######## design 1 ########
**Design 1: clock wiring as the flow saved it**

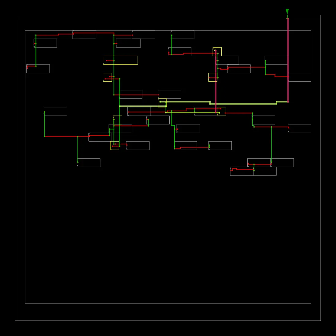

[src/rtl/ascii_ps2_tx.sv]
// rtl/ascii_ps2_tx.sv - ASCII to PS/2 set-2 keystroke transmitter (make, F0, make)
module ascii_ps2_tx #(
    parameter int HALF_PER = 4000,
    parameter int GAP_CYC  = 8000
) (
    input  logic       clk_i,
    input  logic       rst_i,
    input  logic [7:0] ascii_i,
    input  logic       valid_i,
    output logic       ready_o,
    output logic       ps2_clk_o,
    output logic       ps2_data_o,
    output logic       busy_o,
    output logic       done_o,
    output logic       err_o
);

    // One timing counter serves both the half-bit phases and the inter-frame gap.
    localparam int CNT_MAX = (HALF_PER > GAP_CYC) ? HALF_PER : GAP_CYC;
    localparam int CW      = (CNT_MAX > 1) ? $clog2(CNT_MAX) : 1;
    localparam logic [CW-1:0] HALF_LOAD = CW'(HALF_PER - 1);
    localparam logic [CW-1:0] GAP_LOAD  = CW'(GAP_CYC - 1);
    localparam logic [3:0]    LAST_BIT  = 4'd10;
    localparam logic [1:0]    LAST_BYTE = 2'd2;
    localparam logic [7:0]    BREAK_CODE = 8'hF0;

    typedef enum logic [2:0] {
        IDLE   = 3'd0,
        BIT_HI = 3'd1,
        BIT_LO = 3'd2,
        GAP    = 3'd3,
        FINISH = 3'd4
    } state_t;

    state_t          state;
    state_t          state_nxt;
    logic [CW-1:0]   cnt;
    logic [CW-1:0]   cnt_nxt;
    logic [3:0]      bit_idx;
    logic [3:0]      bit_nxt;
    logic [1:0]      byte_idx;
    logic [1:0]      byte_nxt;
    logic [7:0]      code;
    logic            err_q;

    logic [7:0]      folded;
    logic [7:0]      lut_code;
    logic            lut_hit;
    logic            accept;
    logic [7:0]      cur_byte;
    logic [10:0]     frame;

    assign accept   = valid_i && (state == IDLE);
    assign cur_byte = (byte_idx == 2'd1) ? BREAK_CODE : code;
    assign frame    = {1'b1, ~^cur_byte, cur_byte, 1'b0};

    // Fold lowercase letters onto uppercase, then map to the set-2 make code.
    always_comb begin
        folded   = ascii_i;
        lut_code = 8'h00;
        lut_hit  = 1'b1;
        if (ascii_i >= 8'h61 && ascii_i <= 8'h7A) begin
            folded = ascii_i - 8'h20;
        end
        case (folded)
            8'h0D: lut_code = 8'h5A;
            8'h20: lut_code = 8'h29;
            8'h1B: lut_code = 8'h76;
            8'h05: lut_code = 8'h05;
            8'h06: lut_code = 8'h06;
            8'h04: lut_code = 8'h04;
            8'h2B: lut_code = 8'h79;
            8'h2D: lut_code = 8'h7B;
            8'h2A: lut_code = 8'h7C;
            8'h30: lut_code = 8'h70;
            8'h31: lut_code = 8'h69;
            8'h32: lut_code = 8'h72;
            8'h33: lut_code = 8'h7A;
            8'h34: lut_code = 8'h6B;
            8'h35: lut_code = 8'h73;
            8'h36: lut_code = 8'h74;
            8'h37: lut_code = 8'h6C;
            8'h38: lut_code = 8'h75;
            8'h39: lut_code = 8'h7D;
            8'h41: lut_code = 8'h1C;
            8'h42: lut_code = 8'h32;
            8'h43: lut_code = 8'h21;
            8'h44: lut_code = 8'h23;
            8'h45: lut_code = 8'h24;
            8'h46: lut_code = 8'h2B;
            8'h47: lut_code = 8'h34;
            8'h48: lut_code = 8'h33;
            8'h49: lut_code = 8'h43;
            8'h4A: lut_code = 8'h3B;
            8'h4B: lut_code = 8'h42;
            8'h4C: lut_code = 8'h4B;
            8'h4D: lut_code = 8'h3A;
            8'h4E: lut_code = 8'h31;
            8'h4F: lut_code = 8'h44;
            8'h50: lut_code = 8'h4D;
            8'h51: lut_code = 8'h15;
            8'h52: lut_code = 8'h2D;
            8'h53: lut_code = 8'h1B;
            8'h54: lut_code = 8'h2C;
            8'h55: lut_code = 8'h3C;
            8'h56: lut_code = 8'h2A;
            8'h57: lut_code = 8'h1D;
            8'h58: lut_code = 8'h22;
            8'h59: lut_code = 8'h35;
            8'h5A: lut_code = 8'h1A;
            default: lut_hit = 1'b0;
        endcase
    end

    // State, counters, latched make code and the reject pulse.
    always_ff @(posedge clk_i) begin
        if (rst_i) begin
            state    <= IDLE;
            cnt      <= '0;
            bit_idx  <= 4'd0;
            byte_idx <= 2'd0;
            code     <= 8'h00;
            err_q    <= 1'b0;
        end else begin
            state    <= state_nxt;
            cnt      <= cnt_nxt;
            bit_idx  <= bit_nxt;
            byte_idx <= byte_nxt;
            if (accept && lut_hit) begin
                code <= lut_code;
            end
            err_q <= accept && !lut_hit;
        end
    end

    // Sequence bit phases, inter-frame gaps and the three bytes of a keystroke.
    always_comb begin
        state_nxt = state;
        cnt_nxt   = cnt;
        bit_nxt   = bit_idx;
        byte_nxt  = byte_idx;
        case (state)
            IDLE: begin
                if (valid_i && lut_hit) begin
                    state_nxt = BIT_HI;
                    cnt_nxt   = HALF_LOAD;
                    bit_nxt   = 4'd0;
                    byte_nxt  = 2'd0;
                end
            end
            BIT_HI: begin
                if (cnt == '0) begin
                    state_nxt = BIT_LO;
                    cnt_nxt   = HALF_LOAD;
                end else begin
                    cnt_nxt = cnt - CW'(1);
                end
            end
            BIT_LO: begin
                if (cnt == '0) begin
                    if (bit_idx == LAST_BIT) begin
                        if (byte_idx < LAST_BYTE) begin
                            state_nxt = GAP;
                            cnt_nxt   = GAP_LOAD;
                        end else begin
                            state_nxt = FINISH;
                            cnt_nxt   = '0;
                        end
                    end else begin
                        state_nxt = BIT_HI;
                        cnt_nxt   = HALF_LOAD;
                        bit_nxt   = bit_idx + 4'd1;
                    end
                end else begin
                    cnt_nxt = cnt - CW'(1);
                end
            end
            GAP: begin
                if (cnt == '0) begin
                    state_nxt = BIT_HI;
                    cnt_nxt   = HALF_LOAD;
                    bit_nxt   = 4'd0;
                    byte_nxt  = byte_idx + 2'd1;
                end else begin
                    cnt_nxt = cnt - CW'(1);
                end
            end
            FINISH: begin
                state_nxt = IDLE;
                cnt_nxt   = '0;
                bit_nxt   = 4'd0;
                byte_nxt  = 2'd0;
            end
            default: begin
                state_nxt = IDLE;
                cnt_nxt   = '0;
                bit_nxt   = 4'd0;
                byte_nxt  = 2'd0;
            end
        endcase
    end

    // Line levels and status decoded from the current state; data holds for the whole bit.
    always_comb begin
        ready_o    = (state == IDLE);
        busy_o     = (state != IDLE);
        done_o     = (state == FINISH);
        err_o      = err_q;
        ps2_clk_o  = (state != BIT_LO);
        ps2_data_o = 1'b1;
        if (state == BIT_HI || state == BIT_LO) begin
            ps2_data_o = frame[bit_idx];
        end
    end

endmodule
[config.mk]
export PLATFORM = sky130hd
export DESIGN_NAME = ascii_ps2_tx
export DESIGN_NICKNAME = d
export VERILOG_FILES = /design/src/rtl/ascii_ps2_tx.sv
export SDC_FILE = /design/constraint.sdc
export NUM_CORES = 1
export LEC_CHECK = 0
export ABC_AREA = 1
export CORE_MARGIN = 3
export CORE_UTILIZATION = 35
export CTS_BUF_LIST = sky130_fd_sc_hd__clkbuf_4
export DETAILED_ROUTE_END_ITERATION = 12
export SETUP_SLACK_MARGIN = 0.05
export SYNTH_ARGS = -nofsm -noshare
export SYNTH_HDL_FRONTEND = slang
export SYNTH_SLANG_ARGS = --single-unit
[constraint.sdc]
create_clock -name clk_i -period 2.9 [get_ports clk_i]
set_input_delay 0.435 -clock clk_i [delete_from_list [all_inputs] [get_ports clk_i]]
set_output_delay 0.435 -clock clk_i [all_outputs]
set_load 0.01 [all_outputs]
######## design 2 ########
===== src/rtl/decode_stage.sv =====
// Buffered ARM decode stage: a small {instr, pc} FIFO feeding a registered,
// fully decoded output bundle with valid/ready handshake and pipeline flush.
module decode_stage #(
    parameter int FIFO_DEPTH  = 4,
    parameter int ADDR_W      = 32,
    parameter bit EN_MULTIPLY = 1'b1
) (
    input  logic                          clk,
    input  logic                          reset,
    input  logic                          flush,
    input  logic                          in_valid,
    output logic                          in_ready,
    input  logic [31:0]                   in_instr,
    input  logic [ADDR_W-1:0]             in_pc,
    output logic                          out_valid,
    input  logic                          out_ready,
    output logic [ADDR_W-1:0]             out_pc,
    output logic [3:0]                    out_cond,
    output logic [2:0]                    out_class,
    output logic [3:0]                    out_opcode,
    output logic                          out_set_flags,
    output logic [3:0]                    out_rd,
    output logic [3:0]                    out_rn,
    output logic [3:0]                    out_rm,
    output logic [3:0]                    out_rs,
    output logic                          out_use_rs,
    output logic [1:0]                    out_shift,
    output logic [4:0]                    out_shift_amount,
    output logic [3:0]                    out_rotate_imm,
    output logic [7:0]                    out_imm8,
    output logic [11:0]                   out_offset12,
    output logic [4:0]                    out_pubwl,
    output logic                          out_link,
    output logic [23:0]                   out_imm24,
    output logic                          out_accumulate,
    output logic                          out_mem_read,
    output logic                          out_mem_write,
    output logic [$clog2(FIFO_DEPTH):0]   fifo_count
);

    localparam int PTR_W = $clog2(FIFO_DEPTH);
    localparam int CNT_W = PTR_W + 1;

    typedef enum logic [2:0] {
        CLS_DP_REG = 3'd0,
        CLS_DP_IMM = 3'd1,
        CLS_LS_IMM = 3'd2,
        CLS_LS_REG = 3'd3,
        CLS_BRANCH = 3'd4,
        CLS_MUL    = 3'd5,
        CLS_SWI    = 3'd6,
        CLS_UNDEF  = 3'd7
    } class_e;

    typedef struct packed {
        logic [3:0]  cond;
        class_e      cls;
        logic [3:0]  opcode;
        logic        set_flags;
        logic [3:0]  rd;
        logic [3:0]  rn;
        logic [3:0]  rm;
        logic [3:0]  rs;
        logic        use_rs;
        logic [1:0]  shift;
        logic [4:0]  shift_amount;
        logic [3:0]  rotate_imm;
        logic [7:0]  imm8;
        logic [11:0] offset12;
        logic [4:0]  pubwl;
        logic        link;
        logic [23:0] imm24;
        logic        accumulate;
        logic        mem_read;
        logic        mem_write;
    } bundle_t;

    // Fields not meaningful for the decoded class stay zero; UNDEF keeps only cond.
    function automatic bundle_t decode(input logic [31:0] w);
        bundle_t b;
        logic    undef;
        // NOTE: every field gets a default before any branch, so no latch is implied.
        b     = '0;
        undef = 1'b0;
        if (w[31:28] == 4'hF) begin
            undef = 1'b1;
        end else if (w[27:24] == 4'hF) begin
            b.cls = CLS_SWI;
        end else if (w[27:22] == 6'b0 && w[7:4] == 4'b1001) begin
            if (EN_MULTIPLY) begin
                b.cls        = CLS_MUL;
                b.rd         = w[19:16];
                b.rn         = w[15:12];
                b.rs         = w[11:8];
                b.rm         = w[3:0];
                b.accumulate = w[21];
                b.set_flags  = w[20];
            end else begin
                undef = 1'b1;
            end
        end else begin
            unique case (w[27:25])
                3'b000, 3'b001: begin
                    b.opcode    = w[24:21];
                    b.set_flags = w[20];
                    b.rn        = w[19:16];
                    b.rd        = w[15:12];
                    if (w[25]) begin
                        b.cls        = CLS_DP_IMM;
                        b.rotate_imm = w[11:8];
                        b.imm8       = w[7:0];
                    end else begin
                        b.cls    = CLS_DP_REG;
                        b.use_rs = w[4];
                        b.shift  = w[6:5];
                        b.rm     = w[3:0];
                        if (w[4]) b.rs = w[11:8];
                        else      b.shift_amount = w[11:7];
                        if (w[4] && w[7]) undef = 1'b1;
                    end
                    // Compare/test opcodes without S are not valid data-processing ops.
                    if (w[24:23] == 2'b10 && !w[20]) undef = 1'b1;
                end
                3'b010, 3'b011: begin
                    b.pubwl     = w[24:20];
                    b.rn        = w[19:16];
                    b.rd        = w[15:12];
                    b.mem_read  = w[20];
                    b.mem_write = !w[20];
                    if (w[25]) begin
                        b.cls          = CLS_LS_REG;
                        b.rm           = w[3:0];
                        b.shift_amount = w[11:7];
                        b.shift        = w[6:5];
                        if (w[4]) undef = 1'b1;
                    end else begin
                        b.cls      = CLS_LS_IMM;
                        b.offset12 = w[11:0];
                    end
                end
                3'b101: begin
                    b.cls   = CLS_BRANCH;
                    b.link  = w[24];
                    b.imm24 = w[23:0];
                end
                default: undef = 1'b1;
            endcase
        end
        if (undef) begin
            b     = '0;
            b.cls = CLS_UNDEF;
        end
        b.cond = w[31:28];
        return b;
    endfunction

    logic [31:0]       fifo_instr [FIFO_DEPTH];
    logic [ADDR_W-1:0] fifo_pc    [FIFO_DEPTH];
    logic [PTR_W-1:0]  wr_ptr, rd_ptr;
    logic [CNT_W-1:0]  count;
    logic              push, pop;
    bundle_t           out_q;
    logic [ADDR_W-1:0] out_pc_q;
    logic              out_valid_q;

    assign in_ready = (count < CNT_W'(FIFO_DEPTH)) && !flush;
    assign push     = in_valid && in_ready;
    assign pop      = (!out_valid_q || out_ready) && (count != '0);

    // NOTE: the storage array has no reset; occupancy is tracked by the pointers and count.
    always_ff @(posedge clk) begin
        if (push) begin
            fifo_instr[wr_ptr] <= in_instr;
            fifo_pc[wr_ptr]    <= in_pc;
        end
    end

    // NOTE: state registers use non-blocking assignment so all updates see pre-edge values.
    always_ff @(posedge clk) begin
        if (reset) begin
            wr_ptr <= '0;
            rd_ptr <= '0;
            count  <= '0;
        end else if (flush) begin
            wr_ptr <= '0;
            rd_ptr <= '0;
            count  <= '0;
        end else begin
            if (push) wr_ptr <= wr_ptr + 1'b1;
            if (pop)  rd_ptr <= rd_ptr + 1'b1;
            unique case ({push, pop})
                2'b10:   count <= count + CNT_W'(1);
                2'b01:   count <= count - CNT_W'(1);
                default: ;
            endcase
        end
    end

    always_ff @(posedge clk) begin
        if (reset) begin
            out_q       <= '0;
            out_pc_q    <= '0;
            out_valid_q <= 1'b0;
        end else if (flush) begin
            out_valid_q <= 1'b0;
        end else if (pop) begin
            out_q       <= decode(fifo_instr[rd_ptr]);
            out_pc_q    <= fifo_pc[rd_ptr];
            out_valid_q <= 1'b1;
        end else if (out_ready) begin
            out_valid_q <= 1'b0;
        end
    end

    assign fifo_count       = count;
    assign out_valid        = out_valid_q;
    assign out_pc           = out_pc_q;
    assign out_cond         = out_q.cond;
    assign out_class        = out_q.cls;
    assign out_opcode       = out_q.opcode;
    assign out_set_flags    = out_q.set_flags;
    assign out_rd           = out_q.rd;
    assign out_rn           = out_q.rn;
    assign out_rm           = out_q.rm;
    assign out_rs           = out_q.rs;
    assign out_use_rs       = out_q.use_rs;
    assign out_shift        = out_q.shift;
    assign out_shift_amount = out_q.shift_amount;
    assign out_rotate_imm   = out_q.rotate_imm;
    assign out_imm8         = out_q.imm8;
    assign out_offset12     = out_q.offset12;
    assign out_pubwl        = out_q.pubwl;
    assign out_link         = out_q.link;
    assign out_imm24        = out_q.imm24;
    assign out_accumulate   = out_q.accumulate;
    assign out_mem_read     = out_q.mem_read;
    assign out_mem_write    = out_q.mem_write;

endmodule


===== config.mk =====
export PLATFORM = sky130hd
export DESIGN_NAME = decode_stage
export DESIGN_NICKNAME = d
export VERILOG_FILES = /design/src/rtl/decode_stage.sv
export SDC_FILE = /design/constraint.sdc
export NUM_CORES = 1
export LEC_CHECK = 0
export CORE_UTILIZATION = 50
export CTS_BUF_LIST = sky130_fd_sc_hd__clkbuf_16
export CTS_CLUSTER_SIZE = 24
export DETAILED_ROUTE_END_ITERATION = 6
export PLACE_DENSITY = 0.74
export SLEW_MARGIN = 20
export SYNTH_ARGS = -nofsm -noshare
export SYNTH_HDL_FRONTEND = slang
export SYNTH_SLANG_ARGS = --single-unit

===== constraint.sdc =====
create_clock -name clk -period 3.25 [get_ports clk]
set_input_delay 0.325 -clock clk [delete_from_list [all_inputs] [get_ports clk]]
set_output_delay 0.325 -clock clk [all_outputs]
set_load 0.05 [all_outputs]

######## design 3 ########
[src/rtl/key_unlock_if.sv]
// Key-in / payload-out handshake bundle for key_unlock_ctrl.
// slave is the controller side; master is the host/consumer side.
interface key_unlock_if;
    logic [31:0] key;
    logic        key_valid;
    logic        key_ready;
    logic [31:0] data;
    logic        data_valid;
    logic        data_ready;

    modport master (
        output key, key_valid, data_ready,
        input  key_ready, data, data_valid
    );

    modport slave (
        input  key, key_valid, data_ready,
        output key_ready, data, data_valid
    );
endinterface

[src/rtl/key_unlock_ctrl.sv]
// Stateful, rate-limited unlock: matches a four-word key sequence, locks out
// after repeated failures, and streams a four-word payload on success.
module key_unlock_ctrl #(
    parameter logic [31:0] KEY0           = 32'h9DA79FF0,
    parameter logic [31:0] KEY1           = 32'h1337C0DE,
    parameter logic [31:0] KEY2           = 32'hCAFEBABE,
    parameter logic [31:0] KEY3           = 32'h0BADF00D,
    parameter logic [31:0] PAY0           = 32'h00464C45,
    parameter logic [31:0] PAY1           = 32'h00010101,
    parameter logic [31:0] PAY2           = 32'h00000000,
    parameter logic [31:0] PAY3           = 32'h00000000,
    parameter int          MAX_FAILS      = 3,
    parameter int          LOCKOUT_CYCLES = 16
) (
    input  logic         clk,
    input  logic         rst_n,
    key_unlock_if.slave  bus,
    output logic [1:0]   fail_count,
    output logic         locked_out,
    output logic         unlocked
);
    localparam logic [2:0] MAX_F    = 3'(MAX_FAILS);
    localparam logic [7:0] LOCK_LEN = 8'(LOCKOUT_CYCLES);

    typedef enum logic [1:0] {COLLECT, EMIT, LOCKOUT, DONE} state_t;

    logic [3:0][31:0] key_tbl;
    logic [3:0][31:0] pay_tbl;
    assign key_tbl = {KEY3, KEY2, KEY1, KEY0};
    assign pay_tbl = {PAY3, PAY2, PAY1, PAY0};

    state_t      state_reg;
    logic [1:0]  stage_reg;
    logic [1:0]  idx_reg;
    logic [1:0]  fail_reg;
    logic [7:0]  cnt_reg;
    logic        key_ready_reg;
    logic        data_valid_reg;
    logic [31:0] data_reg;
    logic        locked_reg;
    logic        unlocked_reg;
    logic        accept;

    assign accept = bus.key_valid & key_ready_reg & (state_reg == COLLECT);

    always_ff @(posedge clk) begin
        if (!rst_n) begin
            state_reg      <= COLLECT;
            stage_reg      <= 2'd0;
            idx_reg        <= 2'd0;
            fail_reg       <= 2'd0;
            cnt_reg        <= 8'd0;
            key_ready_reg  <= 1'b0;
            data_valid_reg <= 1'b0;
            data_reg       <= 32'd0;
            locked_reg     <= 1'b0;
            unlocked_reg   <= 1'b0;
        end else begin
            case (state_reg)
                COLLECT: begin
                    key_ready_reg <= 1'b1;
                    if (accept) begin
                        if (bus.key == key_tbl[stage_reg]) begin
                            if (stage_reg == 2'd3) begin
                                state_reg      <= EMIT;
                                stage_reg      <= 2'd0;
                                idx_reg        <= 2'd0;
                                key_ready_reg  <= 1'b0;
                                data_valid_reg <= 1'b1;
                                data_reg       <= pay_tbl[0];
                            end else begin
                                stage_reg <= stage_reg + 2'd1;
                            end
                        end else begin
                            stage_reg <= 2'd0;
                            // Saturating count; hitting the limit starts the lockout.
                            if ({1'b0, fail_reg} + 3'd1 >= MAX_F) begin
                                fail_reg      <= MAX_F[1:0];
                                state_reg     <= LOCKOUT;
                                cnt_reg       <= LOCK_LEN;
                                key_ready_reg <= 1'b0;
                                locked_reg    <= 1'b1;
                            end else begin
                                fail_reg <= fail_reg + 2'd1;
                            end
                        end
                    end
                end
                EMIT: begin
                    if (bus.data_ready) begin
                        if (idx_reg == 2'd3) begin
                            state_reg      <= DONE;
                            data_valid_reg <= 1'b0;
                            data_reg       <= 32'd0;
                            unlocked_reg   <= 1'b1;
                        end else begin
                            idx_reg  <= idx_reg + 2'd1;
                            data_reg <= pay_tbl[idx_reg + 2'd1];
                        end
                    end
                end
                LOCKOUT: begin
                    cnt_reg <= cnt_reg - 8'd1;
                    // Leave on the edge the counter hits zero so key_ready rises right after.
                    if (cnt_reg == 8'd1) begin
                        state_reg     <= COLLECT;
                        locked_reg    <= 1'b0;
                        key_ready_reg <= 1'b1;
                        fail_reg      <= 2'd0;
                        stage_reg     <= 2'd0;
                    end
                end
                default: begin
                    key_ready_reg  <= 1'b0;
                    data_valid_reg <= 1'b0;
                    data_reg       <= 32'd0;
                end
            endcase
        end
    end

    assign bus.key_ready  = key_ready_reg;
    assign bus.data_valid = data_valid_reg;
    assign bus.data       = data_reg;
    assign fail_count     = fail_reg;
    assign locked_out     = locked_reg;
    assign unlocked       = unlocked_reg;
endmodule

[src/flat_wrapper.sv]
// flat-port wrapper written by rule: the top's interface ports become plain ports
module key_unlock_ctrl_flat 
#(
    parameter logic [31:0] KEY0           = 32'h9DA79FF0,
    parameter logic [31:0] KEY1           = 32'h1337C0DE,
    parameter logic [31:0] KEY2           = 32'hCAFEBABE,
    parameter logic [31:0] KEY3           = 32'h0BADF00D,
    parameter logic [31:0] PAY0           = 32'h00464C45,
    parameter logic [31:0] PAY1           = 32'h00010101,
    parameter logic [31:0] PAY2           = 32'h00000000,
    parameter logic [31:0] PAY3           = 32'h00000000,
    parameter int          MAX_FAILS      = 3,
    parameter int          LOCKOUT_CYCLES = 16
)
  (clk, rst_n, fail_count, locked_out, unlocked, bus_key, bus_key_valid, bus_data_ready, bus_key_ready, bus_data, bus_data_valid);
  key_unlock_if bus_i ();
  input  logic clk;
  input  logic rst_n;
  output logic [1:0] fail_count;
  output logic locked_out;
  output logic unlocked;
  input wire logic [$bits(bus_i.key)-1:0] bus_key;
  input wire logic [$bits(bus_i.key_valid)-1:0] bus_key_valid;
  input wire logic [$bits(bus_i.data_ready)-1:0] bus_data_ready;
  output wire logic [$bits(bus_i.key_ready)-1:0] bus_key_ready;
  output wire logic [$bits(bus_i.data)-1:0] bus_data;
  output wire logic [$bits(bus_i.data_valid)-1:0] bus_data_valid;
  assign bus_i.key = bus_key;
  assign bus_i.key_valid = bus_key_valid;
  assign bus_i.data_ready = bus_data_ready;
  assign bus_key_ready = bus_i.key_ready;
  assign bus_data = bus_i.data;
  assign bus_data_valid = bus_i.data_valid;
  key_unlock_ctrl #(.KEY0(KEY0), .KEY1(KEY1), .KEY2(KEY2), .KEY3(KEY3), .PAY0(PAY0), .PAY1(PAY1), .PAY2(PAY2), .PAY3(PAY3), .MAX_FAILS(MAX_FAILS), .LOCKOUT_CYCLES(LOCKOUT_CYCLES)) u_core (.clk(clk), .rst_n(rst_n), .bus(bus_i), .fail_count(fail_count), .locked_out(locked_out), .unlocked(unlocked));
endmodule
[config.mk]
export PLATFORM = sky130hd
export DESIGN_NAME = key_unlock_ctrl_flat
export DESIGN_NICKNAME = d
export VERILOG_FILES = /design/src/rtl/key_unlock_if.sv /design/src/rtl/key_unlock_ctrl.sv /design/src/flat_wrapper.sv
export SDC_FILE = /design/constraint.sdc
export NUM_CORES = 1
export LEC_CHECK = 0
export ABC_AREA = 1
export CAP_MARGIN = 25
export CORE_ASPECT_RATIO = 1.1
export CORE_MARGIN = 5
export CORE_UTILIZATION = 45
export CTS_BUF_LIST = sky130_fd_sc_hd__clkbuf_4
export DETAILED_ROUTE_END_ITERATION = 6
export GPL_TIMING_DRIVEN = 0
export PLACE_DENSITY = 0.86
export SLEW_MARGIN = 20
export SYNTH_ARGS = -nofsm -noshare
export SYNTH_HDL_FRONTEND = slang
export SYNTH_SLANG_ARGS = --single-unit
export TNS_END_PERCENT = 30
[constraint.sdc]
create_clock -name clk -period 2.74 [get_ports clk]
set_input_delay 0.548 -clock clk [delete_from_list [all_inputs] [get_ports clk]]
set_output_delay 0.548 -clock clk [all_outputs]
set_load 0.05 [all_outputs]
**Design 2: clock wiring as the flow saved it**

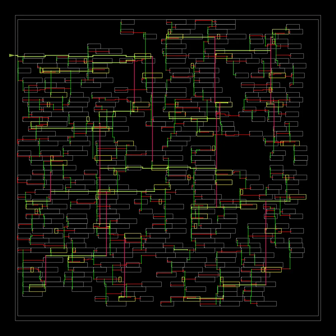
clock sinks: 390
CTS Buf Count: 39
Flops: 390
Layout Skew: 0.01711 ns

==> Slide: Implementation Results, design 2 <==
Flow Results at a Glance

Run status
  • Status: finished, final reports clean

Synthesis
  • Post-Synth XOR/XNOR Area: 0.003678
  • Share of Yosys cell area claimed by the top area cell type: 0.5381
  • Syn_nets: just under 1000
  • Cell taking the most area after synthesis: edfxtp_1

Layout
  • Signal inverters: 10
  • Number of logic gates: 466

Floorplan
  • Die height: 171.0 um
  • Row count: 61
  • Tap Cells: roughly 380
  • Die X-Extent: roughly 170 um

Pwr
  • Sw Ratio: 0.2180
  • Clock power frac: 0.399
  • Top Consumer: registers
  • VDD IR max: ~0.00043 V

Final timing
  • Actual slew at the worst max-slew pin: 0.8918 ns

Place
  • Placed insts: 1465
  • Worst slack, placed: about 0.37 ns

Worst setup path
  • R2R depth: 7

GRT
  • Number of global-route vias before repair: roughly 8200
  • Met2 usage: 0.3476

Drt
  • Top sig layer: met5
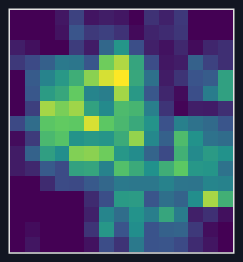
**Above:** design 3 (wiring heat map).
Drawn at 3 px/um. 15 x 16 tiles, from dark purple (low) to yellow (high), scaled to the fullest tile. Values are wire area over tile area, all layers added.
nearly empty tiles = 17%
densest ninth of the die = center
fullest tile = 0.41
WL per Instance: 10.46 um
GRT Total Usage: 0.1598
final wirelength: 4779 um
via count of the routed design: 2030

==> Slide: Implementation Results, design 3 <==
Flow Results at a Glance

Final timing
  • Post-Route Setup TNS: 0 ns
  • FMAX: between 400 and 500 MHz
  • # setup viols final: 0
  • Worst setup margin: 0.4467 ns
  • RSZ-0062 raised after global routing: false
  • Hold Slack: roughly 0.46 ns

Place
  • Worst slack, placed: between 0.3 and 0.4 ns

Drt
  • First-pass DRT Iterations: 4
  • DRC viols: 0
  • Met3 routed wirelength: approximately 310 um
  • Top sig layer: met4

Pwr
  • Lkg Pwr: 1.375 nW
  • Logic pwr share: 0.604
  • P_comb: ~0.9 mW

Worst setup path
  • Top delay family on crit path: buffers and inverters
  • Worst stage delay on the critical path: roughly 0.8 ns
  • CP startpoint: u_core.bus.data[18]$_SDFFE_PN0P_
  • CP Cell Sequence: buf_4 -> clkdlybuf4s50_1
  • Worst Path Arrival: between 1.5 and 2 ns

Clocking
  • CTS Buf Count: 3
  • H-Tree Level Count: 1
  • Clock Tree Buf Depth: 2
  • Clock sinks: 23

GRT
  • Number of global-route vias before repair: between 1500 and 2000
  • Met2 usage: 0.3050
  • Most Used Layer, Global Route: met2

Hold path
  • Worst hold start: u_core.bus.data[0]$_SDFFE_PN0P_

Synthesis
  • Post-synth top cells: nand2_1, inv_1, nor2_1
  • Ys cells: between 300 and 400
  • Logic family by area: simple AND/OR/NAND/NOR gates
  • Share of Yosys cell area claimed by the top area cell type: 0.2248

Layout
  • Finished Core Util: 0.6305
  • Max FFs per register: 8
  • Logic area: ~1200 um^2
  • Reg area: 460.4 um^2
  • Commonest Layout Cell: nand2_1
  • Clock buffers: 4

Run status
  • Status: finished, final reports clean

Floorplan
  • Die Size: 6002 um^2
**Design 1: I/O pins on the die edge**

Drawn at 4 px/um. Pins as bars across the die edge, other pins in gray.
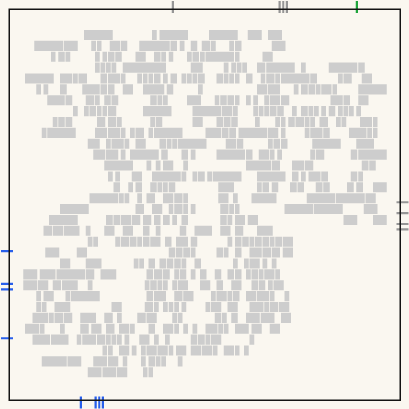
clk_i -> green  # pins 1, direction input, edge top
ascii_i -> blue  # pins 8, direction input, edge 4 bottom, 4 left
all pins by edge = 5 top, 4 bottom, 4 left, 4 right
Die X-Extent: 97.37 um
die height: 97.37 um
I/O Buffers: 16

## Picture notes: 'clock wiring as the flow saved it' of design 1
Flops: 30
CTS Buf Count: 5
clock network power: 0.347 mW
Layout Skew: 0.01786 ns

==> Slide: Implementation Results, design 1 <==
Flow Results at a Glance

Floorplan
  • Tap Cells: a little over 100
  • Core box area: a little under 8000 um^2
  • Row count: 32

Clocking
  • TritonCTS clock tree: built
  • H-Tree Level Count: 2
  • Latest clock arrival within the worst-skew pair: 0.35 ns

Run status
  • Status: finished, final reports clean

Layout
  • Clock buffers: 5
  • Reg area: 601.8 um^2
  • Area growth from synthesis to layout: 24.11%
  • Non-clock buffer share: 0.1463

Worst setup path
  • CP startpoint: ascii_i[0]
  • Crit start category: primary input

Final timing
  • # setup viols final: 0
  • Max Slew Vio Count: 0
  • Post-Route Setup TNS: 0 ns
  • Relative slew margins: 0.5966

Place
  • Placed insts: ~620

Drt
  • Top sig layer: met4
  • WL per Instance: about 14 um
  • Met3 routed wirelength: about 440 um
  • M1 wire length: between 4000 and 5000 um
  • Final wirelength: roughly 8600 um
  • Via count of the routed design: about 3400

GRT
  • Met1 global-route usage: 0.2690
  • Initial antenna violation count: 0
  • Met3 global-route usage: 0.02584
  • GRT Total Usage: 0.1814

Synthesis
  • Most numerous cell in the Yosys netlist: nand2_1
  • Cell taking the most area after synthesis: dfxtp_1
  • Unique cell types: 45
  • Seq/Total Area, Yosys: 0.2056

Hold path
  • Worst hold path depth: 2

Pwr
  • Sw Ratio: 0.4830
  • Lkg Pwr: 1.720 nW

######## design 4 ########
==> src/rtl/alu_operand_stage_pkg.sv <==
// Shared definitions for the ID/EX operand stage: widths, operand-select codes, ALU codes, payload.
// Select codes are also used by decode, so both sides agree on the operand encodings.
// Pure declarations; no logic, no latency.
package alu_operand_stage_pkg;

   // Datapath width of the core.
   localparam int XLEN   = 32;
   localparam int RADDR_W = 5;
   localparam int OP_W    = 4;

   // Operand 0 source select, as produced by decode.
   typedef enum logic [1:0] {
      SRC0_RS1  = 2'b00,
      SRC0_PC   = 2'b01,
      SRC0_ZERO = 2'b10,
      SRC0_RSVD = 2'b11
   } src0_sel_e;

   // Operand 1 source select, as produced by decode.
   typedef enum logic [1:0] {
      SRC1_RS2  = 2'b00,
      SRC1_IMM  = 2'b01,
      SRC1_FOUR = 2'b10,
      SRC1_RSVD = 2'b11
   } src1_sel_e;

   // A few ALU operation codes; this stage passes the code through untouched.
   localparam logic [OP_W-1:0] ALU_ADD = 4'd0;
   localparam logic [OP_W-1:0] ALU_SUB = 4'd1;
   localparam logic [OP_W-1:0] ALU_AND = 4'd2;
   localparam logic [OP_W-1:0] ALU_OR  = 4'd3;

   // Link-address increment for JAL/JALR; zero-extended to full width.
   localparam logic [XLEN-1:0] CONST_FOUR = {{(XLEN-3){1'b0}}, 3'b100};

   // Everything held in the ID/EX register and presented to the ALU.
   typedef struct packed {
      logic [XLEN-1:0]    in_0;
      logic [XLEN-1:0]    in_1;
      logic [OP_W-1:0]    operation;
      logic [XLEN-1:0]    store_data;
      logic [RADDR_W-1:0] rd_addr;
      logic               reg_write;
   } ex_payload_t;

endpackage

==> src/rtl/alu_fwd_mux.sv <==
// Resolves one source register value: x0 -> 0, else EX/MEM hit, else MEM/WB hit, else register file.
// Purely combinational, zero latency.
// No handshake; the caller decides when the resolved value is captured.
module alu_fwd_mux
   import alu_operand_stage_pkg::*;
(
   input  logic [RADDR_W-1:0] i_rs_addr,
   input  logic [XLEN-1:0]    i_rf_data,
   input  logic               i_ex_valid,
   input  logic [RADDR_W-1:0] i_ex_rd,
   input  logic [XLEN-1:0]    i_ex_data,
   input  logic               i_mem_valid,
   input  logic [RADDR_W-1:0] i_mem_rd,
   input  logic [XLEN-1:0]    i_mem_data,
   output logic [XLEN-1:0]    o_value
);

   logic w_rs_is_x0;
   logic w_ex_hit;
   logic w_mem_hit;

   // x0 reads as zero even if a stale forward names it, so it never matches.
   assign w_rs_is_x0 = (i_rs_addr == '0);
   assign w_ex_hit   = i_ex_valid  & (i_ex_rd  == i_rs_addr) & ~w_rs_is_x0;
   assign w_mem_hit  = i_mem_valid & (i_mem_rd == i_rs_addr) & ~w_rs_is_x0;

   // Youngest producer wins: EX/MEM is newer than MEM/WB, which is newer than the register file.
   always_comb begin
      o_value = i_rf_data;
      if (w_rs_is_x0) begin
         o_value = '0;
      end else if (w_ex_hit) begin
         o_value = i_ex_data;
      end else if (w_mem_hit) begin
         o_value = i_mem_data;
      end
   end

endmodule

==> src/rtl/alu_operand_stage.sv <==
// ID/EX register: forwards rs1/rs2, selects ALU operands, holds one instruction for the ALU.
// Latency 1 cycle (capture edge -> out_*), full throughput while out_ready stays high.
// Backpressure: in_ready = !out_valid | out_ready; stalled outputs are held bit-stable; flush discards.
module alu_operand_stage
   import alu_operand_stage_pkg::*;
(
   input  logic                clk,
   input  logic                rst,
   input  logic                flush,
   input  logic                in_valid,
   output logic                in_ready,
   input  logic [XLEN-1:0]     in_pc,
   input  logic [RADDR_W-1:0]  in_rs1_addr,
   input  logic [RADDR_W-1:0]  in_rs2_addr,
   input  logic [XLEN-1:0]     in_rs1_data,
   input  logic [XLEN-1:0]     in_rs2_data,
   input  logic [XLEN-1:0]     in_imm,
   input  logic [1:0]          in_src0_sel,
   input  logic [1:0]          in_src1_sel,
   input  logic [OP_W-1:0]     in_operation,
   input  logic [RADDR_W-1:0]  in_rd_addr,
   input  logic                in_reg_write,
   input  logic                fwd_ex_valid,
   input  logic [RADDR_W-1:0]  fwd_ex_rd,
   input  logic [XLEN-1:0]     fwd_ex_data,
   input  logic                fwd_mem_valid,
   input  logic [RADDR_W-1:0]  fwd_mem_rd,
   input  logic [XLEN-1:0]     fwd_mem_data,
   output logic                out_valid,
   input  logic                out_ready,
   output logic [XLEN-1:0]     in_0,
   output logic [XLEN-1:0]     in_1,
   output logic [OP_W-1:0]     operation,
   output logic [XLEN-1:0]     out_store_data,
   output logic [RADDR_W-1:0]  out_rd_addr,
   output logic                out_reg_write
);

   logic              r_out_valid;
   ex_payload_t       r_payload;

   logic [XLEN-1:0]   w_rs1_val;
   logic [XLEN-1:0]   w_rs2_val;
   logic [XLEN-1:0]   w_op0;
   logic [XLEN-1:0]   w_op1;
   logic              w_in_ready;
   logic              w_capture;
   ex_payload_t       w_next;

   alu_fwd_mux u_fwd_rs1 (
      .i_rs_addr   (in_rs1_addr),
      .i_rf_data   (in_rs1_data),
      .i_ex_valid  (fwd_ex_valid),
      .i_ex_rd     (fwd_ex_rd),
      .i_ex_data   (fwd_ex_data),
      .i_mem_valid (fwd_mem_valid),
      .i_mem_rd    (fwd_mem_rd),
      .i_mem_data  (fwd_mem_data),
      .o_value     (w_rs1_val)
   );

   alu_fwd_mux u_fwd_rs2 (
      .i_rs_addr   (in_rs2_addr),
      .i_rf_data   (in_rs2_data),
      .i_ex_valid  (fwd_ex_valid),
      .i_ex_rd     (fwd_ex_rd),
      .i_ex_data   (fwd_ex_data),
      .i_mem_valid (fwd_mem_valid),
      .i_mem_rd    (fwd_mem_rd),
      .i_mem_data  (fwd_mem_data),
      .o_value     (w_rs2_val)
   );

   // Operand 0 select after forwarding; the reserved code reads as zero.
   always_comb begin
      w_op0 = '0;
      case (src0_sel_e'(in_src0_sel))
         SRC0_RS1:  w_op0 = w_rs1_val;
         SRC0_PC:   w_op0 = in_pc;
         SRC0_ZERO: w_op0 = '0;
         default:   w_op0 = '0;
      endcase
   end

   // Operand 1 select after forwarding; the reserved code reads as zero.
   always_comb begin
      w_op1 = '0;
      case (src1_sel_e'(in_src1_sel))
         SRC1_RS2:  w_op1 = w_rs2_val;
         SRC1_IMM:  w_op1 = in_imm;
         SRC1_FOUR: w_op1 = CONST_FOUR;
         default:   w_op1 = '0;
      endcase
   end

   // Store data is always the forwarded rs2, independent of operand 1's select.
   always_comb begin
      w_next            = '0;
      w_next.in_0       = w_op0;
      w_next.in_1       = w_op1;
      w_next.operation  = in_operation;
      w_next.store_data = w_rs2_val;
      w_next.rd_addr    = in_rd_addr;
      w_next.reg_write  = in_reg_write;
   end

   // The slot is free when empty or when its occupant leaves this cycle.
   assign w_in_ready = ~r_out_valid | out_ready;
   assign w_capture  = in_valid & w_in_ready;

   // Pipeline register: reset beats flush, flush beats capture, capture beats drain/hold.
   // Flush only kills valid and writeback; the data fields keep their last value.
   always_ff @(posedge clk) begin
      if (rst) begin
         r_out_valid <= 1'b0;
         r_payload   <= '0;
      end else if (flush) begin
         r_out_valid         <= 1'b0;
         r_payload.reg_write <= 1'b0;
      end else if (w_capture) begin
         r_out_valid <= 1'b1;
         r_payload   <= w_next;
      end else if (out_ready) begin
         r_out_valid <= 1'b0;
      end
   end

   assign in_ready       = w_in_ready;
   assign out_valid      = r_out_valid;
   assign in_0           = r_payload.in_0;
   assign in_1           = r_payload.in_1;
   assign operation      = r_payload.operation;
   assign out_store_data = r_payload.store_data;
   assign out_rd_addr    = r_payload.rd_addr;
   assign out_reg_write  = r_payload.reg_write;

endmodule
==> config.mk <==
export PLATFORM = sky130hd
export DESIGN_NAME = alu_operand_stage
export DESIGN_NICKNAME = d
export VERILOG_FILES = /design/src/rtl/alu_operand_stage_pkg.sv /design/src/rtl/alu_fwd_mux.sv /design/src/rtl/alu_operand_stage.sv
export SDC_FILE = /design/constraint.sdc
export NUM_CORES = 1
export LEC_CHECK = 0
export CAP_MARGIN = 20
export CORE_MARGIN = 3
export CORE_UTILIZATION = 40
export CTS_CLUSTER_DIAMETER = 50
export DETAILED_ROUTE_END_ITERATION = 8
export PLACE_DENSITY = 0.81
export RECOVER_POWER = 100
export SYNTH_ARGS = -nofsm -noshare
export SYNTH_HDL_FRONTEND = slang
export SYNTH_SLANG_ARGS = --single-unit
==> constraint.sdc <==
create_clock -name clk -period 2.3 [get_ports clk]
set_input_delay 0.345 -clock clk [delete_from_list [all_inputs] [get_ports clk]]
set_output_delay 0.345 -clock clk [all_outputs]
set_load 0.1 [all_outputs]
######## design 5 ########
## config.mk

```make
export PLATFORM = sky130hd
export DESIGN_NAME = branch_resolve_unit
export DESIGN_NICKNAME = d
export VERILOG_FILES = /design/src/rtl/branch_resolve_unit.sv
export SDC_FILE = /design/constraint.sdc
export NUM_CORES = 1
export LEC_CHECK = 0
export ABC_AREA = 1
export ABC_CLOCK_PERIOD_IN_PS = 3500
export CELL_PAD_IN_SITES_DETAIL_PLACEMENT = 1
export CELL_PAD_IN_SITES_GLOBAL_PLACEMENT = 1
export CORE_ASPECT_RATIO = 0.75
export CORE_MARGIN = 3
export CORE_UTILIZATION = 33
export DETAILED_ROUTE_END_ITERATION = 7
export PLACE_DENSITY = 0.84
export SYNTH_ARGS = -nofsm -noshare
export SYNTH_HDL_FRONTEND = slang
export SYNTH_SLANG_ARGS = --single-unit
```

## constraint.sdc

```tcl
create_clock -name clk -period 3.5 [get_ports clk]
set_clock_uncertainty 0.15 [all_clocks]
set_input_delay 0.7 -clock clk [delete_from_list [all_inputs] [get_ports clk]]
set_output_delay 0.7 -clock clk [all_outputs]
set_load 0.02 [all_outputs]
```

## src/rtl/branch_resolve_unit.sv

```systemverilog
// Registered branch/JAL/JALR resolver: evaluates the condition, target and next PC,
// checks them against the front-end prediction and keeps saturating retire statistics.
module branch_resolve_unit #(
  parameter int XLEN  = 32,
  parameter int CNT_W = 16
) (
  input  logic             clk,
  input  logic             rst_n,
  input  logic             in_valid,
  output logic             in_ready,
  input  logic [31:0]      in_instr,
  input  logic [XLEN-1:0]  in_pc,
  input  logic [XLEN-1:0]  in_rs1,
  input  logic [XLEN-1:0]  in_rs2,
  input  logic             in_pred_taken,
  input  logic [XLEN-1:0]  in_pred_target,
  input  logic             flush,
  output logic             out_valid,
  input  logic             out_ready,
  output logic             out_is_ctrl,
  output logic             out_taken,
  output logic [XLEN-1:0]  out_target,
  output logic [XLEN-1:0]  out_next_pc,
  output logic             out_mispredict,
  output logic [CNT_W-1:0] stat_branches,
  output logic [CNT_W-1:0] stat_mispredicts
);

  localparam logic [6:0] OP_BRANCH = 7'b1100011;
  localparam logic [6:0] OP_JAL    = 7'b1101111;
  localparam logic [6:0] OP_JALR   = 7'b1100111;

  logic [6:0]      opcode;
  logic [2:0]      funct3;
  logic            is_branch, is_jal, is_jalr, is_ctrl;
  logic [XLEN-1:0] imm_b, imm_j, imm_i;
  logic [XLEN-1:0] pc_plus4, jalr_sum;
  logic [XLEN:0]   diff;
  logic            eq, lt, ltu, cond;
  logic            taken, mispredict;
  logic [XLEN-1:0] target, next_pc;
  logic            accept, retire;

  assign opcode = in_instr[6:0];
  assign funct3 = in_instr[14:12];

  assign is_branch = (opcode == OP_BRANCH) && (funct3 != 3'd2) && (funct3 != 3'd3);
  assign is_jal    = (opcode == OP_JAL);
  assign is_jalr   = (opcode == OP_JALR) && (funct3 == 3'd0);
  assign is_ctrl   = is_branch || is_jal || is_jalr;

  assign imm_b = {{(XLEN-12){in_instr[31]}}, in_instr[7], in_instr[30:25], in_instr[11:8], 1'b0};
  assign imm_j = {{(XLEN-20){in_instr[31]}}, in_instr[19:12], in_instr[20], in_instr[30:21], 1'b0};
  assign imm_i = {{(XLEN-12){in_instr[31]}}, in_instr[31:20]};

  // One zero-extended subtractor serves equality, unsigned and signed compares.
  assign diff = {1'b0, in_rs1} - {1'b0, in_rs2};
  assign eq   = ~|diff[XLEN-1:0];
  assign ltu  = diff[XLEN];
  assign lt   = (in_rs1[XLEN-1] != in_rs2[XLEN-1]) ? in_rs1[XLEN-1] : diff[XLEN-1];

  always_comb begin
    cond = 1'b0;
    case (funct3)
      3'd0:    cond = eq;
      3'd1:    cond = !eq;
      3'd4:    cond = lt;
      3'd5:    cond = !lt;
      3'd6:    cond = ltu;
      3'd7:    cond = !ltu;
      default: cond = 1'b0;
    endcase
  end

  assign pc_plus4 = in_pc + XLEN'(4);
  assign jalr_sum = in_rs1 + imm_i;

  always_comb begin
    target = pc_plus4;
    taken  = 1'b0;
    if (is_branch) begin
      target = in_pc + imm_b;
      taken  = cond;
    end else if (is_jal) begin
      target = in_pc + imm_j;
      taken  = 1'b1;
    end else if (is_jalr) begin
      target = jalr_sum & {{(XLEN-1){1'b1}}, 1'b0};
      taken  = 1'b1;
    end
  end

  assign next_pc = taken ? target : pc_plus4;

  // A predicted-taken non-control instruction is always a redirect.
  assign mispredict = is_ctrl ? ((taken != in_pred_taken) ||
                                 (taken && in_pred_taken && (in_pred_target != target)))
                              : in_pred_taken;

  assign in_ready = rst_n && (!out_valid || out_ready);
  assign accept   = in_valid && in_ready && !flush;
  assign retire   = out_valid && out_ready && !flush;

  always_ff @(posedge clk) begin
    if (!rst_n) begin
      out_valid        <= 1'b0;
      out_is_ctrl      <= 1'b0;
      out_taken        <= 1'b0;
      out_target       <= '0;
      out_next_pc      <= '0;
      out_mispredict   <= 1'b0;
      stat_branches    <= '0;
      stat_mispredicts <= '0;
    end else begin
      if (flush) begin
        out_valid <= 1'b0;
      end else if (accept) begin
        out_valid      <= 1'b1;
        out_is_ctrl    <= is_ctrl;
        out_taken      <= taken;
        out_target     <= target;
        out_next_pc    <= next_pc;
        out_mispredict <= mispredict;
      end else if (retire) begin
        out_valid <= 1'b0;
      end

      if (retire) begin
        if (out_is_ctrl && (stat_branches != '1))
          stat_branches <= stat_branches + CNT_W'(1);
        if (out_mispredict && (stat_mispredicts != '1))
          stat_mispredicts <= stat_mispredicts + CNT_W'(1);
      end
    end
  end

endmodule

```

######## design 6 ########
## config.mk

```make
export PLATFORM = sky130hd
export DESIGN_NAME = rotary_focus_ctrl
export DESIGN_NICKNAME = d
export VERILOG_FILES = /design/src/rtl/rotary_focus_ctrl.sv
export SDC_FILE = /design/constraint.sdc
export NUM_CORES = 1
export LEC_CHECK = 0
export CAP_MARGIN = 10
export CORE_ASPECT_RATIO = 1.75
export CORE_MARGIN = 2
export CORE_UTILIZATION = 64
export DETAILED_ROUTE_END_ITERATION = 8
export GPL_ROUTABILITY_DRIVEN = 0
export PLACE_DENSITY = 0.94
export SYNTH_ARGS = -nofsm -noshare
export SYNTH_HDL_FRONTEND = slang
export SYNTH_SLANG_ARGS = --single-unit
```

## constraint.sdc

```tcl
create_clock -name clk -period 5.58 [get_ports clk]
set_clock_uncertainty 0.15 [all_clocks]
set_input_delay 1.395 -clock clk [delete_from_list [all_inputs] [get_ports clk]]
set_output_delay 1.395 -clock clk [all_outputs]
set_load 0.02 [all_outputs]
```

## src/rtl/rotary_focus_ctrl.sv

```systemverilog
// Rotary encoder focus/edit arbiter: steps move focus among enabled clients in NAV,
// or accumulate into signed deltas in EDIT. Optional macro ROT_ACCEL_EN adds step acceleration.
module rotary_focus_ctrl #(
  parameter int N_CLIENTS      = 4,
  parameter int DELTA_W        = 8,
  parameter int TIMEOUT_CYCLES = 50000000,
  parameter int ACCEL_WINDOW   = 2500000,
  localparam int IDX_W         = $clog2(N_CLIENTS)
) (
  input  logic                 clk,
  input  logic                 rst,
  input  logic                 step_cw,
  input  logic                 step_ccw,
  input  logic                 btn_press,
  input  logic [N_CLIENTS-1:0] client_en,
  output logic [IDX_W-1:0]     focus,
  output logic                 editing,
  output logic                 delta_valid,
  output logic [DELTA_W-1:0]   delta,
  input  logic                 delta_ready
);

  // state | meaning
  // NAV   | steps move focus among enabled clients
  // EDIT  | steps accumulate into deltas for the focused client
  // FLUSH | steps ignored, remaining accumulator/pending delta drained
  typedef enum logic [1:0] {NAV, EDIT, FLUSH} state_t;

  localparam int TMO_W = (TIMEOUT_CYCLES > 0) ? $clog2(TIMEOUT_CYCLES + 1) : 1;
  localparam logic [TMO_W-1:0] TMO_LOAD = TMO_W'(TIMEOUT_CYCLES);
  localparam logic signed [DELTA_W+1:0] SAT_P = (DELTA_W+2)'((1 << (DELTA_W - 1)) - 1);
  localparam logic signed [DELTA_W+1:0] SAT_N = -SAT_P;

  state_t                     state_q, state_d;
  logic [IDX_W-1:0]           focus_q, focus_d;
  logic                       editing_q, editing_d;
  logic signed [DELTA_W-1:0]  acc_q, acc_d;
  logic [DELTA_W-1:0]         delta_q, delta_d;
  logic                       valid_q, valid_d;
  logic [TMO_W-1:0]           tmo_q, tmo_d;

  logic                       net_cw, net_ccw, net_step, counting, hs, abort;
  logic signed [DELTA_W+1:0]  step_mag, step_val, sum_raw;
  logic signed [DELTA_W-1:0]  sum_sat;

  function automatic logic [IDX_W-1:0] next_focus(input logic [IDX_W-1:0] cur,
                                                  input logic [N_CLIENTS-1:0] en,
                                                  input logic up);
    logic [IDX_W-1:0] res, cand;
    res = cur;
    // Descending scan so the nearest enabled candidate is the last one written.
    for (int k = N_CLIENTS - 1; k >= 1; k--) begin
      if (up) cand = IDX_W'((int'(cur) + k) % N_CLIENTS);
      else    cand = IDX_W'((int'(cur) + N_CLIENTS - k) % N_CLIENTS);
      if (en[cand]) res = cand;
    end
    return res;
  endfunction

  assign net_cw   = step_cw & ~step_ccw;
  assign net_ccw  = step_ccw & ~step_cw;
  assign net_step = net_cw | net_ccw;
  assign counting = (state_q == EDIT) && net_step;
  assign hs       = valid_q & delta_ready;
  assign abort    = (state_q != NAV) && !client_en[focus_q];

`ifdef ROT_ACCEL_EN
  localparam int AW_W = $clog2(ACCEL_WINDOW + 1);
  logic [AW_W-1:0] win_q, win_d;
  logic            last_cw_q, last_cw_d, have_prev_q, have_prev_d;

  always_comb begin
    win_d       = win_q;
    last_cw_d   = last_cw_q;
    have_prev_d = have_prev_q;
    step_mag    = (have_prev_q && (last_cw_q == net_cw) && (win_q != '0)) ? 'sd4 : 'sd1;
    if (state_q != EDIT || abort) begin
      win_d       = '0;
      last_cw_d   = 1'b0;
      have_prev_d = 1'b0;
    end else if (counting) begin
      win_d       = AW_W'(ACCEL_WINDOW);
      last_cw_d   = net_cw;
      have_prev_d = 1'b1;
    end else if (win_q != '0) begin
      win_d = win_q - 1'b1;
    end
  end

  always_ff @(posedge clk or posedge rst) begin
    if (rst) begin
      win_q       <= '0;
      last_cw_q   <= 1'b0;
      have_prev_q <= 1'b0;
    end else begin
      win_q       <= win_d;
      last_cw_q   <= last_cw_d;
      have_prev_q <= have_prev_d;
    end
  end
`else
  assign step_mag = 'sd1;
`endif

  always_comb begin
    step_val = '0;
    if (counting) step_val = net_cw ? step_mag : -step_mag;
    sum_raw = $signed({{2{acc_q[DELTA_W-1]}}, acc_q}) + step_val;
    if (sum_raw > SAT_P)      sum_sat = SAT_P[DELTA_W-1:0];
    else if (sum_raw < SAT_N) sum_sat = SAT_N[DELTA_W-1:0];
    else                      sum_sat = sum_raw[DELTA_W-1:0];
  end

  always_comb begin
    state_d = state_q;
    focus_d = focus_q;
    acc_d   = acc_q;
    delta_d = delta_q;
    valid_d = valid_q;
    tmo_d   = tmo_q;
    case (state_q)
      NAV: begin
        acc_d   = '0;
        valid_d = 1'b0;
        tmo_d   = '0;
        if (btn_press && client_en[focus_q]) begin
          state_d = EDIT;
          tmo_d   = TMO_LOAD;
        end else if (net_cw) begin
          focus_d = next_focus(focus_q, client_en, 1'b1);
        end else if (net_ccw) begin
          focus_d = next_focus(focus_q, client_en, 1'b0);
        end
      end
      EDIT, FLUSH: begin
        // Output register loads when empty or being consumed this cycle.
        if (!valid_q || hs) begin
          if (sum_sat != '0) begin
            delta_d = sum_sat;
            acc_d   = '0;
            valid_d = 1'b1;
          end else begin
            acc_d   = '0;
            valid_d = 1'b0;
          end
        end else begin
          acc_d = sum_sat;
        end
        if (state_q == EDIT) begin
          if (net_step || btn_press) tmo_d = TMO_LOAD;
          if (btn_press) begin
            state_d = FLUSH;
          end else if (!net_step && TIMEOUT_CYCLES != 0) begin
            if (tmo_q == '0) state_d = FLUSH;
            else             tmo_d   = tmo_q - 1'b1;
          end
        end else if (acc_q == '0 && !valid_q) begin
          state_d = NAV;
        end
      end
      default: state_d = NAV;
    endcase
    if (abort) begin
      state_d = NAV;
      acc_d   = '0;
      valid_d = 1'b0;
      tmo_d   = '0;
    end
    editing_d = (state_d != NAV);
  end

  always_ff @(posedge clk or posedge rst) begin
    if (rst) begin
      state_q   <= NAV;
      focus_q   <= '0;
      editing_q <= 1'b0;
      acc_q     <= '0;
      delta_q   <= '0;
      valid_q   <= 1'b0;
      tmo_q     <= '0;
    end else begin
      state_q   <= state_d;
      focus_q   <= focus_d;
      editing_q <= editing_d;
      acc_q     <= acc_d;
      delta_q   <= delta_d;
      valid_q   <= valid_d;
      tmo_q     <= tmo_d;
    end
  end

  assign focus       = focus_q;
  assign editing     = editing_q;
  assign delta_valid = valid_q;
  assign delta       = delta_q;

endmodule

```

######## design 7 ########
--- src/rtl/line_drawer_stream.sv ---
// Bresenham line rasteriser: accepts an endpoint pair on start and streams every
// pixel from (x0,y0) to (x1,y1) over a valid/ready handshake, all eight octants.
module line_drawer_stream #(
    parameter int XW = 10,
    parameter int YW = 9
) (
    input  logic          clk,
    input  logic          reset,
    input  logic          start,
    input  logic [XW-1:0] x0,
    input  logic [YW-1:0] y0,
    input  logic [XW-1:0] x1,
    input  logic [YW-1:0] y1,
    output logic          busy,
    output logic          pix_valid,
    input  logic          pix_ready,
    output logic [XW-1:0] pix_x,
    output logic [YW-1:0] pix_y,
    output logic          pix_last,
    output logic          done
);

    localparam int MW = (XW > YW) ? XW : YW;
    localparam int SW = MW + 2;

    typedef enum logic [1:0] {
        ST_IDLE  = 2'd0,
        ST_SETUP = 2'd1,
        ST_DRAW  = 2'd2,
        ST_FIN   = 2'd3
    } state_t;

    state_t          state_q, state_d;
    logic [XW-1:0]   cur_x_q, cur_x_d;
    logic [YW-1:0]   cur_y_q, cur_y_d;
    logic [XW-1:0]   end_x_q, end_x_d;
    logic [YW-1:0]   end_y_q, end_y_d;
    logic            steep_q, steep_d;
    logic            sx_q, sx_d;
    logic            sy_q, sy_d;
    logic [SW-1:0]   dmaj_q, dmaj_d;
    logic [SW-1:0]   dmin_q, dmin_d;
    logic [SW-1:0]   err_q, err_d;
    logic [MW-1:0]   rem_q, rem_d;
    logic            busy_q, busy_d;
    logic            pix_valid_q, pix_valid_d;
    logic            pix_last_q, pix_last_d;
    logic            done_q, done_d;

    logic [SW-1:0]   xs_s, xe_s, ys_s, ye_s;
    logic [SW-1:0]   dx_s, dy_s, dmaj_s, dmin_s;
    logic            steep_s;
    logic [SW-1:0]   e_s;
    logic            minor_step_s;
    logic [XW-1:0]   x_inc_s;
    logic [YW-1:0]   y_inc_s;
    logic [MW-1:0]   one_m_s;

    // Setup deltas and per-step Bresenham terms derived from the current registers.
    always_comb begin
        xs_s    = {{(SW-XW){1'b0}}, cur_x_q};
        xe_s    = {{(SW-XW){1'b0}}, end_x_q};
        ys_s    = {{(SW-YW){1'b0}}, cur_y_q};
        ye_s    = {{(SW-YW){1'b0}}, end_y_q};
        dx_s    = (xe_s >= xs_s) ? (xe_s - xs_s) : (xs_s - xe_s);
        dy_s    = (ye_s >= ys_s) ? (ye_s - ys_s) : (ys_s - ye_s);
        steep_s = (dy_s > dx_s);
        dmaj_s  = steep_s ? dy_s : dx_s;
        dmin_s  = steep_s ? dx_s : dy_s;
        // A negative trial error (sign bit set) means the minor axis advances.
        e_s          = err_q - dmin_q;
        minor_step_s = e_s[SW-1];
        x_inc_s      = sx_q ? {{(XW-1){1'b0}}, 1'b1} : {XW{1'b1}};
        y_inc_s      = sy_q ? {{(YW-1){1'b0}}, 1'b1} : {YW{1'b1}};
        one_m_s      = {{(MW-1){1'b0}}, 1'b1};
    end

    // Next-state and next-output computation for the IDLE/SETUP/DRAW/FIN sequence.
    always_comb begin
        state_d     = state_q;
        cur_x_d     = cur_x_q;
        cur_y_d     = cur_y_q;
        end_x_d     = end_x_q;
        end_y_d     = end_y_q;
        steep_d     = steep_q;
        sx_d        = sx_q;
        sy_d        = sy_q;
        dmaj_d      = dmaj_q;
        dmin_d      = dmin_q;
        err_d       = err_q;
        rem_d       = rem_q;
        pix_valid_d = pix_valid_q;
        pix_last_d  = pix_last_q;
        done_d      = 1'b0;

        case (state_q)
            ST_IDLE: begin
                if (start) begin
                    cur_x_d = x0;
                    cur_y_d = y0;
                    end_x_d = x1;
                    end_y_d = y1;
                    state_d = ST_SETUP;
                end else begin
                    state_d = ST_IDLE;
                end
            end
            ST_SETUP: begin
                steep_d     = steep_s;
                sx_d        = (xe_s >= xs_s);
                sy_d        = (ye_s >= ys_s);
                dmaj_d      = dmaj_s;
                dmin_d      = dmin_s;
                err_d       = dmaj_s >> 1;
                rem_d       = dmaj_s[MW-1:0];
                pix_valid_d = 1'b1;
                pix_last_d  = (dmaj_s == {SW{1'b0}});
                state_d     = ST_DRAW;
            end
            ST_DRAW: begin
                if (pix_ready) begin
                    if (rem_q == {MW{1'b0}}) begin
                        pix_valid_d = 1'b0;
                        pix_last_d  = 1'b0;
                        done_d      = 1'b1;
                        state_d     = ST_FIN;
                    end else begin
                        if (steep_q) begin
                            cur_y_d = cur_y_q + y_inc_s;
                            if (minor_step_s) begin
                                cur_x_d = cur_x_q + x_inc_s;
                            end else begin
                                cur_x_d = cur_x_q;
                            end
                        end else begin
                            cur_x_d = cur_x_q + x_inc_s;
                            if (minor_step_s) begin
                                cur_y_d = cur_y_q + y_inc_s;
                            end else begin
                                cur_y_d = cur_y_q;
                            end
                        end
                        err_d      = minor_step_s ? (e_s + dmaj_q) : e_s;
                        rem_d      = rem_q - one_m_s;
                        pix_last_d = (rem_q == one_m_s);
                        state_d    = ST_DRAW;
                    end
                end else begin
                    state_d = ST_DRAW;
                end
            end
            ST_FIN: begin
                state_d = ST_IDLE;
            end
            default: begin
                state_d = ST_IDLE;
            end
        endcase

        busy_d = (state_d == ST_SETUP) || (state_d == ST_DRAW);
    end

    // State and output registers with synchronous reset.
    always_ff @(posedge clk) begin
        if (reset) begin
            state_q     <= ST_IDLE;
            cur_x_q     <= {XW{1'b0}};
            cur_y_q     <= {YW{1'b0}};
            end_x_q     <= {XW{1'b0}};
            end_y_q     <= {YW{1'b0}};
            steep_q     <= 1'b0;
            sx_q        <= 1'b0;
            sy_q        <= 1'b0;
            dmaj_q      <= {SW{1'b0}};
            dmin_q      <= {SW{1'b0}};
            err_q       <= {SW{1'b0}};
            rem_q       <= {MW{1'b0}};
            busy_q      <= 1'b0;
            pix_valid_q <= 1'b0;
            pix_last_q  <= 1'b0;
            done_q      <= 1'b0;
        end else begin
            state_q     <= state_d;
            cur_x_q     <= cur_x_d;
            cur_y_q     <= cur_y_d;
            end_x_q     <= end_x_d;
            end_y_q     <= end_y_d;
            steep_q     <= steep_d;
            sx_q        <= sx_d;
            sy_q        <= sy_d;
            dmaj_q      <= dmaj_d;
            dmin_q      <= dmin_d;
            err_q       <= err_d;
            rem_q       <= rem_d;
            busy_q      <= busy_d;
            pix_valid_q <= pix_valid_d;
            pix_last_q  <= pix_last_d;
            done_q      <= done_d;
        end
    end

    assign busy      = busy_q;
    assign pix_valid = pix_valid_q;
    assign pix_x     = cur_x_q;
    assign pix_y     = cur_y_q;
    assign pix_last  = pix_last_q;
    assign done      = done_q;

endmodule

--- config.mk ---
export PLATFORM = sky130hd
export DESIGN_NAME = line_drawer_stream
export DESIGN_NICKNAME = d
export VERILOG_FILES = /design/src/rtl/line_drawer_stream.sv
export SDC_FILE = /design/constraint.sdc
export NUM_CORES = 1
export LEC_CHECK = 0
export CAP_MARGIN = 10
export CELL_PAD_IN_SITES_DETAIL_PLACEMENT = 0
export CELL_PAD_IN_SITES_GLOBAL_PLACEMENT = 1
export CORE_UTILIZATION = 38
export CTS_CLUSTER_SIZE = 14
export DETAILED_ROUTE_END_ITERATION = 10
export MAX_ROUTING_LAYER = met4
export PLACE_DENSITY_LB_ADDON = 0.1
export SYNTH_ARGS = -nofsm -noshare
export SYNTH_HDL_FRONTEND = slang
export SYNTH_SLANG_ARGS = --single-unit
export TNS_END_PERCENT = 20
--- constraint.sdc ---
create_clock -name clk -period 6.3 [get_ports clk]
set_clock_uncertainty 0.2 [all_clocks]
set_input_delay 1.26 -clock clk [delete_from_list [all_inputs] [get_ports clk]]
set_output_delay 1.26 -clock clk [all_outputs]
set_load 0.02 [all_outputs]

## Gallery

A small window of the routed layout.
shot_01.png
Window x 84 to 134, y 84 to 134 um. Cells in gray, sequential cells in the stronger gray; small squares are vias.
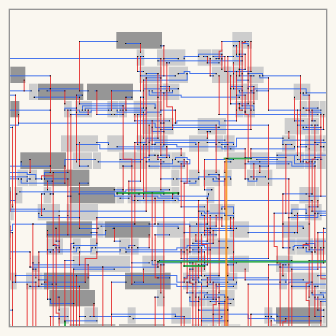
shot_02.png
Window x 75 to 125, y 75 to 125 um. Cells in gray, sequential cells in the stronger gray; small squares are vias.
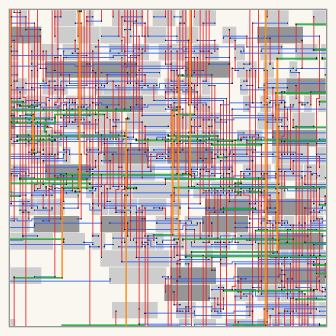
shot_03.png
Window x 166 to 216, y 120 to 170 um. Cells in gray, sequential cells in the stronger gray; small squares are vias.
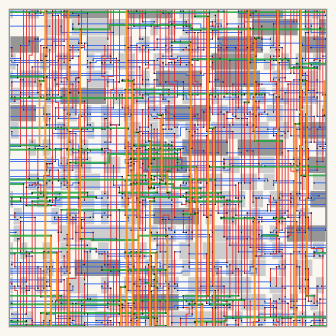
shot_02.png is design 4.
shot_03.png is design 5.
shot_01.png is design 7.

**Design 5: I/O pins on the die edge**

Drawn at 1.5 px/um. Pins as bars across the die edge, other pins in gray.
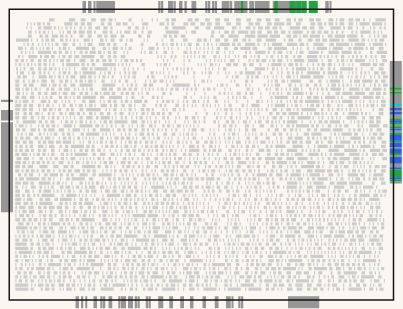
out_ready -> cyan  # pins 1, direction input, edge right
out_next_pc -> green  # pins 32, direction output, edge 19 top, 13 right
stat_branches -> blue  # pins 16, direction output, edge right
all pins by edge = 95 top, 62 bottom, 60 right, 50 left

==> Slide: Implementation Results, design 5 <==
Flow Results at a Glance

Drt
  • Via count of the routed design: ~27000
  • First-pass DRT Iterations: 6

Clocking
  • TritonCTS clock tree: built

Place
  • I/O Buffers: 266
  • Placed cell areas: 24110 um^2
  • HPWL after DPL: between 80000 and 90000 um

Final timing
  • Worst setup margin: -0.6571 ns
  • FMAX: roughly 240 MHz
  • # setup viols final: ~49

Floorplan
  • Core box area: between 40000 and 50000 um^2
  • Tap Cells: 621

Layout
  • Fill count: between 6000 and 7000
  • Signal inverters: between 500 and 600
  • Non-clock buffer share: 0.3010
  • Combinational share of cell area: 0.5084
  • Non-Filler Instances: between 4000 and 5000
  • Antenna diode count: 6
  • Clock buffers: 9
  • Biggest regs: out_next_pc x32, out_target x32

Synthesis
  • Logic family by area: simple AND/OR/NAND/NOR gates
  • Syn Area/Cell: 5.182 um^2
  • Syn_nets: approximately 3200
  • Mux contribution to synthesized area: 0
  • Yosys Warn Count: 0

Pwr
  • Cell Pwr Density: 240.1 nW/um^2
  • Seq power: roughly 1.2 mW
  • Clock network power: 1.05 mW

Worst setup path
  • Top delay family on crit path: simple AND/OR/NAND/NOR gates
  • CP startpoint: in_instr[23]
  • Maximum fanout along the worst path: 4
  • R2R depth: 15
  • CP required: approximately 3.6 ns

GRT
  • Initial antenna violation count: 12
  • First-pass GRT wire length: ~160000 um

Run status
  • Status: finished, violations left
  • Failing checks: negative setup slack
**Design 7: metal 3**

Drawn at 3 px/um. Cells faint in the background.
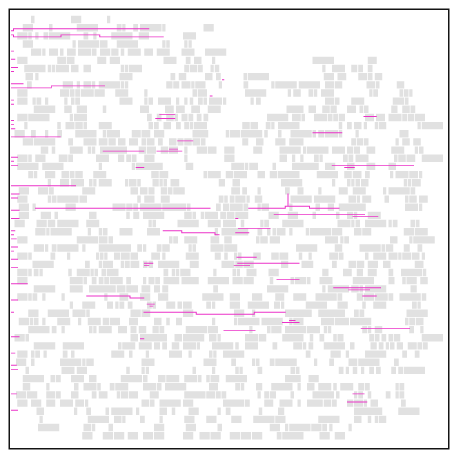
share of all routed wire = 3.0%
wire length on this layer = 668 um
main direction = horizontal
nets with wire on the layer = 67

==> Slide: Implementation Results, design 7 <==
Flow Results at a Glance

Floorplan
  • Initial core utilization: 0.3881

Synthesis
  • Post-Synth XOR/XNOR Area: 0.05321
  • Area fraction in compound gates: 0.2573
  • Mux contribution to synthesized area: 0.06115
  • Synth Flop Type: dfxtp_1

Worst setup path
  • Crit-path slowest cell: nor2_2
  • Top delay family on crit path: AND-OR/OR-AND gates
  • R2R depth: 20
  • Maximum fanout along the worst path: 12

Place
  • Placed cell areas: around 8700 um^2
  • Placed insts: between 1000 and 1500
  • Worst slack, placed: 0.9479 ns

Run status
  • Status: finished, final reports clean

Final timing
  • Max Slew Vio Count: 0
  • RSZ-0062 raised after global routing: false
  • Final period utilization: 0.8489

Pwr
  • Top Consumer: combinational cells
  • Logic pwr share: 0.722
  • Design Power: 5.040 mW

GRT
  • Number of global-route vias before repair: 6858
  • GR Overflow Total: 0
  • GRT Total Usage: 0.2221

Clocking
  • CTS Buf Count: 9
  • Latest clock arrival within the worst-skew pair: about 0.36 ns

Hold path
  • Hold endpoint: pix_valid$_SDFFE_PP0P_

Layout
  • Combinational share of cell area: 0.6104

Drt
  • First-pass DRT Iterations: 5
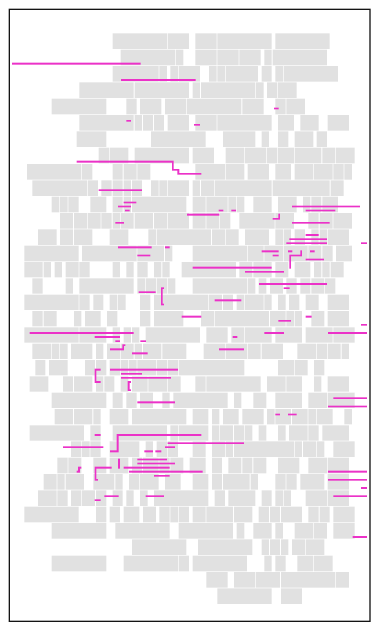
**Above:** design 6 (metal 3).
Drawn at 6 px/um. Cells faint in the background.
main direction = horizontal
wire length on this layer = 370 um
met3 global-route usage: 0.04342
via count of the routed design: 3249
final wirelength: 8497 um

==> Slide: Implementation Results, design 6 <==
Flow Results at a Glance

Hold path
  • Worst hold path depth: 1
  • Hold endpoint: delta[7]$_DFFE_PP0P_

Synthesis
  • Yosys adder share: 0.02863
  • Area fraction in compound gates: 0.2595
  • Most numerous cell in the Yosys netlist: dfrtp_1
  • Synth Flop Type: dfrtp_1
  • Cell Area, Synth: about 3500 um^2
  • Post-Syn Instances: roughly 410
  • Post-synth top cells: dfrtp_1, nand2_1, o21ai_0
  • Syn_nets: 428
  • Asr flop ratio synth: 1.000

Clocking
  • CTS resizes: 0
  • Clock Tree Buf Depth: 2
  • Clock sinks: approximately 48
  • Latest clock arrival within the worst-skew pair: around 0.32 ns

GRT
  • Most Used Layer, Global Route: met2
  • GR Overflow Total: 0
  • Initial antenna violation count: 0

Final timing
  • Actual slew at the worst max-slew pin: a little over 1 ns
  • Hold Slack: roughly 0.38 ns
  • RSZ-0062 raised after global routing: false
  • # setup viols final: 0
  • Final Critical Period: a little under 5 ns

Worst setup path
  • Crit-path slowest cell: clkdlybuf4s50_1
  • R2r setup slk: roughly 1.9 ns
  • Top delay family on crit path: simple AND/OR/NAND/NOR gates
  • Worst path depth: 13
  • Maximum fanout along the worst path: 9
  • FF-to-FF End: delta[0]$_DFFE_PP0P_

Drt
  • Met3 routed wirelength: ~370 um
  • M1 wire length: 3049 um

Floorplan
  • Row count: 35
  • Top-level port count: 22

Pwr
  • Cell Pwr Density: 604.8 nW/um^2
  • Internal power: ~1.2 mW
  • Logic pwr share: 0.620
  • Clock network power: ~0.26 mW
  • Sw Ratio: 0.4778

Layout
  • Non-clock buffer share: 0.06632
  • Dominant class by area: combinational gates
  • Reg area: ~1200 um^2

Run status
  • Status: finished, final reports clean
**Design 4: I/O pins on the die edge**

Drawn at 3 px/um. Pins as bars across the die edge, other pins in gray.
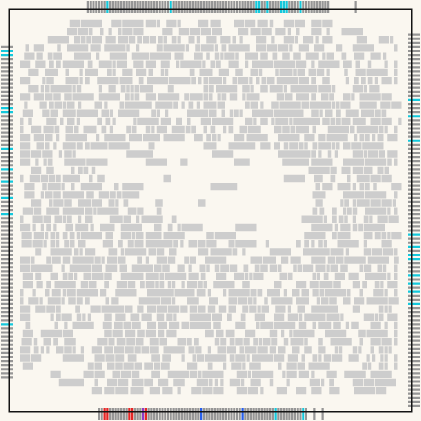
in_rs1_addr -> red  # pins 5, direction input, edge bottom
in_pc -> cyan  # pins 32, direction input, edge 11 right, 10 left, 9 top, 2 bottom
fwd_mem_valid -> purple  # pins 1, direction input, edge bottom
in_src1_sel -> blue  # pins 2, direction input, edge bottom
all pins by edge = 92 right, 89 top, 82 left, 78 bottom

**Design 4: the metal 4 layer**

Drawn at 3 px/um. Supply wires on this layer in gray. Cells faint in the background.
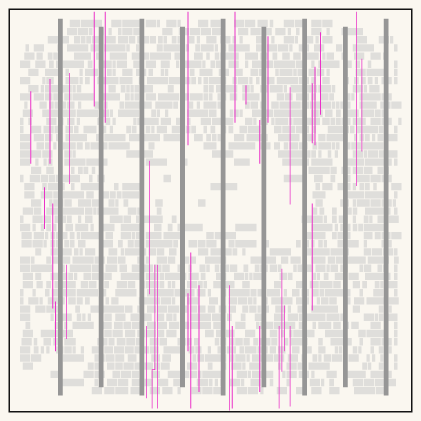
share of all routed wire = 3.6%
nets with wire on the layer = 33
via count of the routed design: 8087
final wirelength: 29860 um

==> Slide: Implementation Results, design 4 <==
Flow Results at a Glance

Place
  • Placed insts: ~1400
  • I/O Buffers: 340

Pwr
  • Sw Ratio: 0.3649
  • Sequential power share: 0.367
  • Design Power: between 5 and 6 mW

Layout
  • Reg area: about 2100 um^2
  • Antenna diode count: 0
  • Finished Core Util: 0.6489
  • Fill count: 1447
  • Logic area: between 3000 and 4000 um^2
  • Top Layout Cells: clkdlybuf4s50_1, dfxtp_1, clkbuf_1

Synthesis
  • Seq/Total Area, Yosys: 0.3285
  • Cell taking the most area after synthesis: dfxtp_1
  • Synth flops: 107
  • Post-synth top cells: dfxtp_1, nand2_1, nor3_1
  • Post-Synth XOR/XNOR Area: 0.02686

Drt
  • First-iteration detailed-routing DRC count: roughly 670

Worst setup path
  • FF-to-FF Start: out_valid$_SDFFE_PP0P_
  • R2r setup slk: about 0.19 ns

GRT
  • Met1 global-route usage: 0.3854

Run status
  • Status: finished, final reports clean

Clocking
  • Clock Tree Buf Depth: 2

Final timing
  • # setup viols final: 0
  • Hold Slack: approximately 0.36 ns


==> notes/layouts.md <==
Pictures saved along the way, in no particular order.

The metal 4 layer.
(a)
Drawn at 1.5 px/um. Supply wires on this layer in gray. Cells faint in the background.
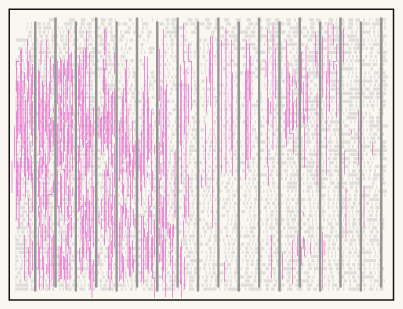
(b)
Drawn at 2 px/um. Supply wires on this layer in gray. Cells faint in the background.
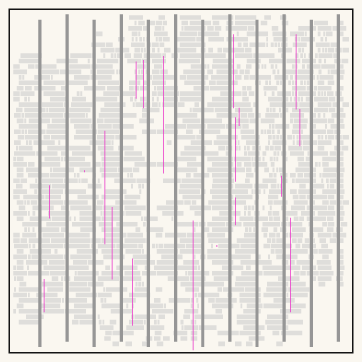
(c)
Drawn at 4 px/um. Supply wires on this layer in gray. Cells faint in the background.
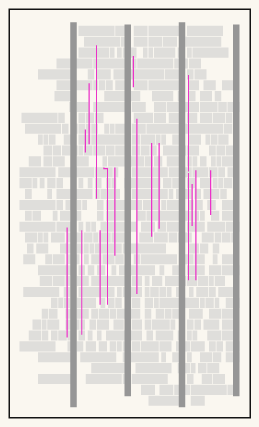
(d)
Drawn at 2 px/um. Supply wires on this layer in gray. Cells faint in the background.
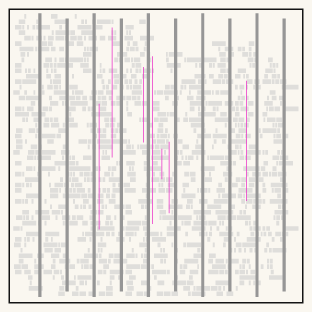
- (d) = design 7
- (b) = design 2
- (c) = design 6
- (a) = design 5
The one with the largest die is (a).

Key to (b):
wire length on this layer = 529 um
nets with wire on the layer = 11
share of all routed wire = 1.8%


==> notes/layouts.md <==
Pictures saved along the way, in no particular order.

Clock wiring as the flow saved it.
picture 1
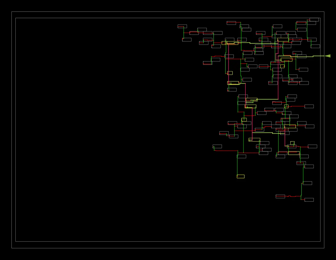
picture 2
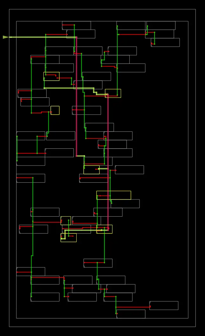
picture 3
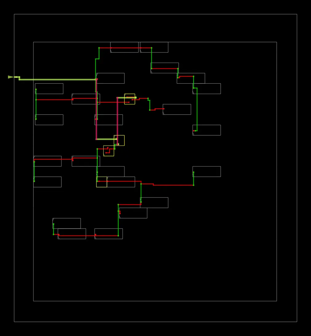
picture 4
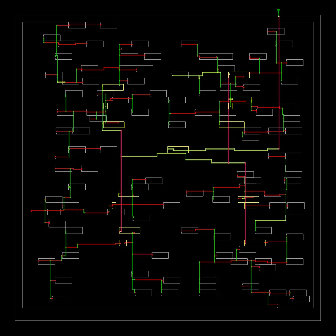
picture 5
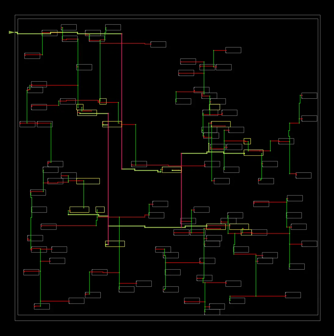
Of these, fewest sequential cells: picture 3
picture 3: design 3
picture 1: design 5
picture 4: design 4
picture 2: design 6
picture 5: design 7

No activity file was given, so power comes from the tool's default toggle rates.
